# ---- design 1 ----
### Clock wiring as the flow saved it, design 1

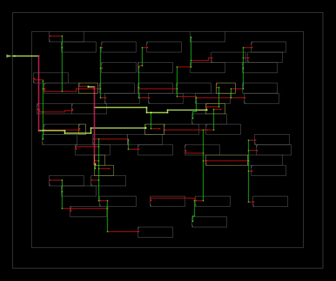
$ cat src/rtl/i2s_receiver.sv
// I2S receiver: synchronizes SCLK/WS/SD into clk, deserializes standard-I2S
// left/right words and hands each {left, right} frame out over a valid/ready buffer.
`timescale 1ns/1ps

module i2s_receiver #(
    parameter int DWIDTH = 8
) (
    input  logic                  clk,
    input  logic                  rst_n,
    input  logic                  SCLK,
    input  logic                  WS,
    input  logic                  SD,
    output logic [2*DWIDTH-1:0]   rx_data,
    output logic                  rx_valid,
    input  logic                  rx_ready,
    output logic                  frame_err,
    output logic                  overrun
);

    localparam int            CW       = $clog2(DWIDTH + 2);
    localparam logic [CW-1:0] CNT_FULL = CW'(DWIDTH);
    localparam logic [CW-1:0] CNT_MAX  = CW'(DWIDTH + 1);

    typedef enum logic [1:0] {
        SYNC  = 2'd0,
        LEFT  = 2'd1,
        RIGHT = 2'd2
    } state_t;

    state_t              state, state_next;
    logic [1:0]          sclk_ff, ws_ff, sd_ff;
    logic                sclk_prev;
    logic                ws_prev;
    logic [DWIDTH-1:0]   shift_reg;
    logic [DWIDTH-1:0]   shift_next;
    logic [DWIDTH-1:0]   left_word;
    logic [CW-1:0]       bit_cnt, cnt_next, cnt_inc;
    logic                ws_s, sd_s;
    logic                bit_evt, ws_change;
    logic                latch_left, frame_done, len_err;

    assign ws_s       = ws_ff[1];
    assign sd_s       = sd_ff[1];
    assign bit_evt    = sclk_ff[1] & ~sclk_prev;
    assign ws_change  = bit_evt && (ws_s != ws_prev);
    assign shift_next = {shift_reg[DWIDTH-2:0], sd_s};
    // Counter holds at DWIDTH+1 so an overlong word can never wrap back to a legal length.
    assign cnt_inc    = (bit_cnt == CNT_MAX) ? bit_cnt : bit_cnt + 1'b1;

    // NOTE: every signal assigned here gets a default first, so no path can infer a latch.
    always_comb begin
        state_next = state;
        cnt_next   = bit_cnt;
        latch_left = 1'b0;
        frame_done = 1'b0;
        len_err    = 1'b0;
        if (bit_evt) begin
            unique case (state)
                SYNC: begin
                    if (ws_change && !ws_s) begin
                        state_next = LEFT;
                        cnt_next   = '0;
                    end
                end
                LEFT: begin
                    cnt_next = cnt_inc;
                    if (ws_change) begin
                        cnt_next = '0;
                        if (cnt_inc == CNT_FULL) begin
                            latch_left = 1'b1;
                            state_next = RIGHT;
                        end else begin
                            len_err    = 1'b1;
                            state_next = SYNC;
                        end
                    end
                end
                RIGHT: begin
                    cnt_next = cnt_inc;
                    if (ws_change) begin
                        cnt_next = '0;
                        if (cnt_inc == CNT_FULL) begin
                            frame_done = 1'b1;
                            state_next = LEFT;
                        end else begin
                            len_err    = 1'b1;
                            state_next = SYNC;
                        end
                    end
                end
                default: state_next = SYNC;
            endcase
        end
    end

    // NOTE: all state, including the data registers, is cleared by the async reset so a
    // mid-frame reset leaves nothing partial behind.
    always_ff @(posedge clk or negedge rst_n) begin
        if (!rst_n) begin
            state <= SYNC;
        end else begin
            state <= state_next;
        end
    end

    // NOTE: sequential state uses non-blocking assignments so every flop samples pre-edge values.
    always_ff @(posedge clk or negedge rst_n) begin
        if (!rst_n) begin
            sclk_ff   <= '0;
            ws_ff     <= '0;
            sd_ff     <= '0;
            sclk_prev <= 1'b0;
            ws_prev   <= 1'b0;
            shift_reg <= '0;
            left_word <= '0;
            bit_cnt   <= '0;
        end else begin
            sclk_ff   <= {sclk_ff[0], SCLK};
            ws_ff     <= {ws_ff[0], WS};
            sd_ff     <= {sd_ff[0], SD};
            sclk_prev <= sclk_ff[1];
            bit_cnt   <= cnt_next;
            if (bit_evt) begin
                ws_prev   <= ws_s;
                shift_reg <= shift_next;
            end
            if (latch_left) begin
                left_word <= shift_next;
            end
        end
    end

    // Output buffer: a completing frame may replace the held one only when it is consumed
    // in the same cycle; otherwise the new frame is dropped and flagged.
    always_ff @(posedge clk or negedge rst_n) begin
        if (!rst_n) begin
            rx_data   <= '0;
            rx_valid  <= 1'b0;
            frame_err <= 1'b0;
            overrun   <= 1'b0;
        end else begin
            frame_err <= len_err;
            overrun   <= 1'b0;
            if (frame_done) begin
                if (!rx_valid || rx_ready) begin
                    rx_data  <= {left_word, shift_next};
                    rx_valid <= 1'b1;
                end else begin
                    overrun <= 1'b1;
                end
            end else if (rx_valid && rx_ready) begin
                rx_valid <= 1'b0;
            end
        end
    end

endmodule

$ cat config.mk
export PLATFORM = sky130hd
export DESIGN_NAME = i2s_receiver
export DESIGN_NICKNAME = d
export VERILOG_FILES = /design/src/rtl/i2s_receiver.sv
export SDC_FILE = /design/constraint.sdc
export NUM_CORES = 1
export LEC_CHECK = 0
export CORE_ASPECT_RATIO = 0.8
export CORE_MARGIN = 5
export CORE_UTILIZATION = 49
export CTS_CLUSTER_SIZE = 16
export DETAILED_ROUTE_END_ITERATION = 8
export GPL_TIMING_DRIVEN = 0
export PLACE_DENSITY = 0.74
export SYNTH_ARGS = -nofsm -noshare
export SYNTH_HDL_FRONTEND = slang
export SYNTH_SLANG_ARGS = --single-unit
$ cat constraint.sdc
create_clock -name clk -period 2 [get_ports clk]
set_input_delay 0.6 -clock clk [delete_from_list [all_inputs] [get_ports clk]]
set_output_delay 0.6 -clock clk [all_outputs]
set_load 0.05 [all_outputs]
==> results.tsv <==
stage	metric	value	unit
route	antenna viol nets, final	0	
synth	yosys stat area	0.00203	mm2
finish	CLK BUF	5	
synth	Mux cell area share	0.158	
critical_path	CP startpoint kind	flip-flop	
floorplanning	total core area	0.00410	mm2
finish	MI comb area	816	um2
power_and_ir_drop	cell-internal power	1.59	mW
finish	Seq/total area	0.466	
hold_path	worst min path class	input port to async pin	
run_status	outcome	completed	
finish	final-layout non-clock buffer area share	0.140	
power_and_ir_drop	leakage	1.32	nW
placement	Placer Congestion	0.767	
sta	setup TNS	0	ps
route	Met1 Wirelength	1670	um
global_route	Total GRT Usage	0.139	
route	DR vias/cell	5.08	
global_route	grt met3 use	0.0413	
route	DR WL/cell	14.0	um
## Picture notes: 'Clock wiring as the flow saved it' of design 1
total CTS buffers: 5
Clock net power: 680 uW

-- synth_stat cells, drive strengths merged --
cell,number,area (um2)
a211oi,3,22.5
clkbuf,2,7.51
and3b,1,10.0
a21oi,4,20.0
a21boi,1,7.51
nand2b,3,18.8
nand3b,3,22.5
o21ai,1,5.00
nor2,6,22.5
nor2b,2,12.5
ha,6,75.1
and3,4,27.5
o211ai,2,15.0
and2,1,6.26
o31ai,1,7.51
a221oi,1,8.76
dfrtp,48,1200
buf,3,38.8
nand3,4,25.0
mux2i,1,13.8
inv,5,18.8
nand2,25,93.8
a21o,1,7.51
mux2,24,308
xnor2,3,26.3
a21bo,1,10.0
-- power by group through the flow --
stage	clock network [mW]	logic, mW	registers [mW]
floorplan	0	0.203	1.13
global placement	0	0.262	1.14
detailed placement	0	0.290	1.15
CTS	0.698	0.338	1.12
global route	0.737	0.415	1.16
finish	0.680	0.365	1.14
-- critical path, stage by stage (launching register included) --
cell and delay [ps]:
dfrtp_2 460, buf_4 160, nand3_2 90, mux2i_2 200, buf_4 160, and3_4 170, buf_6 150, clkbuf_16 160
mux2_4 290

# ---- design 2 ----
`config.mk`:
```
export PLATFORM = sky130hd
export DESIGN_NAME = instruction_fetch_unit
export DESIGN_NICKNAME = d
export VERILOG_FILES = /design/src/rtl/instruction_fetch_unit.sv
export SDC_FILE = /design/constraint.sdc
export NUM_CORES = 2
export LEC_CHECK = 0
export CAP_MARGIN = 20
export CORE_MARGIN = 10
export CORE_UTILIZATION = 44
export DETAILED_ROUTE_END_ITERATION = 10
export GPL_ROUTABILITY_DRIVEN = 0
export HOLD_SLACK_MARGIN = 0.15
export SLEW_MARGIN = 5
export SYNTH_ARGS = -nofsm -noshare
export SYNTH_HDL_FRONTEND = slang
export SYNTH_SLANG_ARGS = --single-unit
```
`constraint.sdc`:
```
create_clock -name Clk -period 10.3 [get_ports Clk]
set_clock_uncertainty 0.2 [all_clocks]
set_input_delay 2.06 -clock Clk [delete_from_list [all_inputs] [get_ports Clk]]
set_output_delay 2.06 -clock Clk [all_outputs]
set_load 0.02 [all_outputs]
```
`src/rtl/instruction_fetch_unit.sv`:
```
// Instruction fetch unit: loadable instruction memory, PC sequencing,
// one-cycle fetch latency, jump redirect with a single bubble, stall hold
// and halt-on-opcode detection. Memory contents survive reset.
module instruction_fetch_unit #(
  parameter int          MEM_DEPTH = 64,
  parameter logic [31:0] RESET_PC  = 32'h0000_0000
) (
  input  logic                         Clk,
  input  logic                         Reset,
  input  logic                         Start,
  input  logic                         Stall,
  input  logic                         Is_Branch,
  input  logic                         Load_En,
  input  logic [$clog2(MEM_DEPTH)-1:0] Load_Addr,
  input  logic [31:0]                  Load_Data,
  output logic [31:0]                  Instruction_Code,
  output logic [31:0]                  PC_Out,
  output logic                         Valid,
  output logic                         Halted
);

  localparam int AW = $clog2(MEM_DEPTH);
  localparam logic [5:0] HALT_OP = 6'b111111;

  typedef enum logic [1:0] {IDLE, RUN, HALT} state_t;

  state_t      state, state_nx;
  logic [31:0] pc, pc_nx;
  logic [31:0] instr_nx, pc_out_nx;
  logic        valid_nx;
  logic [31:0] mem [MEM_DEPTH];
  logic [31:0] fetch_word;

  // Word index ignores the upper PC bits, so fetches wrap around the memory.
  assign fetch_word = mem[pc[AW+1:2]];
  assign Halted     = (state == HALT);

  // Memory is only writable while idle; it has no reset so a program
  // loaded once can be re-run after Reset.
  always_ff @(posedge Clk) begin
    if (!Reset && state == IDLE && Load_En)
      mem[Load_Addr] <= Load_Data;
  end

  // Next-state and next-output selection; everything holds by default,
  // which also gives the Stall behaviour for free.
  always_comb begin
    state_nx  = state;
    pc_nx     = pc;
    instr_nx  = Instruction_Code;
    pc_out_nx = PC_Out;
    valid_nx  = Valid;
    case (state)
      IDLE: begin
        if (Start) begin
          state_nx = RUN;
          pc_nx    = RESET_PC;
        end
      end
      RUN: begin
        if (!Stall) begin
          if (Is_Branch && Valid) begin
            // Jump target keeps the region bits of the sequential successor
            // of the jump; the word fetched this cycle is dropped.
            pc_nx    = ((PC_Out + 32'd4) & 32'hF000_0000) |
                       {4'b0000, Instruction_Code[25:0], 2'b00};
            instr_nx = 32'd0;
            valid_nx = 1'b0;
          end else if (fetch_word[31:26] == HALT_OP) begin
            // Halt word is never issued; PC stays parked on it.
            state_nx  = HALT;
            instr_nx  = 32'd0;
            valid_nx  = 1'b0;
            pc_out_nx = pc;
          end else begin
            instr_nx  = fetch_word;
            pc_out_nx = pc;
            valid_nx  = 1'b1;
            pc_nx     = pc + 32'd4;
          end
        end
      end
      HALT: begin
        instr_nx = 32'd0;
        valid_nx = 1'b0;
      end
      default: state_nx = IDLE;
    endcase
  end

  // State and output registers with synchronous reset taking priority.
  always_ff @(posedge Clk) begin
    if (Reset) begin
      state            <= IDLE;
      pc               <= RESET_PC;
      Instruction_Code <= 32'd0;
      PC_Out           <= 32'd0;
      Valid            <= 1'b0;
    end else begin
      state            <= state_nx;
      pc               <= pc_nx;
      Instruction_Code <= instr_nx;
      PC_Out           <= pc_out_nx;
      Valid            <= valid_nx;
    end
  end

endmodule

```
### Clock wiring as the flow saved it, design 2

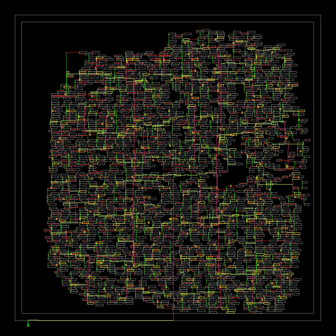
CLK BUF: 274
clock sinks: 2149
num sequential: 2149
total CTS buffers: 209
Clock net power: 7.23 mW

==> results.tsv <==
stage	metric	value	unit
sta	final setup fails	0	
placement	placed cell count	6179	
route	DR vias/cell	5.97	
synth	share of the synthesized area in the top cell type	0.743	
sta	worst slew pin tran	1110	ps
synth	ys cells	3681	
critical_path	critical-path cell list	buf_4 -> buf_12 -> mux4_2 -> mux2i_1 -> o22ai_1 -> or3_1 -> nand2_1 -> o31ai_4 -> buf_4 -> or4_1 -> a21oi_1	
critical_path	CP Data Required Time	10870	ps
floorplanning	Top Ports	110	
sta	setup TNS	0	ps
run_status	outcome	completed	
run	total of max-cap violations	0	
hold_path	Min-Delay Path Depth	2	
synth	Netlist cell types	66	
synth	XOR/XNOR Fraction of Synth Area	0.00169	
finish	Fill cells	14900	
critical_path	Worst EP arrival	6070	ps
sta	Slew Viols, Final	0	
critical_path	R2R setup slack	4800	ps
finish	Syn-to-layout area delta	13.1	%
critical_path	worst r2r dst	pc[2]$_SDFFE_PP0P_	
global_route	initial antenna violation count	27	
critical_path	Worst path depth	11	
critical_path	worst setup path category	flip-flop to flip-flop	
critical_path	critical path fanouts, max	90	
sta	worst hold margin	266	ps
critical_path	CP startpoint kind	flip-flop	
sta	Slew headroom	0.255	
sta	final cycle utilization of the critical path	0.534	
hold_path	hold endpoint	PC_Out[6]$_SDFFE_PP0P_	
route	DR pass1 iterations	5	
global_route	GRT overflow	0	
[layer usage]
metal / global-route usage / vias up
met5: 0 / -
met4: 0.0616 / 18
met3: 0.0489 / 279
met2: 0.294 / 1735
met1: 0.306 / 21200
li1: - / 16100
[layout by cell type, fill, tap and decap left out, types with 32 or more instances in the layout]
master,instances
edfxtp_1,2048
mux4_2,584
clkbuf_16,213
mux2i_1,121
nand2_1,115
buf_4,97
dfxtp_1,96
a21oi_1,77
clkdlybuf4s50_1,74
nor2_4,66
clkbuf_1,59
nand3_1,56
clkinv_1,51
nor2_1,47
clkinv_2,39
a22oi_1,34
a22o_1,32
[where the power goes]
| part | total, mW | internal [mW] | switching (mW) |
|---|---|---|---|
| logic | 0.752 | 0.269 | 0.483 |
| clock network | 7.23 | 4.05 | 3.18 |
| registers | 9.61 | 9.58 | 0.0229 |
| total | 17.6 | 13.9 | 3.68 |
[registers in the layout (all words and copies together), names as in the netlist, named ones only]
name,count
mem,2048
state,2
Instruction_Code,32
pc,30
Valid,1
PC_Out,30

# ---- design 3 ----
--- config.mk ---
export PLATFORM = sky130hd
export DESIGN_NAME = sakebi_crc32_byte_step
export DESIGN_NICKNAME = d
export VERILOG_FILES = /design/src/rtl/sakebi_crc32_pkg.sv /design/src/rtl/sakebi_crc32_byte_step.sv
export SDC_FILE = /design/constraint.sdc
export NUM_CORES = 1
export LEC_CHECK = 0
export CAP_MARGIN = 20
export CELL_PAD_IN_SITES_DETAIL_PLACEMENT = 1
export CELL_PAD_IN_SITES_GLOBAL_PLACEMENT = 2
export CORE_MARGIN = 3
export CORE_UTILIZATION = 19
export DETAILED_ROUTE_END_ITERATION = 10
export PLACE_DENSITY = 0.95
export SLEW_MARGIN = 40
export SYNTH_ARGS = -nofsm -noshare
export SYNTH_HDL_FRONTEND = slang
export SYNTH_SLANG_ARGS = --single-unit
--- constraint.sdc ---
create_clock -name vclk -period 3
set_clock_uncertainty 0.05 [all_clocks]
set_input_delay 0.45 -clock vclk [all_inputs]
set_output_delay 0.45 -clock vclk [all_outputs]
set_load 0.005 [all_outputs]
--- src/rtl/sakebi_crc32_pkg.sv ---
// Shared constants and FSM state type for the CRC-32 FCS checker.
package sakebi_crc32_pkg;

  localparam logic [31:0] CRC32_POLY_REFL = 32'hEDB88320;
  localparam logic [31:0] CRC32_INIT      = 32'hFFFFFFFF;
  localparam logic [31:0] CRC32_RESIDUE   = 32'hDEBB20E3;

  typedef enum logic {
    IDLE,
    BODY
  } state_e;

endpackage

--- src/rtl/sakebi_crc32_byte_step.sv ---
// Combinational one-byte update of a reflected CRC-32 register, LSB first.
module sakebi_crc32_byte_step
  import sakebi_crc32_pkg::*;
(
  input  logic [31:0] crc_i,
  input  logic [7:0]  data_i,
  output logic [31:0] crc_o
);

  logic [31:0] c;

  always_comb begin
    c = crc_i ^ {24'h000000, data_i};
    for (int i = 0; i < 8; i++) begin
      c = c[0] ? ({1'b0, c[31:1]} ^ CRC32_POLY_REFL) : {1'b0, c[31:1]};
    end
    crc_o = c;
  end

endmodule

### Supply network, design 3

Pins as bars on the die edge. Tap cells in gray.
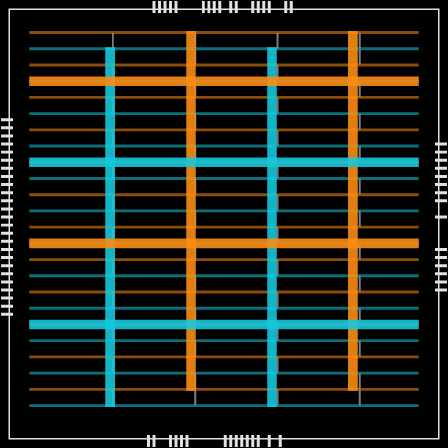
legend:
  VDD:
    color: orange
  VSS:
    color: cyan
met1 rails: 24
rows: 23
met5 straps: 4
tap cells: 50
signal pins: 72
worst vdd ir: 0.220 mV
Die W: 71.8 um
total core area: 0.00409 mm2

### Cell sizes after repair, design 3

Bar = 20 um.
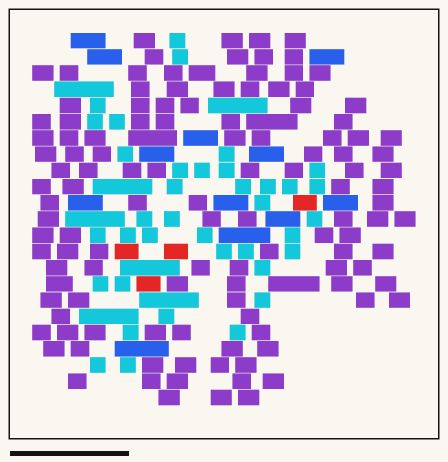
legend:
  _0 and _1 cells:
    color: purple
    cells: 123
    share: 67%
    most_used: clkdlybuf4s50_1
  _3 and _4 cells:
    color: cyan
    cells: 44
    share: 24%
    most_used: buf_4
  _2 cells:
    color: blue
    cells: 12
    share: 6.6%
    most_used: xnor2_2
  _6 and larger:
    color: red
    cells: 4
    share: 2.2%
    most_used: buf_6
Syn-to-layout area delta: 142%
nonclk buf count: 113
final instance area: 0.00199 mm2
setup ws final: 63.4 ps

layer usage:
layer | vias up | share of wire
met5 | - | 0
met2 | 42 | 0.60
met4 | 0 | 0.011
met1 | 410 | 0.31
met3 | 2 | 0.073
li1 | 439 | -
kinds of logic after synthesis:
family | after synthesis | synth area share
xor+xnor | 70 | 1.00
power breakdown:
group          total [mW]  leakage [nW]  internal, mW  switching, mW
Sequential              0             0             0              0
Combinational        1.07         0.854         0.697          0.369
Clock                   0             0             0              0
Total                1.07         0.854         0.697          0.369
worst max path at each step:
stage               from   endpoint  slack (ps)
6_report       data_i[2]  crc_o[19]          60
5_1_grt        data_i[3]  crc_o[17]         -10
4_1_cts        data_i[3]  crc_o[19]         -10
3_5_place_dp   data_i[0]  crc_o[14]        -270
3_3_place_gp   data_i[1]  crc_o[24]        -140
2_1_floorplan  data_i[5]  crc_o[21]         700
cell usage after synthesis:
cell,count
xnor2_1,44
xor2_1,12
xor3_1,3
xnor3_1,1
xnor2_4,5
xnor3_2,1
xnor2_2,3
xor2_4,1
repair_timing:
| item | 4_1_cts | 5_1_grt |
|---|---|---|
| pin swaps | 10 | 5 |
| resized | 24 | 6 |
| endpoints found under the setup margin | 14 | 9 |
| setup buffers | 11 | 1 |
==> results.tsv <==
stage	metric	value	unit
run_status	outcome	completed	
finish	num sequential	0	
global_route	Most Crowded Layer GR	met2	
synth	Top cells by area	xnor2_1 (47%), xnor2_4 (17%), xor2_1 (13%)	
finish	Layout Cells excl Fill	233	
placement	placed cell count	221	
critical_path	critical path's slowest cell	clkdlybuf4s50_1	
sta	final cycle utilization of the critical path	0.979	
finish	Commonest Layout Cell	clkdlybuf4s50_1	
critical_path	CP delay by family, top	XOR/XNOR gates	
finish	most frequent cells in the layout	clkdlybuf4s50_1 (56), xnor2_1 (38), buf_4 (37)	
finish	final net count	225	
route	DR vias/cell	3.83	
run	total of max-cap violations	0	
finish	Comb/total area	0.450	
synth	Post-Syn Area per Cell	11.7	um2
route	drt drc	0	
synth	share of the synthesized area in the top cell type	0.469	
hold_path	Min-Delay Path Depth	3	
critical_path	critical path fanouts, max	4	
global_route	met2 usage	0.257	
route	DR pass1 iterations	2	
route	antenna viol nets, final	0	
floorplanning	Tap Count	50	
critical_path	worst setup path category	input port to output pin	
global_route	grt met3 use	0.0196	
route	Via Count	893	
placement	buffers added on ports	72	
critical_path	critical-path cell list	clkdlybuf4s50_1 -> xnor2_4 -> xor3_2 -> buf_4 -> xnor2_2 -> xnor3_1 -> dlygate4sd2_1	
synth	Yosys warnings	0	
route	drt first-iter violations	1	

# ---- design 4 ----
### Clock network drawn from the DEF, design 4

Bar = 100 um.
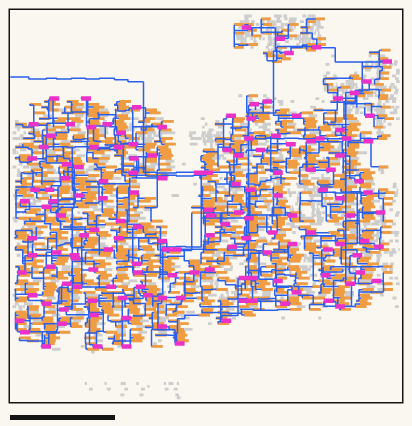
### A small window of the routed layout, design 4

Window x 266 to 296, y 79 to 109 um. Cells in gray, sequential cells in the stronger gray; small squares are vias.
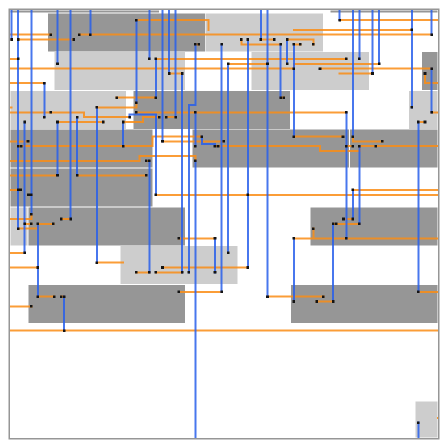
### Where the registers sit, design 4

Bar = 100 um. Other sequential cells in the stronger gray, the rest of the logic in the fainter gray.
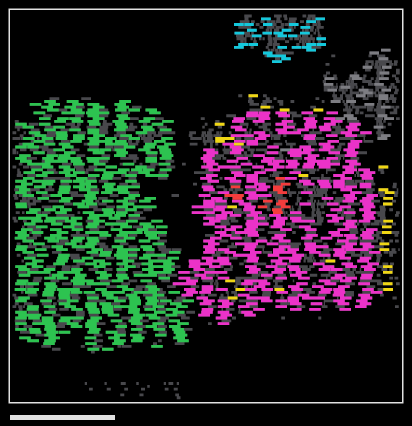
===== src/rtl/icache_direct_if.sv =====
// Fetch-side and memory-side signals of the direct-mapped instruction cache.
// The slave side is the cache. The master side is the datapath together with the memory controller.
interface icache_direct_if;
    logic        imemREN;
    logic [31:0] imemaddr;
    logic        ihit;
    logic [31:0] imemload;
    logic        iwait;
    logic [31:0] iload;
    logic        iREN;
    logic [31:0] iaddr;

    modport master (
        output imemREN, imemaddr, iwait, iload,
        input  ihit, imemload, iREN, iaddr
    );

    modport slave (
        input  imemREN, imemaddr, iwait, iload,
        output ihit, imemload, iREN, iaddr
    );
endinterface


===== src/rtl/icache_direct.sv =====
// Direct-mapped, read-only instruction cache with one-word frames.
// Hits are combinational, misses are served by a single-word fill, and hits/misses are counted for profiling.
//
// state | meaning
// IDLE  | lookup; a hit is returned this cycle, a miss latches missaddr
// FETCH | iREN held on missaddr until iwait drops, then the frame is filled
module icache_direct #(
    parameter int  NSETS = 16,
    localparam int IDX_W = $clog2(NSETS)
) (
    input  logic           CLK,
    input  logic           nRST,
    icache_direct_if.slave cif,
    output logic [31:0]    hit_count,
    output logic [31:0]    miss_count
);
    localparam int TAG_W = 30 - IDX_W;

    typedef enum logic {IDLE, FETCH} state_t;

    state_t            state, next_state;
    logic [NSETS-1:0]  valid;
    logic [TAG_W-1:0]  tag_store  [NSETS];
    logic [31:0]       data_store [NSETS];
    logic [31:0]       missaddr;
    logic [TAG_W-1:0]  req_tag, miss_tag;
    logic [IDX_W-1:0]  req_idx, miss_idx;
    logic              lookup_hit, miss_start, fill;

    assign req_tag    = cif.imemaddr[31:IDX_W+2];
    assign req_idx    = cif.imemaddr[IDX_W+1:2];
    assign miss_tag   = missaddr[31:IDX_W+2];
    assign miss_idx   = missaddr[IDX_W+1:2];
    assign lookup_hit = cif.imemREN && valid[req_idx] && (tag_store[req_idx] == req_tag);

    always_ff @(posedge CLK or negedge nRST) begin
        if (!nRST) state <= IDLE;
        else       state <= next_state;
    end

    always_comb begin
        next_state   = state;
        cif.ihit     = 1'b0;
        cif.imemload = '0;
        cif.iREN     = 1'b0;
        cif.iaddr    = missaddr;
        miss_start   = 1'b0;
        fill         = 1'b0;
        case (state)
            IDLE: begin
                if (lookup_hit) begin
                    cif.ihit     = 1'b1;
                    cif.imemload = data_store[req_idx];
                end else if (cif.imemREN) begin
                    miss_start = 1'b1;
                    next_state = FETCH;
                end
            end
            FETCH: begin
                // A fetch runs to completion regardless of what the datapath does meanwhile
                cif.iREN = 1'b1;
                if (!cif.iwait) begin
                    fill       = 1'b1;
                    next_state = IDLE;
                end
            end
            default: next_state = IDLE;
        endcase
    end

    always_ff @(posedge CLK or negedge nRST) begin
        if (!nRST) begin
            valid      <= '0;
            missaddr   <= '0;
            hit_count  <= '0;
            miss_count <= '0;
        end else begin
            if (miss_start) begin
                missaddr <= cif.imemaddr & ~32'd3;
                if (miss_count != '1) miss_count <= miss_count + 32'd1;
            end
            if (cif.ihit && hit_count != '1) hit_count <= hit_count + 32'd1;
            if (fill) valid[miss_idx] <= 1'b1;
        end
    end

    // Tag and data need no reset; valid alone qualifies them
    always_ff @(posedge CLK) begin
        if (fill) begin
            tag_store[miss_idx]  <= miss_tag;
            data_store[miss_idx] <= cif.iload;
        end
    end
endmodule


===== src/flat_wrapper.sv =====
// flat-port wrapper written by rule: the top's interface ports become plain ports
module icache_direct_flat 
#(
    parameter int  NSETS = 16,
    localparam int IDX_W = $clog2(NSETS)
)
  (CLK, nRST, hit_count, miss_count, cif_imemREN, cif_imemaddr, cif_iwait, cif_iload, cif_ihit, cif_imemload, cif_iREN, cif_iaddr);
  icache_direct_if cif_i ();
  input  logic CLK;
  input  logic nRST;
  output logic [31:0] hit_count;
  output logic [31:0] miss_count;
  input wire logic [$bits(cif_i.imemREN)-1:0] cif_imemREN;
  input wire logic [$bits(cif_i.imemaddr)-1:0] cif_imemaddr;
  input wire logic [$bits(cif_i.iwait)-1:0] cif_iwait;
  input wire logic [$bits(cif_i.iload)-1:0] cif_iload;
  output wire logic [$bits(cif_i.ihit)-1:0] cif_ihit;
  output wire logic [$bits(cif_i.imemload)-1:0] cif_imemload;
  output wire logic [$bits(cif_i.iREN)-1:0] cif_iREN;
  output wire logic [$bits(cif_i.iaddr)-1:0] cif_iaddr;
  assign cif_i.imemREN = cif_imemREN;
  assign cif_i.imemaddr = cif_imemaddr;
  assign cif_i.iwait = cif_iwait;
  assign cif_i.iload = cif_iload;
  assign cif_ihit = cif_i.ihit;
  assign cif_imemload = cif_i.imemload;
  assign cif_iREN = cif_i.iREN;
  assign cif_iaddr = cif_i.iaddr;
  icache_direct #(.NSETS(NSETS)) u_core (.CLK(CLK), .nRST(nRST), .cif(cif_i), .hit_count(hit_count), .miss_count(miss_count));
endmodule

===== config.mk =====
export PLATFORM = sky130hd
export DESIGN_NAME = icache_direct_flat
export DESIGN_NICKNAME = d
export VERILOG_FILES = /design/src/rtl/icache_direct_if.sv /design/src/rtl/icache_direct.sv /design/src/flat_wrapper.sv
export SDC_FILE = /design/constraint.sdc
export NUM_CORES = 1
export LEC_CHECK = 0
export CORE_MARGIN = 2
export CORE_UTILIZATION = 30
export CTS_CLUSTER_SIZE = 8
export DETAILED_ROUTE_END_ITERATION = 8
export SKIP_LAST_GASP = 1
export SLEW_MARGIN = 15
export SYNTH_ARGS = -nofsm -noshare
export SYNTH_HDL_FRONTEND = slang
export SYNTH_SLANG_ARGS = --single-unit

===== constraint.sdc =====
create_clock -name CLK -period 7 [get_ports CLK]
set_input_delay 1.4 -clock CLK [delete_from_list [all_inputs] [get_ports CLK]]
set_output_delay 1.4 -clock CLK [all_outputs]
set_load 0.005 [all_outputs]

==> results.tsv <==
stage	metric	value	unit
route	drt first-iter violations	2043	
finish	Commonest Layout Cell	edfxtp_1	
synth	Synth Cell Area	0.0411	mm2
global_route	Total GRT Usage	0.145	
synth	yosys stat area	0.0411	mm2
floorplanning	Core Util at FP	0.303	
critical_path	CP delay by family, top	buffers and inverters	
route	DRT Wirelength	102000	um
synth	Top FF cell, synth	edfxtp_1	
critical_path	most used cell, CP	buf_4	
synth	Netlist cell types	60	
power_and_ir_drop	worst vdd ir	0.260	mV
finish	Top class by area	flip-flops and latches	
floorplanning	Die W	374	um
critical_path	Worst path depth	13	
global_route	number of global-route vias before repair	21300	
critical_path	critical-path cell list	buf_8 -> buf_12 -> buf_4 -> mux4_2 -> xnor2_1 -> mux2i_1 -> nor3_1 -> buf_4 -> o2111ai_1 -> nor4_4 -> nand3b_4 -> nor2b_1 -> clkdlybuf4s50_1	
power_and_ir_drop	leakage	16.2	nW
critical_path	critical path's slowest cell	clkdlybuf4s50_1	
floorplanning	Top Ports	198	
clock_network	CTS tree	done	
run_status	outcome	completed	
critical_path	start point of the critical path	cif_imemaddr[4]	
critical_path	Reg2Reg Launch Point	u_core.tag_store[12][16]$_DFFE_PP_	
global_route	largest net degree at the start of global routing	71	
critical_path	critical path fanouts, max	30	
synth	Yosys top cell by area	edfxtp_1	
synth	Simple-Gate Area Share	0.0441	
clock_network	CTS root buffer	clkbuf_16	
synth	number of synthesized register bits	1039	
route	DR pass1 iterations	5	
sta	worst slew pin tran	1140	ps
sta	final setup fails	0	
## Picture notes: 'Clock network drawn from the DEF' of design 4
legend:
  clock drivers:
    color: magenta
    count: 148
  flip-flops:
    color: orange
    count: 1039
  clock wires:
    color: blue
    length: 13400 um
routed clock nets: 149

## Picture notes: 'A small window of the routed layout' of design 4
legend:
  metal 1:
    color: orange
  metal 2:
    color: blue
sequential cells in the window: 10
most frequent: edfxtp_1 (10), mux4_2 (4)
netlist names of flops here include: u_core.tag_store (10)
cells with their middle in the window: 16

## Picture notes: 'Where the registers sit' of design 4
legend:
  u_core.tag_store:
    color: magenta
    sequential_cells: 416
  u_core.data_store:
    color: green
    sequential_cells: 512
  u_core.cif.iaddr:
    color: yellow
    sequential_cells: 30
    where: east
  u_core.valid:
    color: red
    sequential_cells: 16
  u_core.miss_count:
    color: cyan
    sequential_cells: 32
not colored: 33
register area: 0.0306 mm2
final core occ: 0.366
Sequential Power: 7.41 mW
Seq/total area: 0.616

## metal layers
metal | up-vias | part of all wire | track usage
met5 | - | 0.0011 | 0
met4 | 16 | 0.021 | 0.0492
met3 | 160 | 0.074 | 0.0352
met2 | 750 | 0.48 | 0.229
met1 | 10900 | 0.42 | 0.196
li1 | 8468 | - | -
## synthesized netlist by cell type (all sizes together) (20+ instances only)
| cell type | n |
|---|---|
| xor2 | 32 |
| mux2i | 36 |
| nand2 | 27 |
| clkbuf | 29 |
| nand4 | 20 |
| and3 | 31 |
| dfrtp | 111 |
| buf | 65 |
| mux4 | 273 |
| mux2 | 39 |
| xnor2 | 54 |
| edfxtp | 928 |
| nor2 | 30 |
| nor2b | 42 |
| nand3 | 25 |
## worst register-to-register path: stages, from the launching register on
cell and delay, ps:
edfxtp_1 370, mux4_2 470, mux4_2 480, xor2_1 440
nor4b_1 150, nand4b_1 190, nor4_4 70, buf_4 160
a21oi_4 750, buf_12 330, mux2_4 350
## power breakdown
group / internal [mW] / total, mW / leakage (nW) / switching [mW]
Combinational: 0.525 / 1.06 / 4.45 / 0.538
Clock: 3.91 / 6.48 / 2.02 / 2.57
Sequential: 7.15 / 7.41 / 9.78 / 0.254

# ---- design 5 ----
--- config.mk ---
export PLATFORM = sky130hd
export DESIGN_NAME = alu_shifter
export DESIGN_NICKNAME = d
export VERILOG_FILES = /design/src/rtl/alu_shifter.sv
export SDC_FILE = /design/constraint.sdc
export NUM_CORES = 1
export LEC_CHECK = 0
export CORE_ASPECT_RATIO = 0.8
export CORE_MARGIN = 5
export CORE_UTILIZATION = 41
export CTS_BUF_LIST = sky130_fd_sc_hd__clkbuf_8
export CTS_CLUSTER_DIAMETER = 40
export DETAILED_ROUTE_END_ITERATION = 8
export HOLD_SLACK_MARGIN = 0.06
export PLACE_DENSITY = 0.84
export SLEW_MARGIN = 20
export SYNTH_ARGS = -nofsm -noshare
export SYNTH_HDL_FRONTEND = slang
export SYNTH_SLANG_ARGS = --single-unit
export TNS_END_PERCENT = 10
--- constraint.sdc ---
create_clock -name clk -period 0.8 [get_ports clk]
set_input_delay 0.2 -clock clk [delete_from_list [all_inputs] [get_ports clk]]
set_output_delay 0.2 -clock clk [all_outputs]
set_load 0.02 [all_outputs]
--- src/rtl/alu_shifter.sv ---
// rtl/alu_shifter.sv - registered SLL/SRL/SRA shift unit built on a single logarithmic right-shift core
module alu_shifter #(
    parameter int OPD_LENGTH = 8
) (
    input  logic                  clk,
    input  logic                  rst,
    input  logic [OPD_LENGTH-1:0] opd1,
    input  logic [OPD_LENGTH-1:0] opd2,
    input  logic [2:0]            alu_op_select,
    output logic [OPD_LENGTH-1:0] shifter_result
);

    localparam int SHW = $clog2(OPD_LENGTH);

    localparam logic [2:0] OP_SLL = 3'b011;
    localparam logic [2:0] OP_SRL = 3'b001;
    localparam logic [2:0] OP_SRA = 3'b111;

    logic [SHW-1:0]        shamt;
    logic                  is_sll;
    logic                  is_srl;
    logic                  is_sra;
    logic                  op_valid;
    logic                  fill;
    logic [OPD_LENGTH-1:0] opd1_rev;
    logic [OPD_LENGTH-1:0] core_in;
    logic [OPD_LENGTH-1:0] core_out;
    logic [OPD_LENGTH-1:0] core_out_rev;
    logic [OPD_LENGTH-1:0] next_result;
    logic [OPD_LENGTH-1:0] stage [SHW+1];

    // Only the low log2(width) bits form the amount; the rest are deliberately dropped.
    assign shamt = opd2[SHW-1:0];
    logic unused_opd2_hi;
    assign unused_opd2_hi = &{1'b0, opd2[OPD_LENGTH-1:SHW]};

    assign is_sll   = (alu_op_select == OP_SLL);
    assign is_srl   = (alu_op_select == OP_SRL);
    assign is_sra   = (alu_op_select == OP_SRA);
    assign op_valid = is_sll | is_srl | is_sra;

    // Sign fill is only meaningful for arithmetic right shifts.
    assign fill = is_sra & opd1[OPD_LENGTH-1];

    // Left shift reuses the right-shift core by mirroring the operand on both sides.
    genvar i;
    generate
        for (i = 0; i < OPD_LENGTH; i++) begin : g_rev
            assign opd1_rev[i]     = opd1[OPD_LENGTH-1-i];
            assign core_out_rev[i] = core_out[OPD_LENGTH-1-i];
        end
    endgenerate

    assign core_in  = is_sll ? opd1_rev : opd1;
    assign stage[0] = core_in;

    // Stage k conditionally moves the word right by 2^k positions.
    genvar k;
    generate
        for (k = 0; k < SHW; k++) begin : g_stage
            localparam int STEP = 1 << k;
            assign stage[k+1] = shamt[k]
                ? {{STEP{fill}}, stage[k][OPD_LENGTH-1:STEP]}
                : stage[k];
        end
    endgenerate

    assign core_out = stage[SHW];

    // Select the final orientation, forcing zero for codes this unit does not handle.
    always_comb begin
        next_result = '0;
        if (op_valid) begin
            next_result = is_sll ? core_out_rev : core_out;
        end
    end

    // Single result register; reset clears it without waiting for a clock edge.
    always_ff @(posedge clk or posedge rst) begin
        if (rst) begin
            shifter_result <= '0;
        end else begin
            shifter_result <= next_result;
        end
    end

endmodule

### Clock network drawn from the DEF, design 5

Bar = 20 um.
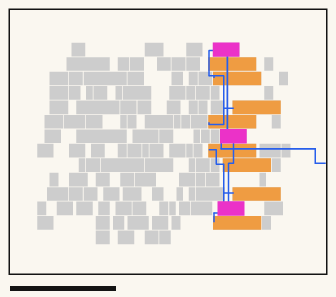
legend:
  clock drivers:
    color: magenta
    count: 3
  flip-flops:
    color: orange
    count: 8
  clock wires:
    color: blue
    length: 113 um
routed clock nets: 4

### Cell sizes after repair, design 5

Bar = 20 um.
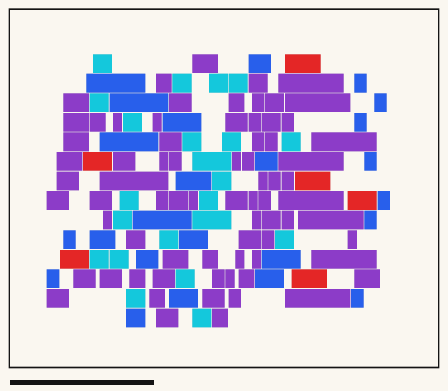
legend:
  _2 cells:
    color: blue
    cells: 24
    share: 19%
    most_used: buf_2
  _0 and _1 cells:
    color: purple
    cells: 73
    share: 58%
    most_used: dfrtp_1
  _6 and larger:
    color: red
    cells: 6
    share: 4.8%
  _3 and _4 cells:
    color: cyan
    cells: 22
    share: 18%
    most_used: buf_4

### A small window of the routed layout, design 5

Window x 30 to 60, y 0 to 30 um. Cells in gray, sequential cells in the stronger gray; small squares are vias.
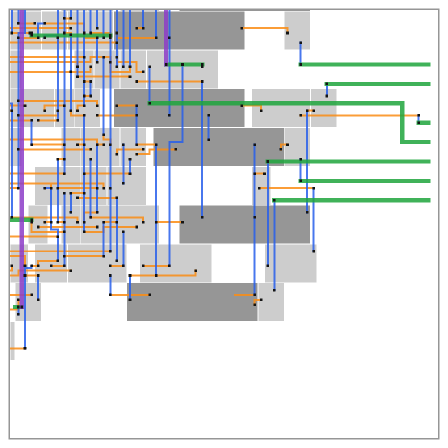
legend:
  metal 2:
    color: blue
  metal 1:
    color: orange
  metal 3:
    color: green
  metal 4:
    color: purple
netlist names of flops here include: shifter_result (5)
cells with their middle in the window: 36
sequential cells in the window: 5
most frequent: dfrtp_1 (5), nor2_1 (4), buf_2 (4)

==> results.tsv <==
stage	metric	value	unit
floorplanning	total core area	0.00187	mm2
finish	Comb/total area	0.472	
power_and_ir_drop	Pwr Total	1.47	mW
power_and_ir_drop	Comb pwr share	0.383	
finish	ANT cells	0	
run	total of max-cap violations	0	
placement	dpl cell area	0.00117	mm2
finish	Top reg by flops	shifter_result	
synth	share of the synthesized area in the top cell type	0.249	
run_status	outcome	complete, but fails checks	
placement	placed cell count	146	
critical_path	Worst EP arrival	1690	ps
floorplanning	die height	49.6	um
route	drt first-iter violations	27	
finish	Commonest Layout Cell	buf_4	
finish	biggest regs	shifter_result (8)	
placement	Placement Setup Slack	-1450	ps
sta	final setup fails	16	
synth	Synth Cell Area	805	um2
synth	Top FF cell, synth	dfrtp_1	
sta	Slew headroom	0.784	
power_and_ir_drop	leakage	0.524	nW
hold_path	worst min path class	input port to async pin	
sta	setup ws final	-787	ps
synth	yosys stat area	805	um2
clock_network	clock sinks	8	
sta	Tmin final	1590	ps
finish	final-layout non-clock buffer area share	0.287	
floorplanning	num rows	14	
synth	Yosys top cell by area	dfrtp_1	
global_route	GRT overflow	0	
finish	final core occ	0.634	
synth	Async SR Flop Fraction	1.00	
finish	CLK BUF	3	
run_status	failing checks	negative setup slack	
synth	cell count after synthesis	86	
synth	Synth Seq Share	0.249	
synth	top-count cell post-synth	dfrtp_1	
power_and_ir_drop	Switching Fraction	0.289	
critical_path	Critical Path End Type	flip-flop	
floorplanning	full die area	0.00295	mm2
finish	Layout Cells excl Fill	149	
floorplanning	Top Ports	29	
placement	buffers added on ports	23	
clock_network	Reg clk slew, reported paths	40	ps
-- layer usage --
layer | up-vias | share of wire | GRT usage
met5 | - | 0 | 0
met4 | 0 | 0.019 | 0.0738
met3 | 4 | 0.078 | 0.0339
met2 | 44 | 0.49 | 0.275
met1 | 407 | 0.41 | 0.198
li1 | 414 | - | -
-- path summary, 6_finish.rpt --
kind                       slack [ps]                     endpoint             start
worst max-delay path             -790  shifter_result[1]$_DFF_PP0_           opd2[0]
worst min-delay path              220  shifter_result[3]$_DFF_PP0_               rst
max in group asynchronous         370  shifter_result[0]$_DFF_PP0_               rst
min in group clk                  370  shifter_result[7]$_DFF_PP0_  alu_op_select[0]
-- critical path: stages --
cell and delay [ps]:
clkdlybuf4s50_1 470, buf_6 150, mux4_2 340, mux2_4 300, o221ai_2 170, a21boi_2 60
-- timing repair --
item,CTS,global route
endpoints found under the setup margin,16,16
hold buffers,0,0
resized,54,6
pin swaps,3,2
cloned,0,0
-- logic make-up (layout without fill, tap and decap cells) --
family / after synthesis / after routing / synth area share
flops: 8 / 8 / 0.249
mux: 9 / 9 / 0.208
buf+inv: 12 / 51 / 0.0793
simple gates: 27 / 27 / 0.187
compound gates: 30 / 30 / 0.277

# ---- design 6 ----
### A small window of the routed layout, design 6

Window x 15 to 45, y 0 to 30 um. Cells in gray, sequential cells in the stronger gray; small squares are vias.
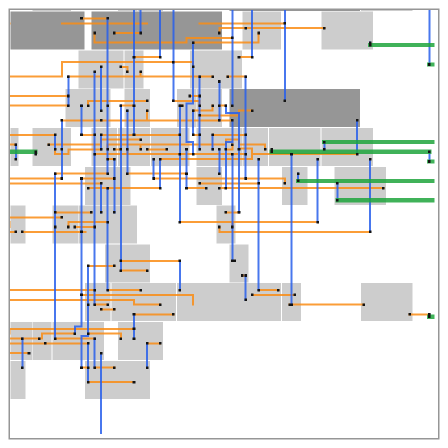
### Clock network drawn from the DEF, design 6

Bar = 10 um.
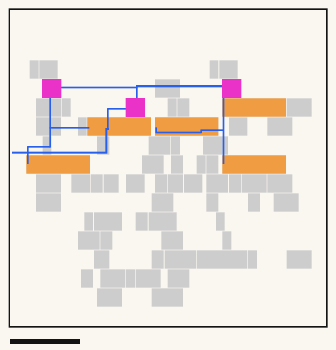
### src/rtl/updn_cnt_mod.sv
// Parametrised up/down event counter with parallel load, wrap/saturate mode
// and an optional one-shot RUN/DONE controller.
module updn_cnt_mod #(
    parameter int WIDTH     = 4,
    parameter int MAX_COUNT = 15,
    parameter int WRAP      = 1,
    parameter int ONESHOT   = 0
) (
    input  logic             clk,
    input  logic             a_reset,
    input  logic             s_reset,
    input  logic             start,
    input  logic             up_dn,
    input  logic             load,
    input  logic [WIDTH-1:0] load_val,
    output logic [WIDTH-1:0] count,
    output logic             tc,
    output logic             wrapped,
    output logic             done,
    output logic             state_dbg
);

    typedef enum logic {
        S_RUN  = 1'b0,
        S_DONE = 1'b1
    } state_e;

    localparam logic [WIDTH-1:0] MAX_C = WIDTH'(MAX_COUNT);
    localparam logic [WIDTH-1:0] ONE_C = WIDTH'(1);

    state_e           state_q, state_d;
    logic [WIDTH-1:0] count_q, count_d;
    logic             wrapped_q, wrapped_d;
    logic             done_q, done_d;
    logic             tc_w;

    // Terminal value depends on the direction currently requested.
    assign tc_w = up_dn ? (count_q == MAX_C) : (count_q == '0);

    always_comb begin
        state_d   = state_q;
        count_d   = count_q;
        wrapped_d = 1'b0;
        done_d    = done_q;
        if (s_reset) begin
            state_d = S_RUN;
            count_d = '0;
            done_d  = 1'b0;
        end else if (load) begin
            state_d = S_RUN;
            count_d = (load_val > MAX_C) ? MAX_C : load_val;
            done_d  = 1'b0;
        end else if (start && (state_q == S_RUN)) begin
            if (!tc_w) begin
                count_d = up_dn ? (count_q + ONE_C) : (count_q - ONE_C);
            end else if (ONESHOT != 0) begin
                state_d = S_DONE;
                done_d  = 1'b1;
            end else if (WRAP != 0) begin
                count_d   = up_dn ? '0 : MAX_C;
                wrapped_d = 1'b1;
            end
            // Saturate mode: a terminal step simply holds the count.
        end
    end

    always_ff @(posedge clk or posedge a_reset) begin
        if (a_reset) begin
            state_q   <= S_RUN;
            count_q   <= '0;
            wrapped_q <= 1'b0;
            done_q    <= 1'b0;
        end else begin
            state_q   <= state_d;
            count_q   <= count_d;
            wrapped_q <= wrapped_d;
            done_q    <= done_d;
        end
    end

    assign count     = count_q;
    assign tc        = tc_w;
    assign wrapped   = wrapped_q;
    assign done      = done_q;
    assign state_dbg = state_q;

endmodule
### config.mk
export PLATFORM = sky130hd
export DESIGN_NAME = updn_cnt_mod
export DESIGN_NICKNAME = d
export VERILOG_FILES = /design/src/rtl/updn_cnt_mod.sv
export SDC_FILE = /design/constraint.sdc
export NUM_CORES = 1
export LEC_CHECK = 0
export CORE_MARGIN = 2
export CORE_UTILIZATION = 25
export DETAILED_ROUTE_END_ITERATION = 7
export GPL_TIMING_DRIVEN = 0
export PLACE_DENSITY = 0.59
export SLEW_MARGIN = 20
export SYNTH_ARGS = -nofsm -noshare
export SYNTH_HDL_FRONTEND = slang
export SYNTH_SLANG_ARGS = --single-unit
export TNS_END_PERCENT = 10
### constraint.sdc
create_clock -name clk -period 2.3 [get_ports clk]
set_input_delay 0.345 -clock clk [delete_from_list [all_inputs] [get_ports clk]]
set_output_delay 0.345 -clock clk [all_outputs]
set_load 0.05 [all_outputs]
==> results.tsv <==
stage	metric	value	unit
global_route	initial antenna violation count	0	
floorplanning	Tap Count	16	
synth	yosys stat area	425	um2
sta	setup ws final	103	ps
finish	Seq/total area	0.200	
synth	Dominant comb cell	AND-OR/OR-AND gates	
sta	Final Hold Vio Count	0	
synth	Synth Seq Share	0.294	
route	max layer used	met3	
global_route	met1 Use GR	0.157	
power_and_ir_drop	cell-internal power	215	uW
sta	setup TNS	0	ps
run	total of max-cap violations	0	
sta	Slew Viols, Final	0	
run_status	outcome	completed	
finish	final net count	84	
global_route	GRT overflow	0	
sta	final cycle utilization of the critical path	0.955	
power_and_ir_drop	Power Dens Cells	535	mW/mm2
floorplanning	num rows	14	
## Picture notes: 'A small window of the routed layout' of design 6
legend:
  metal 3:
    color: green
  metal 2:
    color: blue
  metal 1:
    color: orange
netlist names of flops here include: count (3)
most frequent: clkdlybuf4s50_1 (6), inv_1 (4)
sequential cells in the window: 3
cells with their middle in the window: 38

## Picture notes: 'Clock network drawn from the DEF' of design 6
legend:
  clock drivers:
    color: magenta
    count: 3
  flip-flops:
    color: orange
    count: 5
  clock wires:
    color: blue
    length: 91.6 um
routed clock nets: 4
Clk Latency, worst-skew pair: 240 ps
Clock net power: 99.9 uW
Clock Power Share: 0.299

-- synthesized netlist by cell type --
| master | instances | share of area |
|---|---|---|
| and4b_1 | 1 | 0.024 |
| or4_4 | 1 | 0.026 |
| inv_1 | 6 | 0.053 |
| a21o_1 | 1 | 0.018 |
| o32ai_1 | 1 | 0.021 |
| dfrtp_1 | 5 | 0.29 |
| and3_1 | 1 | 0.015 |
| xor2_1 | 2 | 0.041 |
| o221ai_1 | 2 | 0.041 |
| ha_1 | 2 | 0.059 |
| a211oi_1 | 1 | 0.018 |
| nand3_1 | 2 | 0.024 |
| fa_1 | 1 | 0.047 |
| buf_4 | 3 | 0.053 |
| nor3b_1 | 1 | 0.018 |
| nand2_1 | 4 | 0.035 |
| and4_1 | 1 | 0.021 |
| a41o_2 | 1 | 0.026 |
| or3_1 | 1 | 0.015 |
| a21oi_1 | 8 | 0.094 |
| nor2_2 | 1 | 0.015 |
| o21ai_0 | 3 | 0.035 |
| conb_1 | 1 | 0.0088 |
-- worst register-to-register path, cell delays in order (launching register included) --
cell	delay, ps
dfrtp_1	430
ha_1	370
nand3_1	160
and3_1	200
o32ai_1	260
a211oi_1	110

# ---- design 7 ----
### Clock network drawn from the DEF, design 7

Bar = 20 um.
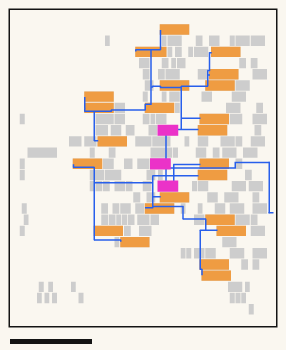
### Clock wiring as the flow saved it, design 7

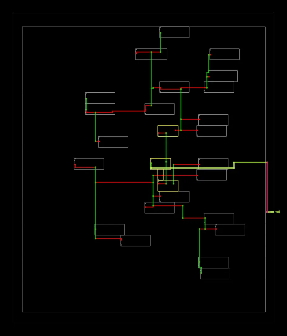
File: config.mk
export PLATFORM = sky130hd
export DESIGN_NAME = table_writer
export DESIGN_NICKNAME = d
export VERILOG_FILES = /design/src/rtl/table_writer_pkg.sv /design/src/rtl/table_writer_verify.sv /design/src/rtl/table_writer.sv
export SDC_FILE = /design/constraint.sdc
export NUM_CORES = 1
export LEC_CHECK = 0
export CAP_MARGIN = 20
export CELL_PAD_IN_SITES_DETAIL_PLACEMENT = 0
export CELL_PAD_IN_SITES_GLOBAL_PLACEMENT = 1
export CORE_ASPECT_RATIO = 1.2
export CORE_MARGIN = 2
export CORE_UTILIZATION = 27
export CTS_CLUSTER_SIZE = 40
export DETAILED_ROUTE_END_ITERATION = 8
export PLACE_DENSITY = 0.71
export RECOVER_POWER = 50
export SLEW_MARGIN = 20
export SYNTH_ARGS = -nofsm -noshare
export SYNTH_HDL_FRONTEND = slang
export SYNTH_HIERARCHICAL = 1
export SYNTH_SLANG_ARGS = --single-unit
File: constraint.sdc
create_clock -name clk -period 1.9 [get_ports clk]
set_input_delay 0.19 -clock clk [delete_from_list [all_inputs] [get_ports clk]]
set_output_delay 0.19 -clock clk [all_outputs]
set_load 0.1 [all_outputs]
File: src/rtl/table_writer_pkg.sv
// Shared definitions for the table write-side initiator: FSM state encoding
// and its width.
package table_writer_pkg;

  localparam int STATE_W = 2;

  typedef enum logic [STATE_W-1:0] {
    IDLE = 2'd0,
    FILL = 2'd1,
    VRD  = 2'd2,
    VCMP = 2'd3
  } state_e;

endpackage : table_writer_pkg

File: src/rtl/table_writer_verify.sv
// Read-back checker for single-entry table writes.
// It saves the address and data of each accepted write and issues one read of
// that address. The data comes back one cycle after the read and is compared
// then. The error flag is sticky, and the address of the first mismatch is kept.
module table_writer_verify
  import table_writer_pkg::*;
#(
  parameter int WIDTH     = 1,
  parameter int ADDR_BITS = 9
) (
  input  logic                 clk,
  input  logic                 rst,
  input  logic                 cap_i,       // single-entry write accepted
  input  logic [ADDR_BITS-1:0] addr_i,
  input  logic [WIDTH-1:0]     data_i,
  input  logic                 rd_issue_i,  // FSM is in VRD
  input  logic [WIDTH-1:0]     dout_i,      // table read data
  output logic                 rd_o,
  output logic [ADDR_BITS-1:0] idx_o,
  output logic                 err_o,
  output logic [ADDR_BITS-1:0] err_addr_o
);

  logic [ADDR_BITS-1:0] addr_q;
  logic [WIDTH-1:0]     data_q;
  logic                 rd_q;
  logic [ADDR_BITS-1:0] idx_q;
  logic                 pend_q;
  logic                 err_q;
  logic [ADDR_BITS-1:0] err_addr_q;
  logic                 mismatch_d;

  // Read data is valid in the cycle after Rd, which is when pend_q is high.
  assign mismatch_d = pend_q && (dout_i != data_q);

  // Save the write, issue the read, compare the returned data and record errors.
  always_ff @(posedge clk) begin
    if (rst) begin
      addr_q     <= '0;
      data_q     <= '0;
      rd_q       <= 1'b0;
      idx_q      <= '0;
      pend_q     <= 1'b0;
      err_q      <= 1'b0;
      err_addr_q <= '0;
    end else begin
      if (cap_i) begin
        addr_q <= addr_i;
        data_q <= data_i;
      end
      rd_q   <= rd_issue_i;
      idx_q  <= rd_issue_i ? addr_q : '0;
      pend_q <= rd_q;
      if (mismatch_d) begin
        err_q <= 1'b1;
        if (!err_q) begin
          err_addr_q <= addr_q;
        end
      end
    end
  end

  assign rd_o       = rd_q;
  assign idx_o      = idx_q;
  assign err_o      = err_q;
  assign err_addr_o = err_addr_q;

endmodule : table_writer_verify

File: src/rtl/table_writer.sv
// Write-side initiator for the router's synchronous 1R1W lookup tables.
// It handles single-entry writes over a valid/ready stream and a bulk fill of
// every entry with one value.
// Optional feature macro: TABLE_WRITER_VERIFY_EN. When it is defined, each
// single-entry write is read back and checked.
module table_writer
  import table_writer_pkg::*;
#(
  parameter int WIDTH     = 1,
  parameter int ADDR_BITS = 9,
  parameter int DEPTH     = 1 << ADDR_BITS
) (
  input  logic                 clk,
  input  logic                 rst,
  input  logic                 wr_valid,
  output logic                 wr_ready,
  input  logic [ADDR_BITS-1:0] wr_addr,
  input  logic [WIDTH-1:0]     wr_data,
  input  logic                 fill_start,
  input  logic [WIDTH-1:0]     fill_value,
  output logic                 busy,
  output logic                 fill_done,
  output logic                 We,
  output logic [ADDR_BITS-1:0] IdxW,
  output logic [WIDTH-1:0]     DinW,
  output logic                 Rd,
  output logic [ADDR_BITS-1:0] IdxR,
  input  logic [WIDTH-1:0]     DoutR,
  output logic                 verify_err,
  output logic [ADDR_BITS-1:0] err_addr
);

  // Last fill address. The fill counter stops here, so it never walks past
  // DEPTH-1 even when DEPTH is not a power of two.
  localparam logic [ADDR_BITS-1:0] CNT_LAST = ADDR_BITS'(DEPTH - 1);

  state_e               state_q;
  logic [ADDR_BITS-1:0] cnt_q;
  logic [WIDTH-1:0]     fill_val_q;
  logic                 we_q;
  logic [ADDR_BITS-1:0] idxw_q;
  logic [WIDTH-1:0]     dinw_q;
  logic                 fill_done_q;
  logic                 hs_d;

  // Requests are accepted only in IDLE and only when no fill starts that cycle.
  // Reset also holds ready low.
  assign wr_ready = (state_q == IDLE) && !fill_start && !rst;
  assign hs_d     = wr_valid && wr_ready;
  assign busy     = (state_q != IDLE);

  // Main FSM: it issues single writes and fill writes through registered port signals.
  always_ff @(posedge clk) begin
    if (rst) begin
      state_q     <= IDLE;
      cnt_q       <= '0;
      fill_val_q  <= '0;
      we_q        <= 1'b0;
      idxw_q      <= '0;
      dinw_q      <= '0;
      fill_done_q <= 1'b0;
    end else begin
      we_q        <= 1'b0;
      fill_done_q <= 1'b0;
      case (state_q)
        IDLE: begin
          if (fill_start) begin
            fill_val_q <= fill_value;
            cnt_q      <= '0;
            state_q    <= FILL;
          end else if (hs_d) begin
            we_q   <= 1'b1;
            idxw_q <= wr_addr;
            dinw_q <= wr_data;
`ifdef TABLE_WRITER_VERIFY_EN
            state_q <= VRD;
`endif
          end
        end
        FILL: begin
          we_q   <= 1'b1;
          idxw_q <= cnt_q;
          dinw_q <= fill_val_q;
          if (cnt_q == CNT_LAST) begin
            cnt_q       <= '0;
            fill_done_q <= 1'b1;
            state_q     <= IDLE;
          end else begin
            cnt_q <= cnt_q + ADDR_BITS'(1);
          end
        end
`ifdef TABLE_WRITER_VERIFY_EN
        // VRD registers the read request, so Rd is seen during VCMP. This is
        // one cycle after the write has landed in the table.
        VRD:     state_q <= VCMP;
        VCMP:    state_q <= IDLE;
`endif
        default: state_q <= IDLE;
      endcase
    end
  end

  assign We        = we_q;
  assign IdxW      = idxw_q;
  assign DinW      = dinw_q;
  assign fill_done = fill_done_q;

`ifdef TABLE_WRITER_VERIFY_EN
  table_writer_verify #(
    .WIDTH     (WIDTH),
    .ADDR_BITS (ADDR_BITS)
  ) u_verify (
    .clk        (clk),
    .rst        (rst),
    .cap_i      (hs_d),
    .addr_i     (wr_addr),
    .data_i     (wr_data),
    .rd_issue_i (state_q == VRD),
    .dout_i     (DoutR),
    .rd_o       (Rd),
    .idx_o      (IdxR),
    .err_o      (verify_err),
    .err_addr_o (err_addr)
  );
`else
  // Without read-back the read port stays idle and DoutR is ignored.
  logic unused_doutr;
  assign unused_doutr = ^DoutR;
  assign Rd           = 1'b0;
  assign IdxR         = '0;
  assign verify_err   = 1'b0;
  assign err_addr     = '0;
`endif

endmodule : table_writer

==> results.tsv <==
stage	metric	value	unit
floorplanning	num rows	26	
finish	Logic Gate Count	96	
critical_path	worst setup path category	input port to output pin	
synth	Synth Seq Share	0.386	
critical_path	Critical Path End Type	output pin	
finish	Commonest Layout Cell	dfxtp_1	
run_status	outcome	completed	
synth	commonest cells in the synthesized netlist	dfxtp_1 (23), buf_4 (20), mux2i_1 (12), nor2_1 (12), a211oi_1 (10)	
critical_path	CP startpoint kind	input port	
synth	Netlist cell types	33	
global_route	Total GRT Usage	0.0982	
synth	Yosys top cell by area	dfxtp_1	
power_and_ir_drop	cell-internal power	743	uW
power_and_ir_drop	sw power	564	uW
sta	setup TNS	0	ps
route	Via Count	948	
finish	final-layout non-clock buffer area share	0.197	
power_and_ir_drop	sequential power share	0.399	
finish	register area	462	um2
power_and_ir_drop	Sequential Power	522	uW
placement	Placer Congestion	0.721	
finish	clk tree area frac	0.0303	
route	antenna viol nets, final	0	
finish	Seq/total area	0.310	
hold_path	worst min path class	flip-flop to flip-flop	
synth	Post-Syn Area per Cell	9.04	um2
run	total of max-cap violations	0	
## Picture notes: 'Clock network drawn from the DEF' of design 7
legend:
  clock drivers:
    color: magenta
    count: 3
  clock wires:
    color: blue
    length: 271 um
  flip-flops:
    color: orange
    count: 23
routed clock nets: 4

## Picture notes: 'Clock wiring as the flow saved it' of design 7
Clock net power: 294 uW
clk_skew: 2.66 ps
num sequential: 23
Clk Latency, worst-skew pair: 250 ps

routing by layer:
layer / GRT usage / wire [um] / vias to the layer above
met1: 0.129 / 1090 / 416
met4: 0.0255 / 12 / 0
met2: 0.160 / 1080 / 37
li1: - / - / 493
met5: 0 / 0 / -
met3: 0.0235 / 195 / 2
kinds of logic after synthesis:
family	Yosys count
other cells	1
buf+inv	32
simple gates	35
compound gates	26
flops	23
fa+ha+maj	2
xor+xnor	1
mux	12
worst paths after layout:
path                                       startpoint                    end  slack (ps)
worst max-delay path                       fill_start               wr_ready         130
worst max register to register  cnt_q[0]$_SDFFE_PP0P_  cnt_q[2]$_SDFFE_PP0P_         150
worst min-delay path            cnt_q[7]$_SDFFE_PP0P_  cnt_q[7]$_SDFFE_PP0P_         490
worst min register to register  cnt_q[7]$_SDFFE_PP0P_  cnt_q[7]$_SDFFE_PP0P_         490
repair_timing:
| action | CTS | global route |
|---|---|---|
| setup buffers | 0 | 1 |
| setup endpoints to repair | 0 | 1 |
| hold buffers | 0 | 0 |
| resized | 0 | 3 |
worst reg2reg max path, delay by kind of cell (launching register included):
family | cells | cell delay, ps
buf+inv | 2 | 260
simple gates | 4 | 620
flops | 1 | 320
fa+ha+maj | 2 | 390
mux | 1 | 110

# ---- design 8 ----
===== config.mk =====
export PLATFORM = sky130hd
export DESIGN_NAME = rv32i_if_stage_flat
export DESIGN_NICKNAME = d
export VERILOG_FILES = /design/src/rtl/rv32i_if_stage_if.sv /design/src/rtl/rv32i_if_stage.sv /design/src/flat_wrapper.sv
export SDC_FILE = /design/constraint.sdc
export NUM_CORES = 1
export LEC_CHECK = 0
export CORE_MARGIN = 1.5
export CORE_UTILIZATION = 40
export DETAILED_ROUTE_END_ITERATION = 16
export PLACE_DENSITY = 0.67
export SLEW_MARGIN = 20
export SYNTH_ARGS = -nofsm -noshare
export SYNTH_HDL_FRONTEND = slang
export SYNTH_SLANG_ARGS = --single-unit

===== constraint.sdc =====
create_clock -name clk_i -period 4.4 [get_ports clk_i]
set_input_delay 0.88 -clock clk_i [delete_from_list [all_inputs] [get_ports clk_i]]
set_output_delay 0.88 -clock clk_i [all_outputs]
set_load 0.01 [all_outputs]

===== src/rtl/rv32i_if_stage_if.sv =====
// Instruction-memory request/grant/response bus between the fetch stage and imem.
interface rv32i_if_stage_if;
    logic        req;
    logic [31:0] addr;
    logic        gnt;
    logic        rvalid;
    logic [31:0] rdata;

    modport master (output req, addr, input gnt, rvalid, rdata);
    modport slave  (input req, addr, output gnt, rvalid, rdata);
endinterface


===== src/rtl/rv32i_if_stage.sv =====
// rv32i instruction-fetch stage: owns the fetch PC, keeps one imem request in flight
// and parks a response that decode cannot take yet in a one-entry hold buffer.
module rv32i_if_stage #(
    parameter logic [31:0] RESET_PC  = 32'h0000_0000,
    parameter logic [31:0] NOP_INSTR = 32'h0000_0013
) (
    input  logic                    clk_i,
    input  logic                    rst_i,
    input  logic                    stall_if_i,
    input  logic                    flush_if_i,
    input  logic                    pc_sel_i,
    input  logic [31:0]             exif_pc_bj_i,
    rv32i_if_stage_if.master        imem,
    output logic [31:0]             ifid_pc_o,
    output logic [31:0]             ifid_instr_o,
    output logic                    ifid_valid_o,
    output logic                    if_busy_o
);

    typedef enum logic [1:0] {IDLE, WAIT, DISCARD} state_t;

    state_t      state_q, state_d;
    logic [31:0] pc_q, fetch_pc_q, target;
    logic [31:0] hb_pc_q, hb_instr_q;
    logic        hb_valid_q;
    logic        rsp_live, hb_fill, mem_load, hb_drain, grant;

    always_comb begin
        target   = pc_sel_i ? (exif_pc_bj_i & 32'hFFFF_FFFC) : pc_q;
        // A live response is one for the current stream that has not been redirected away.
        rsp_live = (state_q == WAIT) && imem.rvalid && !pc_sel_i;
        hb_fill  = rsp_live && (stall_if_i || flush_if_i);
        mem_load = rsp_live && !stall_if_i && !flush_if_i;
        hb_drain = hb_valid_q && !stall_if_i && !flush_if_i && !pc_sel_i;
        imem.req  = !rst_i && !hb_valid_q && !hb_fill &&
                    ((state_q == IDLE) || imem.rvalid);
        imem.addr = target;
        grant     = imem.req && imem.gnt;
    end

    always_comb begin
        state_d = state_q;
        case (state_q)
            IDLE:    if (grant) state_d = WAIT;
            WAIT: begin
                if (imem.rvalid)   state_d = grant ? WAIT : IDLE;
                else if (pc_sel_i) state_d = DISCARD;
            end
            DISCARD: if (imem.rvalid) state_d = grant ? WAIT : IDLE;
            default: state_d = IDLE;
        endcase
    end

    always_ff @(posedge clk_i) begin
        if (rst_i) state_q <= IDLE;
        else       state_q <= state_d;
    end

    assign if_busy_o = (state_q != IDLE);

    always_ff @(posedge clk_i) begin
        if (rst_i) begin
            pc_q         <= RESET_PC;
            fetch_pc_q   <= 32'h0;
            hb_valid_q   <= 1'b0;
            hb_pc_q      <= 32'h0;
            hb_instr_q   <= NOP_INSTR;
            ifid_valid_o <= 1'b0;
            ifid_instr_o <= NOP_INSTR;
            ifid_pc_o    <= 32'h0;
        end else begin
            if (grant) begin
                fetch_pc_q <= target;
                pc_q       <= target + 32'd4;
            end else if (pc_sel_i) begin
                pc_q <= target;
            end

            if (pc_sel_i || hb_drain) begin
                hb_valid_q <= 1'b0;
            end else if (hb_fill) begin
                hb_valid_q <= 1'b1;
                hb_pc_q    <= fetch_pc_q;
                hb_instr_q <= imem.rdata;
            end

            // Bubbles keep the old PC; only valid and the instruction word change.
            if (pc_sel_i || flush_if_i) begin
                ifid_valid_o <= 1'b0;
                ifid_instr_o <= NOP_INSTR;
            end else if (!stall_if_i) begin
                if (hb_valid_q) begin
                    ifid_valid_o <= 1'b1;
                    ifid_pc_o    <= hb_pc_q;
                    ifid_instr_o <= hb_instr_q;
                end else if (mem_load) begin
                    ifid_valid_o <= 1'b1;
                    ifid_pc_o    <= fetch_pc_q;
                    ifid_instr_o <= imem.rdata;
                end else begin
                    ifid_valid_o <= 1'b0;
                    ifid_instr_o <= NOP_INSTR;
                end
            end
        end
    end

endmodule


===== src/flat_wrapper.sv =====
// flat-port wrapper written by rule: the top's interface ports become plain ports
module rv32i_if_stage_flat 
#(
    parameter logic [31:0] RESET_PC  = 32'h0000_0000,
    parameter logic [31:0] NOP_INSTR = 32'h0000_0013
)
  (clk_i, rst_i, stall_if_i, flush_if_i, pc_sel_i, exif_pc_bj_i, ifid_pc_o, ifid_instr_o, ifid_valid_o, if_busy_o, imem_req, imem_addr, imem_gnt, imem_rvalid, imem_rdata);
  rv32i_if_stage_if imem_i ();
  input  logic clk_i;
  input  logic rst_i;
  input  logic stall_if_i;
  input  logic flush_if_i;
  input  logic pc_sel_i;
  input  logic [31:0] exif_pc_bj_i;
  output logic [31:0] ifid_pc_o;
  output logic [31:0] ifid_instr_o;
  output logic ifid_valid_o;
  output logic if_busy_o;
  output wire logic [$bits(imem_i.req)-1:0] imem_req;
  output wire logic [$bits(imem_i.addr)-1:0] imem_addr;
  input wire logic [$bits(imem_i.gnt)-1:0] imem_gnt;
  input wire logic [$bits(imem_i.rvalid)-1:0] imem_rvalid;
  input wire logic [$bits(imem_i.rdata)-1:0] imem_rdata;
  assign imem_req = imem_i.req;
  assign imem_addr = imem_i.addr;
  assign imem_i.gnt = imem_gnt;
  assign imem_i.rvalid = imem_rvalid;
  assign imem_i.rdata = imem_rdata;
  rv32i_if_stage #(.RESET_PC(RESET_PC), .NOP_INSTR(NOP_INSTR)) u_core (.clk_i(clk_i), .rst_i(rst_i), .stall_if_i(stall_if_i), .flush_if_i(flush_if_i), .pc_sel_i(pc_sel_i), .exif_pc_bj_i(exif_pc_bj_i), .imem(imem_i), .ifid_pc_o(ifid_pc_o), .ifid_instr_o(ifid_instr_o), .ifid_valid_o(ifid_valid_o), .if_busy_o(if_busy_o));
endmodule

### Clock wiring as the flow saved it, design 8

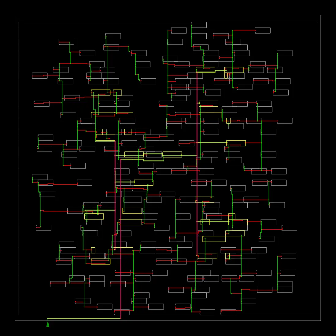
clk_skew: 11.0 ps
total CTS buffers: 17
CLK BUF: 19

==> results.tsv <==
stage	metric	value	unit
run_status	outcome	completed	
synth	Synth Cell Area	0.00836	mm2
route	DR vias/cell	5.15	
synth	share of the synthesized area in the top cell type	0.469	
synth	Synth Seq Share	0.469	
global_route	GRT overflow	0	
critical_path	CP startpoint kind	input port	
floorplanning	total core area	0.0204	mm2
critical_path	Reg2Reg Launch Point	u_core.pc_q[3]$_SDFFE_PP0P_	
floorplanning	Top Ports	170	
route	DRT Wirelength	21700	um
hold_path	hold endpoint	u_core.hb_pc_q[1]$_SDFFE_PP0P_	
critical_path	worst-case reg-to-reg path depth	8	
finish	share of cells above drive strength 1	0.0607	
synth	Top cells by area	dfxtp_1 (47%), mux2i_1 (10%), nand2_1 (6.7%)	
synth	Netlist cell types	54	
sta	final setup fails	0	
power_and_ir_drop	cell-internal power	3.01	mW
clock_network	CTS root buffer	clkbuf_16	
clock_network	Resized cells post-CTS	0	
sta	worst hold margin	454	ps
finish	Fill cells	1868	
critical_path	worst r2r dst	u_core.pc_q[28]$_SDFFE_PP0P_	
global_route	Total GRT Usage	0.197	
### Cell sizes after repair, design 8

Bar = 50 um.
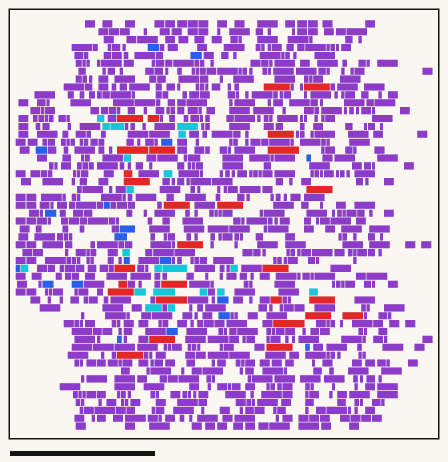
legend:
  _2 cells:
    color: blue
    cells: 19
    share: 1.7%
    most_used: mux2_2
  _3 and _4 cells:
    color: cyan
    cells: 20
    share: 1.8%
    most_used: buf_4
  _0 and _1 cells:
    color: purple
    cells: 1036
    share: 94%
    most_used: dfxtp_1
  _6 and larger:
    color: red
    cells: 28
    share: 2.5%
    most_used: clkbuf_16
nonclk buf count: 180
Syn-to-layout area delta: 30.0%
final instance area: 0.0109 mm2
setup ws final: 743 ps

power groups by stage:
stage	clock network [mW]	logic, mW	registers [mW]
after detailed placement	0	0.400	1.90
after floorplan	0	0.224	1.88
final	1.69	0.401	1.86
after global placement	0	0.397	1.90
after global routing	1.80	0.437	1.86
after CTS	1.72	0.403	1.86
cell families after synthesis:
| logic type | count (synthesis) | synth area share |
|---|---|---|
| AND/OR/NAND/NOR | 365 | 0.196 |
| AND-OR/OR-AND | 196 | 0.158 |
| flip-flops | 196 | 0.469 |
| buffers and inverters | 102 | 0.0491 |
| multiplexers | 95 | 0.115 |
| XOR/XNOR | 9 | 0.00943 |
| adder cells (fa/ha/maj) | 2 | 0.00269 |
per-layer routing:
metal	routed length, um	vias up	GRT usage
met4	274	0	0.0560
met3	969	19	0.0302
met5	0	-	0
met1	11000	3267	0.292
li1	-	3624	-
met2	9450	162	0.294
layout make-up:
type	count	area [um2]	share of cell area
multi-input cells	667	4060	0.374
flip-flops and latches	196	3930	0.361
repair buffers	180	1790	0.164
clock buffers	19	454	0.0418
well taps	270	338	0.0311
clock inverters	13	193	0.0177
inverters	28	105	0.00967

# ---- design 9 ----
File: src/rtl/fetch_unit.sv
// In-order instruction fetch: owns the fetch PC, issues word requests to imem,
// buffers in-order responses with their PCs and hands {pc, instr} downstream.
module fetch_unit #(
  parameter logic [63:0] RESET_PC = 64'h0,
  parameter int unsigned DEPTH    = 4
) (
  input  logic        clk,
  input  logic        reset,
  output logic        imem_req_valid,
  input  logic        imem_req_ready,
  output logic [63:0] imem_req_addr,
  input  logic        imem_resp_valid,
  input  logic [31:0] imem_resp_data,
  input  logic        redirect_valid,
  input  logic [63:0] redirect_pc,
  input  logic        halt_req,
  output logic        inst_valid,
  input  logic        inst_ready,
  output logic [63:0] inst_pc,
  output logic [31:0] inst_data,
  output logic [63:0] pc,
  output logic        fetch_idle
);

  localparam int unsigned AW = $clog2(DEPTH);
  localparam int unsigned CW = $clog2(DEPTH) + 1;

  typedef logic [AW-1:0] ptr_t;
  typedef logic [CW-1:0] cnt_t;

  localparam cnt_t FULL = cnt_t'(DEPTH);

  logic [63:0]      pc_q;
  logic [63:0]      bpc   [DEPTH];
  logic [31:0]      bdata [DEPTH];
  logic [DEPTH-1:0] bfilled;
  ptr_t             alloc, fill, head;
  cnt_t             count, pend, drop_cnt;

  logic acc, take, discard, pop;
  cnt_t redir_drop;

  assign pc             = pc_q;
  assign imem_req_addr  = pc_q;
  assign imem_req_valid = !reset && !halt_req && (count != FULL) && (drop_cnt == '0);
  assign inst_valid     = !reset && (count != '0) && bfilled[head];
  assign inst_pc        = inst_valid ? bpc[head] : '0;
  assign inst_data      = inst_valid ? bdata[head] : '0;
  assign fetch_idle     = halt_req && (reset || ((count == '0) && (drop_cnt == '0)));

  always_comb begin
    acc     = imem_req_valid && imem_req_ready;
    discard = imem_resp_valid && (drop_cnt != '0);
    take    = imem_resp_valid && (drop_cnt == '0) && (pend != '0);
    pop     = inst_valid && inst_ready;
    // Every word still owed by memory becomes stale; a response that is
    // neither dropped nor filled (protocol error) is not subtracted.
    redir_drop = pend + drop_cnt + cnt_t'(acc) - cnt_t'(discard || take);
  end

  always_ff @(posedge clk) begin
    if (reset) begin
      pc_q     <= RESET_PC & ~64'h3;
      bfilled  <= '0;
      alloc    <= '0;
      fill     <= '0;
      head     <= '0;
      count    <= '0;
      pend     <= '0;
      drop_cnt <= '0;
      for (int unsigned i = 0; i < DEPTH; i++) begin
        bpc[i]   <= '0;
        bdata[i] <= '0;
      end
    end else if (redirect_valid) begin
      pc_q     <= redirect_pc & ~64'h3;
      bfilled  <= '0;
      alloc    <= '0;
      fill     <= '0;
      head     <= '0;
      count    <= '0;
      pend     <= '0;
      drop_cnt <= redir_drop;
    end else begin
      if (pop) begin
        bfilled[head] <= 1'b0;
        head          <= head + ptr_t'(1);
      end
      if (acc) begin
        bpc[alloc]     <= pc_q;
        bfilled[alloc] <= 1'b0;
        alloc          <= alloc + ptr_t'(1);
        pc_q           <= pc_q + 64'd4;
      end
      if (take) begin
        bdata[fill]   <= imem_resp_data;
        bfilled[fill] <= 1'b1;
        fill          <= fill + ptr_t'(1);
      end
      if (discard) drop_cnt <= drop_cnt - cnt_t'(1);
      count <= count + cnt_t'(acc) - cnt_t'(pop);
      pend  <= pend + cnt_t'(acc) - cnt_t'(take);
    end
  end

endmodule

File: config.mk
export PLATFORM = sky130hd
export DESIGN_NAME = fetch_unit
export DESIGN_NICKNAME = d
export VERILOG_FILES = /design/src/rtl/fetch_unit.sv
export SDC_FILE = /design/constraint.sdc
export NUM_CORES = 1
export LEC_CHECK = 0
export ABC_AREA = 1
export CORE_ASPECT_RATIO = 0.8
export CORE_UTILIZATION = 57
export CTS_BUF_LIST = sky130_fd_sc_hd__clkbuf_2 sky130_fd_sc_hd__clkbuf_4 sky130_fd_sc_hd__clkbuf_8
export DETAILED_ROUTE_END_ITERATION = 10
export MAX_ROUTING_LAYER = met4
export PLACE_DENSITY = 0.81
export SYNTH_ARGS = -nofsm -noshare
export SYNTH_HDL_FRONTEND = slang
export SYNTH_SLANG_ARGS = --single-unit
File: constraint.sdc
create_clock -name clk -period 7.86 [get_ports clk]
set_input_delay 1.179 -clock clk [delete_from_list [all_inputs] [get_ports clk]]
set_output_delay 1.179 -clock clk [all_outputs]
set_load 0.02 [all_outputs]
### A small window of the routed layout, design 9

Window x 154 to 184, y 30 to 60 um. Cells in gray, sequential cells in the stronger gray; small squares are vias.
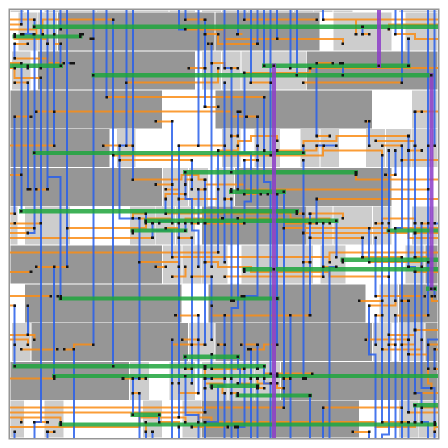
legend:
  metal 4:
    color: purple
  metal 3:
    color: green
  metal 2:
    color: blue
  metal 1:
    color: orange
most frequent: nor2_1 (30), edfxtp_1 (16), o21ai_0 (7)
cells with their middle in the window: 67
netlist names of flops here include: bpc (16)
sequential cells in the window: 18

### Clock wiring as the flow saved it, design 9

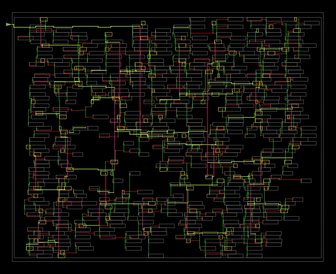
clk_skew: 31.1 ps
CLK BUF: 117
Clock net power: 2.09 mW

### Clock network drawn from the DEF, design 9

Bar = 50 um.
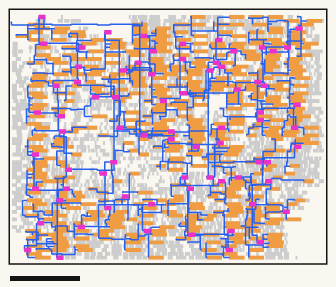
legend:
  flip-flops:
    color: orange
    count: 459
  clock drivers:
    color: magenta
    count: 74
  clock wires:
    color: blue
    length: 5800 um
flops lie: spread over the die
routed clock nets: 75
Clock Power Share: 0.390
Clk Latency, worst-skew pair: 640 ps

-- worst paths after layout --
path | to | depth (start not counted) | slack [ps]
worst max-delay path | inst_pc[11] | 7 | 2150
worst min-delay path | bfilled[0]$_SDFF_PP0_ | 2 | 490
worst max register to register | bpc[1][34]$_SDFFCE_PN0P_ | 10 | 3860
worst min register to register | bfilled[0]$_SDFF_PP0_ | 2 | 490
-- metrics by stage --
stage	area, um2	utilization
2_1_floorplan	22700	-
3_3_place_gp	25700	0.664
3_5_place_dp	25700	0.664
4_1_cts	27200	0.703
5_1_grt	27200	0.703
6_report	27200	0.703
-- critical path, cell delays in order --
cell and delay (ps):
clkdlybuf4s50_1 400, buf_4 270, a21oi_1 310, nand3_4 780
buf_4 590, a21oi_1 270, clkdlybuf4s50_1 660
-- report_power, final --
group          internal [mW]  switching, mW  total (mW)
combinational          0.175          0.300       0.475
sequential              2.72         0.0691        2.79
clock                   1.13          0.961        2.09
-- kinds of logic after synthesis --
group	after synthesis	share of synthesized area
AOI/OAI and AO/OA	435	0.0972
DFF	459	0.571
adders and majority gates	25	0.0151
other	1	0.000165
and+or+nand+nor	1291	0.229
buffers and inverters	380	0.0772
xor gates and xnor gates	25	0.00966
==> results.tsv <==
stage	metric	value	unit
run_status	outcome	completed	
sta	FMAX	175	MHz
route	DR pass1 iterations	5	
synth	yosys stat area	0.0227	mm2
finish	Top reg by flops	bpc	
synth	Post-Syn Area per Cell	8.67	um2
hold_path	hold_sp	bfilled[0]$_SDFF_PP0_	
run	tool warnings	40	
route	DR vias/cell	5.75	
power_and_ir_drop	leakage	9.81	nW
finish	num sequential	459	
finish	share of cells above drive strength 1	0.0689	
power_and_ir_drop	Pwr Total	5.35	mW
finish	register area	0.0130	mm2
hold_path	worst min path class	flip-flop to flip-flop	
sta	setup TNS	0	ps
synth	Synth Cell Area	0.0227	mm2
route	drt drc	0	
sta	Tmin final	5710	ps
synth	Synth Seq Share	0.571	
route	DR WL/cell	20.2	um
critical_path	CP Data Required Time	6680	ps
sta	worst hold margin	493	ps
placement	Placement Setup Slack	2220	ps
synth	share of the synthesized area in the top cell type	0.498	
finish	Comb/total area	0.296	
clock_network	Post-CTS Setup Inserts	0	
finish	MI comb area	0.00804	mm2
critical_path	CP startpoint kind	input port	
floorplanning	total core area	0.0387	mm2
global_route	number of global-route vias before repair	19000	
sta	RSZ-0062 raised after global routing	no	
floorplanning	full die area	0.0406	mm2
route	max layer used	met4	
route	Via Count	19700	
synth	Yosys warnings	0	
sta	worst slew pin tran	1240	ps
finish	most frequent cells in the layout	nor2_1 (815), edfxtp_1 (376), clkdlybuf4s50_1 (320)	
route	met2 WL	32000	um
sta	final cycle utilization of the critical path	0.727	
finish	clk tree area frac	0.0548	
global_route	grt met3 use	0.0554	
sta	Slew headroom	0.176	

# ---- design 10 ----
### Where the registers sit, design 10

Bar = 50 um. Other sequential cells in the stronger gray, the rest of the logic in the fainter gray.
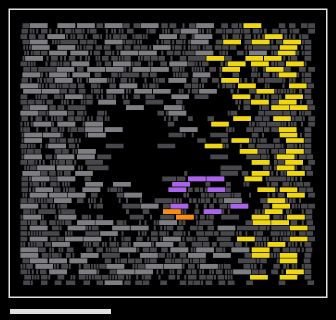
### Cell sizes after repair, design 10

Bar = 50 um.
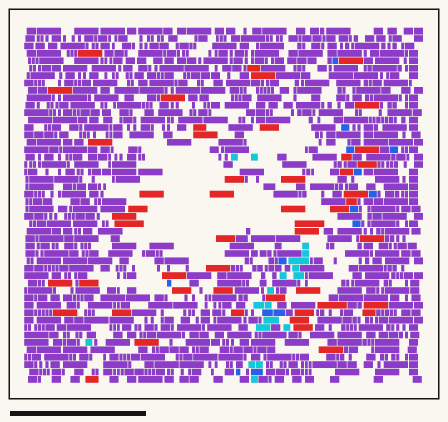
### A small window of the routed layout, design 10

Window x 103 to 133, y 21 to 51 um. Cells in gray, sequential cells in the stronger gray; small squares are vias.
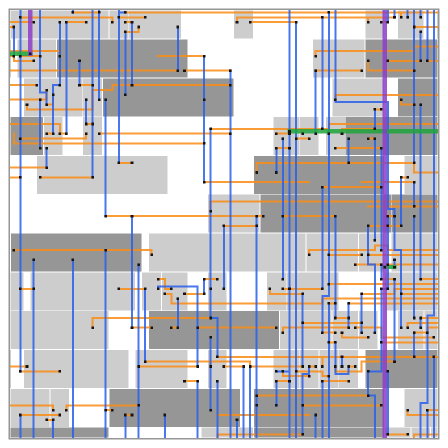
**src/rtl/mem_access_ctrl.sv**
```systemverilog
// ---------------------------------------------------------------------------
// mem_access_ctrl
// Sequences loads and stores from the memory-access stage to a data memory
// whose latency varies, using a req/ack handshake. While an access is
// outstanding it stalls the pipeline up to and including the memory/write-back
// register, so write-back sees exactly one result per memory instruction.
// Each access has a timeout; a timeout aborts the access, returns zero load
// data and sets a sticky error flag.
//
// Ports
//   clk          rising-edge clock
//   rst          asynchronous active-low reset
//   mem_MemRead  memory stage holds a load
//   mem_MemWrite memory stage holds a store
//   mem_addr     effective address from the memory-stage ALU
//   mem_wdata    store data
//   dm_ack       data memory completion (only honoured while dm_req=1)
//   dm_rdata     load data, valid with dm_ack
//   dm_req       registered request to data memory
//   dm_we        1=write, 0=read; valid while dm_req=1
//   dm_addr      latched address
//   dm_wdata     latched store data
//   stall_req    holds the upstream pipeline registers
//   mem_rdata    load result for the memory/write-back register
//   timeout_err  sticky timeout flag, cleared only by reset
// ---------------------------------------------------------------------------
module mem_access_ctrl #(
   parameter int ADDR_W  = 64,
   parameter int DATA_W  = 64,
   parameter int TIMEOUT = 16
) (
   input  logic              clk,
   input  logic              rst,
   input  logic              mem_MemRead,
   input  logic              mem_MemWrite,
   input  logic [ADDR_W-1:0] mem_addr,
   input  logic [DATA_W-1:0] mem_wdata,
   input  logic              dm_ack,
   input  logic [DATA_W-1:0] dm_rdata,
   output logic              dm_req,
   output logic              dm_we,
   output logic [ADDR_W-1:0] dm_addr,
   output logic [DATA_W-1:0] dm_wdata,
   output logic              stall_req,
   output logic [DATA_W-1:0] mem_rdata,
   output logic              timeout_err
);

   localparam logic [1:0] S_IDLE = 2'd0;
   localparam logic [1:0] S_REQ  = 2'd1;
   localparam logic [1:0] S_DONE = 2'd2;

   // Counter value seen on the last permitted REQ cycle.
   localparam logic [7:0] LP_CNT_LAST = 8'(TIMEOUT - 1);

   logic [1:0]        r_state;
   logic [7:0]        r_cnt;
   logic              r_we;
   logic [ADDR_W-1:0] r_addr;
   logic [DATA_W-1:0] r_wdata;
   logic [DATA_W-1:0] r_rdata;
   logic              r_err;

   logic              w_acc;
   logic              w_stall;

   assign w_acc = mem_MemRead | mem_MemWrite;

   // NOTE: every sequential register uses non-blocking assignment so all
   // flops sample their inputs from the same pre-edge values.
   always_ff @(posedge clk or negedge rst) begin
      if (!rst) begin
         r_state <= S_IDLE;
         r_cnt   <= '0;
         r_we    <= 1'b0;
         r_addr  <= '0;
         r_wdata <= '0;
         r_rdata <= '0;
         r_err   <= 1'b0;
      end else begin
         case (r_state)
            S_IDLE: begin
               if (w_acc) begin
                  r_addr  <= mem_addr;
                  r_wdata <= mem_wdata;
                  r_we    <= mem_MemWrite;
                  r_cnt   <= '0;
                  r_state <= S_REQ;
               end
            end
            S_REQ: begin
               r_cnt <= r_cnt + 8'd1;
               // Ack is tested first so an ack on the final cycle wins over
               // the timeout.
               if (dm_ack) begin
                  if (!r_we) begin
                     r_rdata <= dm_rdata;
                  end
                  r_state <= S_DONE;
               end else if (r_cnt == LP_CNT_LAST) begin
                  r_err   <= 1'b1;
                  r_rdata <= '0;
                  r_state <= S_DONE;
               end
            end
            S_DONE: begin
               r_state <= S_IDLE;
            end
            default: begin
               r_state <= S_IDLE;
            end
         endcase
      end
   end

   // Mealy in IDLE (a new memory instruction stalls in its first cycle),
   // Moore in REQ; forced low while reset is asserted.
   // NOTE: the default assignment first keeps this block free of latches.
   always_comb begin
      w_stall = 1'b0;
      if (rst) begin
         case (r_state)
            S_IDLE:  w_stall = w_acc;
            S_REQ:   w_stall = 1'b1;
            default: w_stall = 1'b0;
         endcase
      end
   end

   // dm_req is a straight decode of the state register, so it is glitch-free
   // and drops as soon as the asynchronous reset clears the state.
   assign dm_req      = (r_state == S_REQ);
   assign dm_we       = r_we;
   assign dm_addr     = r_addr;
   assign dm_wdata    = r_wdata;
   assign stall_req   = w_stall;
   assign mem_rdata   = r_rdata;
   assign timeout_err = r_err;

endmodule
```
**config.mk**
```make
export PLATFORM = sky130hd
export DESIGN_NAME = mem_access_ctrl
export DESIGN_NICKNAME = d
export VERILOG_FILES = /design/src/rtl/mem_access_ctrl.sv
export SDC_FILE = /design/constraint.sdc
export NUM_CORES = 1
export LEC_CHECK = 0
export CAP_MARGIN = 15
export CORE_ASPECT_RATIO = 0.9
export CORE_MARGIN = 5
export CORE_UTILIZATION = 41
export DETAILED_ROUTE_END_ITERATION = 8
export PLACE_DENSITY = 0.81
export SYNTH_ARGS = -nofsm -noshare
export SYNTH_HDL_FRONTEND = slang
export SYNTH_SLANG_ARGS = --single-unit
```
**constraint.sdc**
```tcl
create_clock -name clk -period 1.8 [get_ports clk]
set_input_delay 0.18 -clock clk [delete_from_list [all_inputs] [get_ports clk]]
set_output_delay 0.18 -clock clk [all_outputs]
set_load 0.02 [all_outputs]
```
==> results.tsv <==
stage	metric	value	unit
run_status	outcome	completed	
global_route	initial antenna violation count	0	
critical_path	Worst EP arrival	2130	ps
finish	register area	0.00510	mm2
clock_network	CTS root buffer	clkbuf_16	
synth	share of the synthesized area in the top cell type	0.639	
floorplanning	num rows	48	
hold_path	worst min path class	input port to flip-flop	
floorplanning	Tap Count	250	
finish	final-layout non-clock buffer area share	0.333	
sta	RSZ-0062 raised after global routing	yes	
hold_path	Min-Delay Path Depth	3	
finish	inverter count	2	
global_route	number of global-route vias before repair	7584	
synth	cell count after synthesis	880	
sta	clk_skew	6.78	ps
route	antenna viol nets, final	0	
floorplanning	Die W	157	um
synth	ys cells	880	
sta	final setup fails	0	
critical_path	worst r2r dst	mem_rdata[36]$_DFFE_PN0P_	
synth	syn nets	1078	
synth	Top cells by area	dfrtp_1 (64%), nand2_1 (24%), o21ai_0 (3.8%)	
Notes on 'Where the registers sit' of design 10 above:
legend:
  mem_rdata:
    color: yellow
    sequential_cells: 64
    where: a vertical strip on the right
  r_cnt:
    color: purple
    sequential_cells: 8
  r_state:
    color: orange
    sequential_cells: 2
not colored: 130

Notes on 'Cell sizes after repair' of design 10 above:
legend:
  _2 cells:
    color: blue
    cells: 14
    share: 1.1%
    most_used: o21ai_2
  _6 and larger:
    color: red
    cells: 50
    share: 3.9%
    most_used: clkbuf_16
  _3 and _4 cells:
    color: cyan
    cells: 18
    share: 1.4%
    most_used: buf_4
  _0 and _1 cells:
    color: purple
    cells: 1211
    share: 94%
    most_used: nand2_1

Notes on 'A small window of the routed layout' of design 10 above:
legend:
  metal 3:
    color: green
  metal 1:
    color: orange
  metal 4:
    color: purple
  metal 2:
    color: blue
netlist names of flops here include: mem_rdata (7), dm_addr (2)
most frequent: nand2_1 (17), dfrtp_1 (11), clkdlybuf4s50_1 (10)
sequential cells in the window: 11
cells with their middle in the window: 56

==> timing repair <==
action                                  in CTS  in global routing
endpoints found under the hold margin      204                  0
resized                                      6                 11
endpoints found under the setup margin       2                 58
setup buffers                                0                  2
pin swaps                                    1                  1
hold buffers                                 1                  0
gates cloned                                 0                  5
==> registers in the layout, indices dropped and copies added (netlist names) <==
register	count
r_state	2
dm_we	1
r_cnt	8
mem_rdata	64
timeout_err	1
dm_wdata	64
dm_addr	64
==> worst max-delay path: stages (launching register included) <==
cell and delay (ps):
dfrtp_1 380, or4_4 550, nor4_4 230, buf_4 210
buf_12 160, o21ai_0 110
==> cells by family (layout without fill, tap and decap cells) <==
kind of cell             count (synthesis)  count (layout)  synth area share
AND/OR/NAND/NOR                        539             539             0.260
flip-flops                             204             204             0.639
AND-OR/OR-AND                           82              82            0.0583
buffers and inverters                   53             466            0.0395
adder cells (fa/ha/maj)                  1               1           0.00157
multiplexers                             1               1           0.00125
other                                    0               1                 0
==> layer usage <==
layer	global-route usage	up-vias	wire, um
met1	0.272	3533	10200
met2	0.397	334	13900
met3	0.0876	64	2960
met4	0.0828	0	1160
li1	-	3526	-
met5	0	-	0

# ---- design 11 ----
<file path="config.mk">
export PLATFORM = sky130hd
export DESIGN_NAME = vga_fb_arbiter
export DESIGN_NICKNAME = d
export VERILOG_FILES = /design/src/rtl/vga_pkg.sv /design/src/rtl/vga_wfifo.sv /design/src/rtl/vga_fb_arbiter.sv
export SDC_FILE = /design/constraint.sdc
export NUM_CORES = 1
export LEC_CHECK = 0
export CAP_MARGIN = 10
export CORE_ASPECT_RATIO = 0.75
export CORE_MARGIN = 2
export CORE_UTILIZATION = 50
export CTS_BUF_LIST = sky130_fd_sc_hd__clkbuf_2 sky130_fd_sc_hd__clkbuf_4 sky130_fd_sc_hd__clkbuf_8
export DETAILED_ROUTE_END_ITERATION = 8
export PLACE_DENSITY = 0.76
export SLEW_MARGIN = 20
export SYNTH_ARGS = -nofsm -noshare
export SYNTH_HDL_FRONTEND = slang
export SYNTH_SLANG_ARGS = --single-unit
</file>
<file path="constraint.sdc">
create_clock -name clk -period 2.8 [get_ports clk]
set_input_delay 0.7 -clock clk [delete_from_list [all_inputs] [get_ports clk]]
set_output_delay 0.7 -clock clk [all_outputs]
set_load 0.03 [all_outputs]
</file>
<file path="src/rtl/vga_pkg.sv">
// Shared definitions for the VGA frame-buffer slice.
//   VGA_ADDR_W / VGA_DATA_W : default frame-buffer address width (320x240)
//                             and pixel width (matches vga_rgb)
//   gnt_e                   : RAM grant owner for the current RAM cycle
package vga_pkg;

  localparam int unsigned VGA_ADDR_W = 17;
  localparam int unsigned VGA_DATA_W = 8;

  typedef enum logic [1:0] {
    GNT_NONE = 2'd0,
    GNT_RD   = 2'd1,
    GNT_WR   = 2'd2
  } gnt_e;

endpackage

</file>
<file path="src/rtl/vga_wfifo.sv">
// Write-posting FIFO for frame-buffer writes.
//   clk, rst              : clock, synchronous active-high reset
//   push, push_addr/data  : enqueue one write (caller guarantees !full)
//   pop                   : dequeue head (caller guarantees !empty)
//   head_addr/head_data   : current head entry
//   count, full, empty    : occupancy; full/empty derive from count
module vga_wfifo #(
  parameter int unsigned DEPTH = 4,
  parameter int unsigned AW    = 17,
  parameter int unsigned DW    = 8
) (
  input  logic                     clk,
  input  logic                     rst,
  input  logic                     push,
  input  logic [AW-1:0]            push_addr,
  input  logic [DW-1:0]            push_data,
  input  logic                     pop,
  output logic [AW-1:0]            head_addr,
  output logic [DW-1:0]            head_data,
  output logic [$clog2(DEPTH):0]   count,
  output logic                     full,
  output logic                     empty
);

  localparam int unsigned PW = $clog2(DEPTH);
  localparam int unsigned CW = PW + 1;

  logic [AW+DW-1:0] mem [DEPTH];
  logic [PW-1:0]    wr_ptr;
  logic [PW-1:0]    rd_ptr;

  // Pointers wrap naturally because DEPTH is a power of two.
  always_ff @(posedge clk) begin
    if (rst) begin
      wr_ptr <= '0;
      rd_ptr <= '0;
      count  <= '0;
    end else begin
      if (push) wr_ptr <= wr_ptr + 1'b1;
      if (pop)  rd_ptr <= rd_ptr + 1'b1;
      case ({push, pop})
        2'b10:   count <= count + 1'b1;
        2'b01:   count <= count - 1'b1;
        default: count <= count;
      endcase
    end
  end

  always_ff @(posedge clk) begin
    if (push) mem[wr_ptr] <= {push_addr, push_data};
  end

  assign {head_addr, head_data} = mem[rd_ptr];
  assign full  = (count == CW'(DEPTH));
  assign empty = (count == '0);

endmodule

</file>
<file path="src/rtl/vga_fb_arbiter.sv">
// Frame-buffer RAM arbiter: display reads win every cycle they are asked
// for; writer traffic is posted into a small FIFO and drained into idle
// RAM cycles.
//   clk, rst                      : clock, synchronous active-high reset
//   rd_req, rd_addr               : display read, one pixel per cycle
//   rd_valid, rd_data             : read return, fixed 3-cycle latency
//   wr_valid/addr/data, wr_ready  : writer handshake into the FIFO
//   ram_addr/we/wdata, ram_rdata  : single-port RAM, 1-cycle registered read
//   wr_pending                    : queued-write count
//   starve, starve_clr            : sticky write-starvation flag and clear
module vga_fb_arbiter
  import vga_pkg::*;
#(
  parameter int unsigned ADDR_W      = VGA_ADDR_W,
  parameter int unsigned DATA_W      = VGA_DATA_W,
  parameter int unsigned WFIFO_DEPTH = 4,
  parameter int unsigned STARVE_MAX  = 1024
) (
  input  logic                         clk,
  input  logic                         rst,
  input  logic                         rd_req,
  input  logic [ADDR_W-1:0]            rd_addr,
  output logic                         rd_valid,
  output logic [DATA_W-1:0]            rd_data,
  input  logic                         wr_valid,
  input  logic [ADDR_W-1:0]            wr_addr,
  input  logic [DATA_W-1:0]            wr_data,
  output logic                         wr_ready,
  output logic [ADDR_W-1:0]            ram_addr,
  output logic                         ram_we,
  output logic [DATA_W-1:0]            ram_wdata,
  input  logic [DATA_W-1:0]            ram_rdata,
  output logic [$clog2(WFIFO_DEPTH):0] wr_pending,
  output logic                         starve,
  input  logic                         starve_clr
);

  localparam int unsigned SW = $clog2(STARVE_MAX + 1);

  gnt_e              state;
  gnt_e              state_next;
  logic [ADDR_W-1:0] addr_next;
  logic [DATA_W-1:0] wdata_next;

  logic              push;
  logic              pop;
  logic              blocked;
  logic              fifo_full;
  logic              fifo_empty;
  logic [ADDR_W-1:0] head_addr;
  logic [DATA_W-1:0] head_data;

  logic              rd_p1;
  logic              rd_p2;
  logic [SW-1:0]     wait_cnt;

  assign wr_ready = !rst && !fifo_full;
  assign push     = wr_valid && wr_ready;
  assign pop      = !rd_req && !fifo_empty;
  assign blocked  = !fifo_empty && !pop;

  vga_wfifo #(
    .DEPTH (WFIFO_DEPTH),
    .AW    (ADDR_W),
    .DW    (DATA_W)
  ) u_wfifo (
    .clk       (clk),
    .rst       (rst),
    .push      (push),
    .push_addr (wr_addr),
    .push_data (wr_data),
    .pop       (pop),
    .head_addr (head_addr),
    .head_data (head_data),
    .count     (wr_pending),
    .full      (fifo_full),
    .empty     (fifo_empty)
  );

  always_comb begin
    state_next = GNT_NONE;
    addr_next  = '0;
    wdata_next = '0;
    if (rd_req) begin
      state_next = GNT_RD;
      addr_next  = rd_addr;
    end else if (!fifo_empty) begin
      state_next = GNT_WR;
      addr_next  = head_addr;
      wdata_next = head_data;
    end
  end

  // state names the owner of the RAM cycle that the registered outputs drive.
  always_ff @(posedge clk) begin
    if (rst) begin
      state     <= GNT_NONE;
      ram_addr  <= '0;
      ram_we    <= 1'b0;
      ram_wdata <= '0;
    end else begin
      state     <= state_next;
      ram_addr  <= addr_next;
      ram_we    <= (state_next == GNT_WR);
      ram_wdata <= wdata_next;
    end
  end

  // Request -> RAM address (N+1) -> RAM data (N+2) -> rd_data (N+3).
  always_ff @(posedge clk) begin
    if (rst) begin
      rd_p1    <= 1'b0;
      rd_p2    <= 1'b0;
      rd_valid <= 1'b0;
      rd_data  <= '0;
    end else begin
      rd_p1    <= rd_req;
      rd_p2    <= rd_p1;
      rd_valid <= rd_p2;
      if (rd_p2) rd_data <= ram_rdata;
    end
  end

  // The flag rises in the same cycle the counter reaches STARVE_MAX;
  // a set in that cycle overrides a coincident clear.
  always_ff @(posedge clk) begin
    if (rst) begin
      wait_cnt <= '0;
      starve   <= 1'b0;
    end else begin
      if (!blocked)
        wait_cnt <= '0;
      else if (wait_cnt != SW'(STARVE_MAX))
        wait_cnt <= wait_cnt + 1'b1;

      if (blocked && (wait_cnt >= SW'(STARVE_MAX - 1)))
        starve <= 1'b1;
      else if (starve_clr)
        starve <= 1'b0;
    end
  end

endmodule

</file>
### Where the registers sit, design 11

Bar = 50 um. Other sequential cells in the stronger gray, the rest of the logic in the fainter gray.
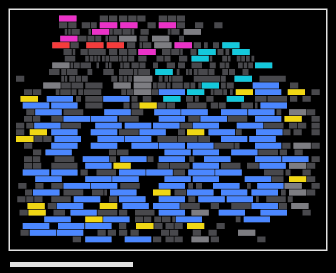
legend:
  u_wfifo.count:
    color: red
    sequential_cells: 3
  u_wfifo.mem:
    color: blue
    sequential_cells: 100
  rd_data:
    color: magenta
    sequential_cells: 8
  ram_addr:
    color: yellow
    sequential_cells: 17
  wait_cnt:
    color: cyan
    sequential_cells: 11
not colored: 19

==> results.tsv <==
stage	metric	value	unit
run_status	outcome	completed	
finish	Layout Cells excl Fill	608	
finish	Fill cells	781	
critical_path	Worst EP arrival	1760	ps
synth	Synth Cell Area	0.00580	mm2
floorplanning	total core area	0.0114	mm2
power_and_ir_drop	Sequential Power	2.78	mW
route	drt first-iter violations	265	
synth	Dominant comb cell	multiplexers	
sta	final cycle utilization of the critical path	0.880	
floorplanning	die height	97.3	um
power_and_ir_drop	leakage	2.44	nW
power_and_ir_drop	Comb pwr share	0.203	
critical_path	CP delay by family, top	buffers and inverters	
critical_path	Critical Path Max Stage Delay	520	ps
global_route	first-pass GRT wire length	17400	um
critical_path	critical path fanouts, max	22	
clock_network	CTS Buffer Depth	2	
finish	final core occ	0.647	
sta	Slew Viols, Final	0	
route	Via Count	3314	
synth	syn nets	404	
synth	Compound Share, Synth	0.0518	
floorplanning	full die area	0.0125	mm2
power_and_ir_drop	Clock net power	1.69	mW
### Cell sizes after repair, design 11

Bar = 50 um.
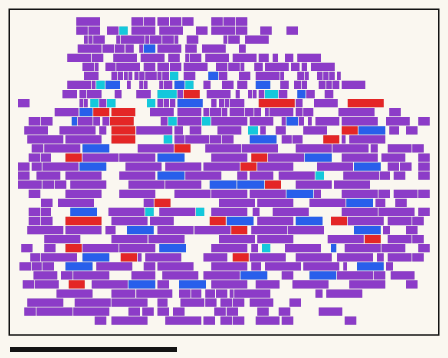
legend:
  _6 and larger:
    color: red
    cells: 25
    share: 5.4%
    most_used: clkbuf_8
  _3 and _4 cells:
    color: cyan
    cells: 17
    share: 3.7%
    most_used: buf_4
  _2 cells:
    color: blue
    cells: 36
    share: 7.8%
    most_used: mux4_2
  _0 and _1 cells:
    color: purple
    cells: 386
    share: 83%
    most_used: edfxtp_1
setup ws final: 337 ps
nonclk buf count: 107
final instance area: 0.00740 mm2
Syn-to-layout area delta: 27.6%

## layout by cell type, fill, tap and decap left out, types with 2 or more instances in the layout
cell / n
a211oi_1: 2
a21oi_1: 9
a22o_1: 17
and2_1: 12
buf_12: 4
buf_4: 10
bufinv_16: 3
clkbuf_8: 18
clkdlybuf4s50_1: 93
clkinv_1: 4
clkinv_2: 2
clkinvlp_4: 3
dfxtp_1: 57
edfxtp_1: 100
ha_1: 7
inv_1: 12
mux2i_1: 11
mux4_2: 25
nand2_1: 3
nand3_1: 7
nand4_1: 2
nor2_1: 16
nor2b_1: 2
nor3b_1: 2
nor4_1: 2
o21ai_0: 5
o31ai_1: 4
or3_1: 5
or4_1: 3
xor2_1: 4
## layer usage
metal / part of all wire / GRT usage / vias to the layer above
li1: - / - / 1533
met1: 0.44 / 0.253 / 1658
met2: 0.48 / 0.288 / 115
met3: 0.062 / 0.0512 / 8
met4: 0.013 / 0.0811 / 0
met5: 0 / 0 / -
## layout make-up
type / count / share of cell area
Sequential cell: 158 / 0.563
Multi-Input combinational cell: 155 / 0.206
Timing Repair Buffer: 107 / 0.147
Clock buffer: 19 / 0.0345
Tap cell: 144 / 0.0243
Clock inverter: 13 / 0.0198
Inverter: 12 / 0.00609

# ---- design 12 ----
**config.mk**
```make
export PLATFORM = sky130hd
export DESIGN_NAME = ram_arbiter_flat
export DESIGN_NICKNAME = d
export VERILOG_FILES = /design/src/rtl/ram_arbiter_pkg.sv /design/src/rtl/ram_arbiter_if.sv /design/src/rtl/ram_arbiter_rr_arb2.sv /design/src/rtl/ram_arbiter.sv /design/src/flat_wrapper.sv
export SDC_FILE = /design/constraint.sdc
export NUM_CORES = 1
export LEC_CHECK = 0
export ABC_CLOCK_PERIOD_IN_PS = 1400
export CAP_MARGIN = 20
export CORE_MARGIN = 2
export CORE_UTILIZATION = 40
export DETAILED_ROUTE_END_ITERATION = 10
export PLACE_DENSITY = 0.79
export SLEW_MARGIN = 5
export SYNTH_ARGS = -nofsm -noshare
export SYNTH_HDL_FRONTEND = slang
export SYNTH_SLANG_ARGS = --single-unit
```
**constraint.sdc**
```tcl
create_clock -name clk -period 1.4 [get_ports clk]
set_input_delay 0.35 -clock clk [delete_from_list [all_inputs] [get_ports clk]]
set_output_delay 0.35 -clock clk [all_outputs]
set_load 0.05 [all_outputs]
```
**src/rtl/ram_arbiter_pkg.sv**
```systemverilog
// Shared types for the two-master RAM arbiter: FSM states and requester IDs.
package ram_arbiter_pkg;

  typedef enum logic [1:0] {
    S_IDLE   = 2'd0,
    S_ACCESS = 2'd1,
    S_RWAIT  = 2'd2
  } state_e;

  typedef enum logic {
    ID_CPU = 1'b0,
    ID_DMA = 1'b1
  } req_id_e;

  localparam int NUM_REQ = 2;

  function automatic req_id_e other_id(req_id_e id);
    return (id == ID_CPU) ? ID_DMA : ID_CPU;
  endfunction

endpackage

```
**src/rtl/ram_arbiter_if.sv**
```systemverilog
// Bundle of both requester handshakes plus the RAM pins. slave = arbiter side.
interface ram_arbiter_if #(
  parameter int DATA_W = 8,
  parameter int ADDR_W = 8
);
  logic              cpu_req, cpu_we, cpu_gnt, cpu_rvalid;
  logic [ADDR_W-1:0] cpu_addr;
  logic [DATA_W-1:0] cpu_wdata, cpu_rdata;
  logic              dma_req, dma_we, dma_gnt, dma_rvalid;
  logic [ADDR_W-1:0] dma_addr;
  logic [DATA_W-1:0] dma_wdata, dma_rdata;
  logic [ADDR_W-1:0] mem_addr;
  logic [DATA_W-1:0] mem_din, mem_dout;
  logic              mem_we;

  modport slave (
    input  cpu_req, cpu_we, cpu_addr, cpu_wdata,
    input  dma_req, dma_we, dma_addr, dma_wdata,
    input  mem_dout,
    output cpu_gnt, cpu_rvalid, cpu_rdata,
    output dma_gnt, dma_rvalid, dma_rdata,
    output mem_addr, mem_din, mem_we
  );

  modport master (
    output cpu_req, cpu_we, cpu_addr, cpu_wdata,
    output dma_req, dma_we, dma_addr, dma_wdata,
    output mem_dout,
    input  cpu_gnt, cpu_rvalid, cpu_rdata,
    input  dma_gnt, dma_rvalid, dma_rdata,
    input  mem_addr, mem_din, mem_we
  );
endinterface

```
**src/rtl/ram_arbiter_rr_arb2.sv**
```systemverilog
// Combinational 2-way pick; on contention either alternates or favours the cpu.
module rr_arb2
  import ram_arbiter_pkg::*;
#(
  parameter int ROUND_ROBIN = 1
) (
  input  logic    req_a_i,
  input  logic    req_b_i,
  input  req_id_e last_grant_i,
  output req_id_e grant_id_o
);

  always_comb begin
    grant_id_o = ID_CPU;
    if (req_a_i && req_b_i)
      grant_id_o = (ROUND_ROBIN != 0) ? other_id(last_grant_i) : ID_CPU;
    else if (req_b_i)
      grant_id_o = ID_DMA;
  end

endmodule

```
**src/rtl/ram_arbiter.sv**
```systemverilog
// Serialises cpu and dma accesses onto one single-port RAM:
// IDLE -> ACCESS -> (write) IDLE | (read) RWAIT -> IDLE.
module ram_arbiter
  import ram_arbiter_pkg::*;
#(
  parameter int DATA_W      = 8,
  parameter int ADDR_W      = 8,
  parameter int READ_LAT    = 1,
  parameter int ROUND_ROBIN = 1
) (
  input  logic          clk,
  input  logic          reset,
  ram_arbiter_if.slave  bus,
  output logic          busy
);

  localparam int               CNT_W    = $clog2(READ_LAT + 1);
  localparam logic [CNT_W-1:0] CNT_LAST = CNT_W'(READ_LAT - 1);

  state_e                          state_q;
  req_id_e                         owner_q, last_q, grant_id;
  logic [CNT_W-1:0]                cnt_q;
  logic [ADDR_W-1:0]               addr_q;
  logic [DATA_W-1:0]               din_q;
  logic                            mem_we_q;
  logic [NUM_REQ-1:0]              gnt_q, rvalid_q;
  logic [NUM_REQ-1:0][DATA_W-1:0]  rdata_q;

  logic              any_req, sel_we;
  logic [ADDR_W-1:0] sel_addr;
  logic [DATA_W-1:0] sel_wdata;

  rr_arb2 #(.ROUND_ROBIN(ROUND_ROBIN)) u_arb (
    .req_a_i      (bus.cpu_req),
    .req_b_i      (bus.dma_req),
    .last_grant_i (last_q),
    .grant_id_o   (grant_id)
  );

  always_comb begin
    any_req   = bus.cpu_req | bus.dma_req;
    sel_we    = bus.cpu_we;
    sel_addr  = bus.cpu_addr;
    sel_wdata = bus.cpu_wdata;
    if (grant_id == ID_DMA) begin
      sel_we    = bus.dma_we;
      sel_addr  = bus.dma_addr;
      sel_wdata = bus.dma_wdata;
    end
  end

  // gnt/rvalid/mem_we are single-cycle pulses: cleared every edge unless re-set.
  always_ff @(posedge clk or posedge reset) begin
    if (reset) begin
      state_q  <= S_IDLE;
      owner_q  <= ID_CPU;
      last_q   <= ID_DMA;
      cnt_q    <= '0;
      addr_q   <= '0;
      din_q    <= '0;
      mem_we_q <= 1'b0;
      gnt_q    <= '0;
      rvalid_q <= '0;
      rdata_q  <= '0;
    end else begin
      gnt_q    <= '0;
      rvalid_q <= '0;
      mem_we_q <= 1'b0;
      unique case (state_q)
        S_IDLE: begin
          if (any_req) begin
            addr_q          <= sel_addr;
            din_q           <= sel_wdata;
            mem_we_q        <= sel_we;
            owner_q         <= grant_id;
            last_q          <= grant_id;
            gnt_q[grant_id] <= 1'b1;
            state_q         <= S_ACCESS;
          end
        end
        S_ACCESS: begin
          cnt_q   <= '0;
          state_q <= mem_we_q ? S_IDLE : S_RWAIT;
        end
        S_RWAIT: begin
          if (cnt_q == CNT_LAST) begin
            rdata_q[owner_q]  <= bus.mem_dout;
            rvalid_q[owner_q] <= 1'b1;
            state_q           <= S_IDLE;
          end else begin
            cnt_q <= cnt_q + 1'b1;
          end
        end
        default: state_q <= S_IDLE;
      endcase
    end
  end

  assign bus.cpu_gnt    = gnt_q[ID_CPU];
  assign bus.dma_gnt    = gnt_q[ID_DMA];
  assign bus.cpu_rvalid = rvalid_q[ID_CPU];
  assign bus.dma_rvalid = rvalid_q[ID_DMA];
  assign bus.cpu_rdata  = rdata_q[ID_CPU];
  assign bus.dma_rdata  = rdata_q[ID_DMA];
  assign bus.mem_addr   = addr_q;
  assign bus.mem_din    = din_q;
  assign bus.mem_we     = mem_we_q;
  assign busy           = (state_q != S_IDLE);

endmodule

```
**src/flat_wrapper.sv**
```systemverilog
// flat-port wrapper written by rule: the top's interface ports become plain ports
module ram_arbiter_flat import ram_arbiter_pkg::*;
#(
  parameter int DATA_W      = 8,
  parameter int ADDR_W      = 8,
  parameter int READ_LAT    = 1,
  parameter int ROUND_ROBIN = 1
)
  (clk, reset, busy, bus_cpu_req, bus_cpu_we, bus_cpu_addr, bus_cpu_wdata, bus_dma_req, bus_dma_we, bus_dma_addr, bus_dma_wdata, bus_mem_dout, bus_cpu_gnt, bus_cpu_rvalid, bus_cpu_rdata, bus_dma_gnt, bus_dma_rvalid, bus_dma_rdata, bus_mem_addr, bus_mem_din, bus_mem_we);
  ram_arbiter_if #(.DATA_W(DATA_W), .ADDR_W(ADDR_W)) bus_i ();
  input  logic clk;
  input  logic reset;
  output logic busy;
  input wire logic [$bits(bus_i.cpu_req)-1:0] bus_cpu_req;
  input wire logic [$bits(bus_i.cpu_we)-1:0] bus_cpu_we;
  input wire logic [$bits(bus_i.cpu_addr)-1:0] bus_cpu_addr;
  input wire logic [$bits(bus_i.cpu_wdata)-1:0] bus_cpu_wdata;
  input wire logic [$bits(bus_i.dma_req)-1:0] bus_dma_req;
  input wire logic [$bits(bus_i.dma_we)-1:0] bus_dma_we;
  input wire logic [$bits(bus_i.dma_addr)-1:0] bus_dma_addr;
  input wire logic [$bits(bus_i.dma_wdata)-1:0] bus_dma_wdata;
  input wire logic [$bits(bus_i.mem_dout)-1:0] bus_mem_dout;
  output wire logic [$bits(bus_i.cpu_gnt)-1:0] bus_cpu_gnt;
  output wire logic [$bits(bus_i.cpu_rvalid)-1:0] bus_cpu_rvalid;
  output wire logic [$bits(bus_i.cpu_rdata)-1:0] bus_cpu_rdata;
  output wire logic [$bits(bus_i.dma_gnt)-1:0] bus_dma_gnt;
  output wire logic [$bits(bus_i.dma_rvalid)-1:0] bus_dma_rvalid;
  output wire logic [$bits(bus_i.dma_rdata)-1:0] bus_dma_rdata;
  output wire logic [$bits(bus_i.mem_addr)-1:0] bus_mem_addr;
  output wire logic [$bits(bus_i.mem_din)-1:0] bus_mem_din;
  output wire logic [$bits(bus_i.mem_we)-1:0] bus_mem_we;
  assign bus_i.cpu_req = bus_cpu_req;
  assign bus_i.cpu_we = bus_cpu_we;
  assign bus_i.cpu_addr = bus_cpu_addr;
  assign bus_i.cpu_wdata = bus_cpu_wdata;
  assign bus_i.dma_req = bus_dma_req;
  assign bus_i.dma_we = bus_dma_we;
  assign bus_i.dma_addr = bus_dma_addr;
  assign bus_i.dma_wdata = bus_dma_wdata;
  assign bus_i.mem_dout = bus_mem_dout;
  assign bus_cpu_gnt = bus_i.cpu_gnt;
  assign bus_cpu_rvalid = bus_i.cpu_rvalid;
  assign bus_cpu_rdata = bus_i.cpu_rdata;
  assign bus_dma_gnt = bus_i.dma_gnt;
  assign bus_dma_rvalid = bus_i.dma_rvalid;
  assign bus_dma_rdata = bus_i.dma_rdata;
  assign bus_mem_addr = bus_i.mem_addr;
  assign bus_mem_din = bus_i.mem_din;
  assign bus_mem_we = bus_i.mem_we;
  ram_arbiter #(.DATA_W(DATA_W), .ADDR_W(ADDR_W), .READ_LAT(READ_LAT), .ROUND_ROBIN(ROUND_ROBIN)) u_core (.clk(clk), .reset(reset), .bus(bus_i), .busy(busy));
endmodule
```
### Cell sizes after repair, design 12

Bar = 20 um.
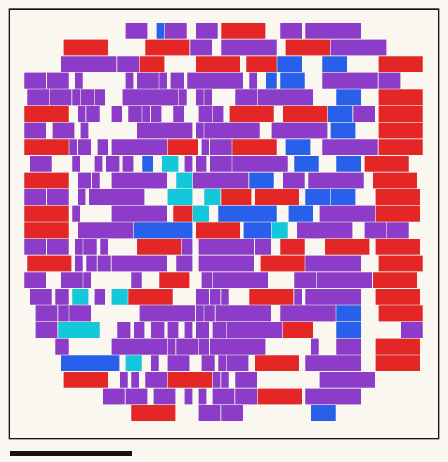
legend:
  _6 and larger:
    color: red
    cells: 50
    share: 20%
    most_used: buf_12
  _3 and _4 cells:
    color: cyan
    cells: 10
    share: 4.1%
    most_used: buf_4
  _2 cells:
    color: blue
    cells: 23
    share: 9.4%
    most_used: mux2_2
  _0 and _1 cells:
    color: purple
    cells: 162
    share: 66%
    most_used: clkdlybuf4s50_1

==> results.tsv <==
stage	metric	value	unit
placement	Placer Congestion	0.773	
route	DRT Wirelength	4360	um
synth	Dominant comb cell	AND-OR/OR-AND gates	
sta	setup ws final	-5.48	ps
run_status	failing checks	negative setup slack	
power_and_ir_drop	sw power	3.83	mW
sta	RSZ-0062 raised after global routing	yes	
synth	Compound Share, Synth	0.133	
power_and_ir_drop	Comb pwr share	0.637	
finish	Syn-to-layout area delta	81.6	%
synth	Yosys top cell by area	dfrtp_1	
critical_path	Critical Path Max Stage Delay	460	ps
finish	final core occ	0.743	
hold_path	worst min path class	input port to async pin	
critical_path	critical-path cell list	nor2_4 -> inv_2 -> buf_6	
global_route	grt met3 use	0.0563	
synth	number of synthesized register bits	41	
power_and_ir_drop	Logic power comb	5.54	mW
placement	Final HPWL DP	3260	um
synth	ys cells	150	
global_route	met1 Use GR	0.229	
global_route	initial antenna violation count	0	
power_and_ir_drop	leakage	1.39	nW
clock_network	CTS tree	done	
floorplanning	num rows	24	
sta	worst hold margin	403	ps
floorplanning	Top Ports	84	
clock_network	Post-CTS Hold Buffers	0	
sta	FMAX	712	MHz
run_status	outcome	complete, but fails checks	
floorplanning	Core Util at FP	0.409	
synth	Synth Seq Share	0.589	
sta	final setup fails	1	
synth	Top cells by area	dfrtp_1 (57%), mux2_2 (9.7%), nand2_1 (7.3%)	
critical_path	worst r2r dst	u_core.bus.cpu_rdata[2]$_DFFE_PP0P_	
route	WL met3	254	um
synthesized netlist by cell type:
master	number
nand2_1	34
a21bo_1	1
a21o_1	1
inv_1	3
a21oi_1	18
dfrtp_1	40
buf_6	2
nor2_4	1
buf_4	5
mux2_1	1
mux2_2	15
nand3b_2	1
buf_2	1
nor3_1	1
buf_8	1
a21boi_4	1
nor3b_1	1
a31oi_1	17
nor3b_2	1
nor2_1	1
or2_1	1
inv_6	1
nand2_8	1
dfstp_2	1
layout make-up:
cell class | instances | area (um2)
repair buffers | 96 | 1350
fillers | 302 | 1090
flip-flops and latches | 41 | 1030
multi-input cells | 96 | 618
clock buffers | 6 | 72.6
well taps | 52 | 65.1
inverters | 4 | 20.0
clock inverters | 2 | 10.0
worst max-delay path: cells and delay by family, from the launching register on:
kind,cells,cell delay [ps]
buffers and inverters,2,180
DFF,1,460
and+or+nand+nor,1,120
registers in the layout, indices dropped and copies added (netlist names), 2 cells and up:
name / cells
u_core.state_q: 2
u_core.bus.mem_din: 8
u_core.gnt_q: 2
u_core.bus.cpu_rdata: 8
u_core.bus.dma_rdata: 8
u_core.bus.mem_addr: 8
u_core.rvalid_q: 2

# ---- design 13 ----
### Clock wiring as the flow saved it, design 13

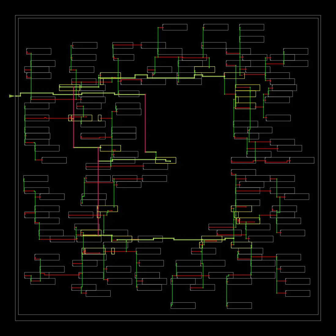
### Clock network drawn from the DEF, design 13

Bar = 50 um.
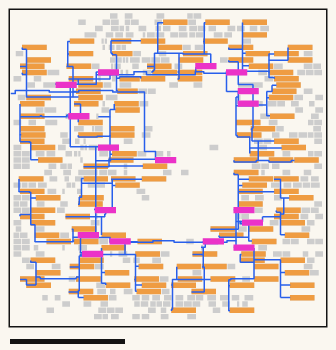
### src/rtl/arm_decode_stage.sv
// Registered ARMv4 instruction-decode stage: classifies fetched words and buffers them in a DEPTH-entry FIFO.
// Optional feature macro ARM_COND_EVAL_EN: evaluates the head condition field against the NZCV flags input.
module arm_decode_stage #(
    parameter int unsigned PC_W  = 32,
    parameter int unsigned DEPTH = 2
) (
    input  logic            clk,
    input  logic            rst,
    input  logic            flush,
    input  logic            in_valid,
    output logic            in_ready,
    input  logic [31:0]     in_instr,
    input  logic [PC_W-1:0] in_pc,
    input  logic [3:0]      flags,
    output logic            out_valid,
    input  logic            out_ready,
    output logic [3:0]      out_itype,
    output logic [31:0]     out_instr,
    output logic [PC_W-1:0] out_pc,
    output logic [3:0]      out_cond,
    output logic [3:0]      out_rn,
    output logic [3:0]      out_rd,
    output logic [3:0]      out_rs,
    output logic [3:0]      out_rm,
    output logic            out_cond_pass
);

    localparam int unsigned PTR_W = (DEPTH > 1) ? $clog2(DEPTH) : 1;
    localparam int unsigned CNT_W = $clog2(DEPTH) + 1;

    localparam logic [3:0] CLS_MUL       = 4'd0;
    localparam logic [3:0] CLS_MULL      = 4'd1;
    localparam logic [3:0] CLS_BX        = 4'd2;
    localparam logic [3:0] CLS_SWP       = 4'd3;
    localparam logic [3:0] CLS_HALF_R    = 4'd4;
    localparam logic [3:0] CLS_HALF_I    = 4'd5;
    localparam logic [3:0] CLS_SIGNED_DT = 4'd6;
    localparam logic [3:0] CLS_DATA_PROC = 4'd7;
    localparam logic [3:0] CLS_LDR_STR   = 4'd8;
    localparam logic [3:0] CLS_UNDEF     = 4'd9;
    localparam logic [3:0] CLS_BLOCK_DT  = 4'd10;
    localparam logic [3:0] CLS_BRANCH    = 4'd11;
    localparam logic [3:0] CLS_COPROC    = 4'd12;

    logic [31:0]     r_instr_mem [DEPTH];
    logic [PC_W-1:0] r_pc_mem    [DEPTH];
    logic [3:0]      r_itype_mem [DEPTH];
    logic [PTR_W-1:0] r_wr_ptr;
    logic [PTR_W-1:0] r_rd_ptr;
    logic [CNT_W-1:0] r_count;

    logic       w_full;
    logic       w_empty;
    logic       w_push;
    logic       w_pop;
    logic [3:0] w_itype;

    // Priority class decode; multiply/swap/halfword space is only reached when bits 7 and 4 are both set.
    function automatic logic [3:0] f_classify(input logic [31:0] i);
        logic [3:0] c;
        c = CLS_MUL;
        case (i[27:26])
            2'b11: c = CLS_COPROC;
            2'b10: c = i[25] ? CLS_BRANCH : CLS_BLOCK_DT;
            2'b01: c = (i[25] & i[4]) ? CLS_UNDEF : CLS_LDR_STR;
            default: begin
                if (i[25])                      c = CLS_DATA_PROC;
                else if (i[27:4] == 24'h12FFF1) c = CLS_BX;
                else if (!(i[7] & i[4]))        c = CLS_DATA_PROC;
                else if (i[6])                  c = CLS_SIGNED_DT;
                else if (i[5])                  c = i[22] ? CLS_HALF_I : CLS_HALF_R;
                else if (i[24])                 c = CLS_SWP;
                else if (i[23])                 c = CLS_MULL;
                else                            c = CLS_MUL;
            end
        endcase
        return c;
    endfunction

    assign w_full   = (r_count == CNT_W'(DEPTH));
    assign w_empty  = (r_count == CNT_W'(0));
    assign w_push   = in_valid & ~w_full & ~flush;
    assign w_pop    = ~w_empty & out_ready & ~flush;
    assign w_itype  = f_classify(in_instr);

    assign in_ready  = ~w_full;
    assign out_valid = ~w_empty;

    // Occupancy and pointers; flush wins over any same-cycle transfer.
    always_ff @(posedge clk or posedge rst) begin
        if (rst) begin
            r_wr_ptr <= '0;
            r_rd_ptr <= '0;
            r_count  <= '0;
        end else if (flush) begin
            r_wr_ptr <= '0;
            r_rd_ptr <= '0;
            r_count  <= '0;
        end else begin
            if (w_push) r_wr_ptr <= r_wr_ptr + PTR_W'(1);
            if (w_pop)  r_rd_ptr <= r_rd_ptr + PTR_W'(1);
            case ({w_push, w_pop})
                2'b10:   r_count <= r_count + CNT_W'(1);
                2'b01:   r_count <= r_count - CNT_W'(1);
                default: r_count <= r_count;
            endcase
        end
    end

    // Entry storage is deliberately left unreset.
    always_ff @(posedge clk) begin
        if (w_push) begin
            r_instr_mem[r_wr_ptr] <= in_instr;
            r_pc_mem[r_wr_ptr]    <= in_pc;
            r_itype_mem[r_wr_ptr] <= w_itype;
        end
    end

    assign out_instr = r_instr_mem[r_rd_ptr];
    assign out_pc    = r_pc_mem[r_rd_ptr];
    assign out_itype = w_empty ? CLS_UNDEF : r_itype_mem[r_rd_ptr];
    assign out_cond  = out_instr[31:28];
    assign out_rn    = out_instr[19:16];
    assign out_rd    = out_instr[15:12];
    assign out_rs    = out_instr[11:8];
    assign out_rm    = out_instr[3:0];

`ifdef ARM_COND_EVAL_EN
    logic w_n;
    logic w_z;
    logic w_c;
    logic w_v;

    assign w_n = flags[3];
    assign w_z = flags[2];
    assign w_c = flags[1];
    assign w_v = flags[0];

    // Head condition evaluated against the live flags, not the flags at push time.
    always_comb begin
        out_cond_pass = 1'b0;
        case (out_cond)
            4'h0: out_cond_pass = w_z;
            4'h1: out_cond_pass = ~w_z;
            4'h2: out_cond_pass = w_c;
            4'h3: out_cond_pass = ~w_c;
            4'h4: out_cond_pass = w_n;
            4'h5: out_cond_pass = ~w_n;
            4'h6: out_cond_pass = w_v;
            4'h7: out_cond_pass = ~w_v;
            4'h8: out_cond_pass = w_c & ~w_z;
            4'h9: out_cond_pass = ~w_c | w_z;
            4'hA: out_cond_pass = (w_n == w_v);
            4'hB: out_cond_pass = (w_n != w_v);
            4'hC: out_cond_pass = ~w_z & (w_n == w_v);
            4'hD: out_cond_pass = w_z | (w_n != w_v);
            4'hE: out_cond_pass = 1'b1;
            default: out_cond_pass = 1'b0;
        endcase
    end
`else
    logic w_unused_flags;

    assign w_unused_flags = ^flags;
    assign out_cond_pass  = 1'b1;
`endif

endmodule

### config.mk
export PLATFORM = sky130hd
export DESIGN_NAME = arm_decode_stage
export DESIGN_NICKNAME = d
export VERILOG_FILES = /design/src/rtl/arm_decode_stage.sv
export SDC_FILE = /design/constraint.sdc
export NUM_CORES = 1
export LEC_CHECK = 0
export CORE_UTILIZATION = 30
export DETAILED_ROUTE_END_ITERATION = 7
export GPL_TIMING_DRIVEN = 0
export SLEW_MARGIN = 0
export SYNTH_ARGS = -nofsm -noshare
export SYNTH_HDL_FRONTEND = slang
export SYNTH_SLANG_ARGS = --single-unit
### constraint.sdc
create_clock -name clk -period 15.5 [get_ports clk]
set_input_delay 2.325 -clock clk [delete_from_list [all_inputs] [get_ports clk]]
set_output_delay 2.325 -clock clk [all_outputs]
set_load 0.05 [all_outputs]
==> results.tsv <==
stage	metric	value	unit
run_status	outcome	completed	
clock_network	CTS Buffer Depth	2	
floorplanning	die height	137	um
clock_network	Post-CTS Setup Inserts	0	
global_route	number of global-route vias before repair	3323	
power_and_ir_drop	Max power group	registers	
route	drt first-iter violations	94	
finish	Top class by area	flip-flops and latches	
finish	final net count	551	
route	Via Count	3105	
finish	register area	0.00418	mm2
power_and_ir_drop	Clock Power Share	0.354	
sta	worst slew pin tran	592	ps
finish	Logic Gate Count	114	
global_route	GRT overflow	0	
sta	worst hold margin	594	ps
placement	placed cell count	688	
floorplanning	Tap Count	229	
sta	final cycle utilization of the critical path	0.303	
route	max layer used	met4	
route	Met1 Wirelength	4540	um
floorplanning	num rows	49	
power_and_ir_drop	Comb pwr share	0.200	
finish	Layout Cells excl Fill	716	
route	DRT Wirelength	11300	um
power_and_ir_drop	Power Dens Cells	122	mW/mm2
hold_path	worst min path class	flip-flop to flip-flop	
placement	Placer Congestion	0.714	
route	DR pass1 iterations	4	
## Picture notes: 'Clock wiring as the flow saved it' of design 13
clock sinks: 140
clk_skew: 3.59 ps
num sequential: 140
total CTS buffers: 17

## Picture notes: 'Clock network drawn from the DEF' of design 13
legend:
  clock drivers:
    color: magenta
    count: 17
  clock wires:
    color: blue
    length: 1660 um
  flip-flops:
    color: orange
    count: 140
routed clock nets: 18

[cells by family (layout without fill, tap and decap cells)]
family                 after synthesis  in the layout  share of synthesized area
AND-OR/OR-AND                        8              8                     0.0105
XOR/XNOR                             3              3                    0.00479
buffers and inverters               33            233                     0.0422
flip-flops                         140            140                      0.762
multiplexers                        69             69                      0.144
other                                1              1                   0.000683
AND/OR/NAND/NOR                     33             33                     0.0360
[final timing paths]
path                                                to  slack [ps]  depth (start not counted)
min in group asynchronous       r_count[0]$_DFFE_PP0P_        2110                          2
max in group asynchronous         r_wr_ptr$_DFFE_PP0P_       13240                          2
setup / recovery                             out_rn[1]       10810                          5
hold / removal                    r_wr_ptr$_DFFE_PP0P_         590                          2
hold reg to reg                   r_wr_ptr$_DFFE_PP0P_         590                          2
setup reg to reg           r_instr_mem[1][9]$_DFFE_PP_       13510                          6
[critical path, stage by stage, from the launching register on]
cell and delay (ps):
dfrtp_1 340, buf_6 130, buf_2 270, mux2_2 400, buf_4 130, clkdlybuf4s50_1 690
[sequential cells by signal (all words and copies together) (netlist names)]
signal,count
r_itype_mem,8
r_rd_ptr,1
r_count,2
r_pc_mem,64
r_instr_mem,64
r_wr_ptr,1


==> gallery <==
Clock network drawn from the DEF.
(a)
Bar = 20 um.
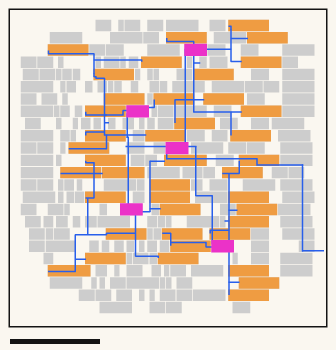
(b)
Bar = 20 um.
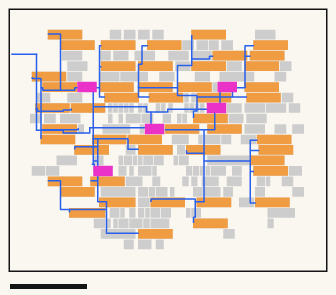
(c)
Bar = 100 um.
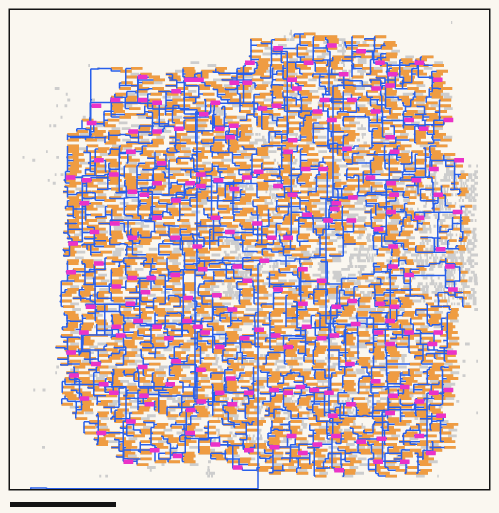
(d)
Bar = 50 um.
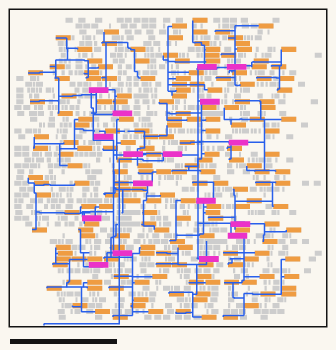
(e)
Bar = 50 um.
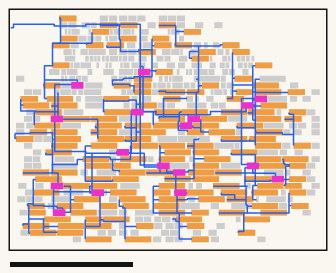
(f)
Bar = 50 um.
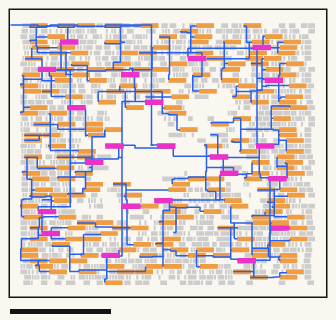
- design 8 = (d)
- design 1 = (b)
- design 12 = (a)
- design 10 = (f)
- design 2 = (c)
- design 11 = (e)
The one with the largest die is (c).
The one with the most sequential cells is (c).

Key to (f):
legend:
  clock wires:
    color: blue
    length: 2620 um
  flip-flops:
    color: orange
    count: 204
  clock drivers:
    color: magenta
    count: 22
routed clock nets: 23


==> gallery <==
Cell sizes after repair.
panel A
Bar = 10 um.
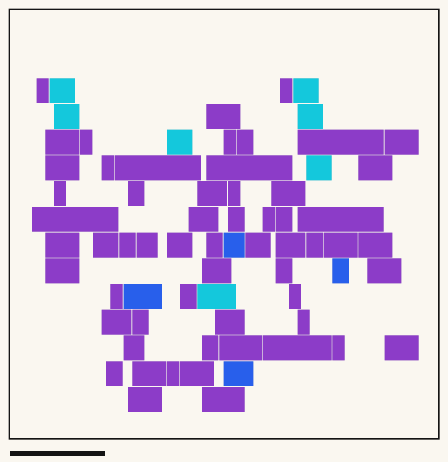
panel B
Bar = 50 um.
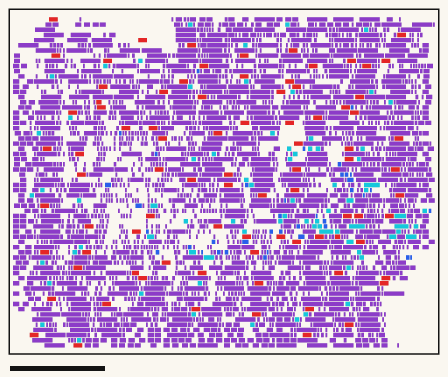
panel C
Bar = 20 um.
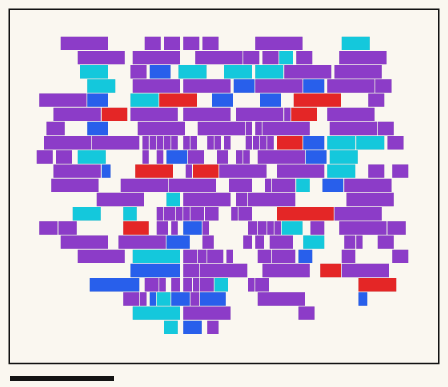
panel D
Bar = 50 um.
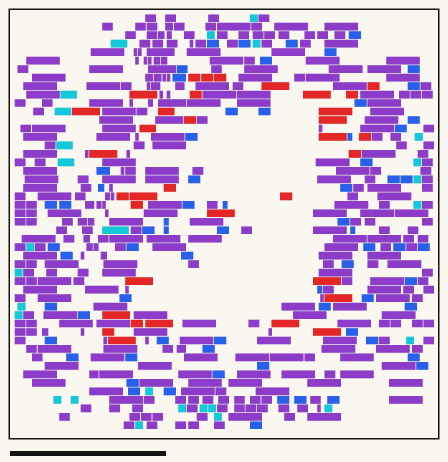
panel E
Bar = 20 um.
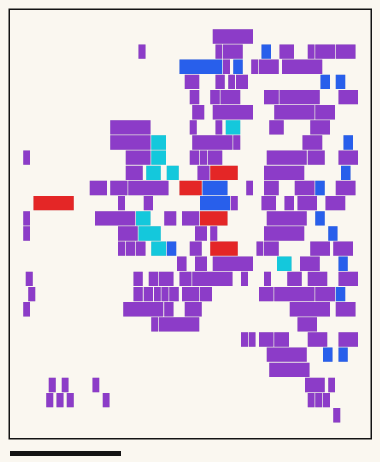
- panel C = design 1
- panel A = design 6
- panel E = design 7
- panel D = design 13
- panel B = design 9
- most cells: panel B

No activity file was given, so power comes from the tool's default toggle rates.
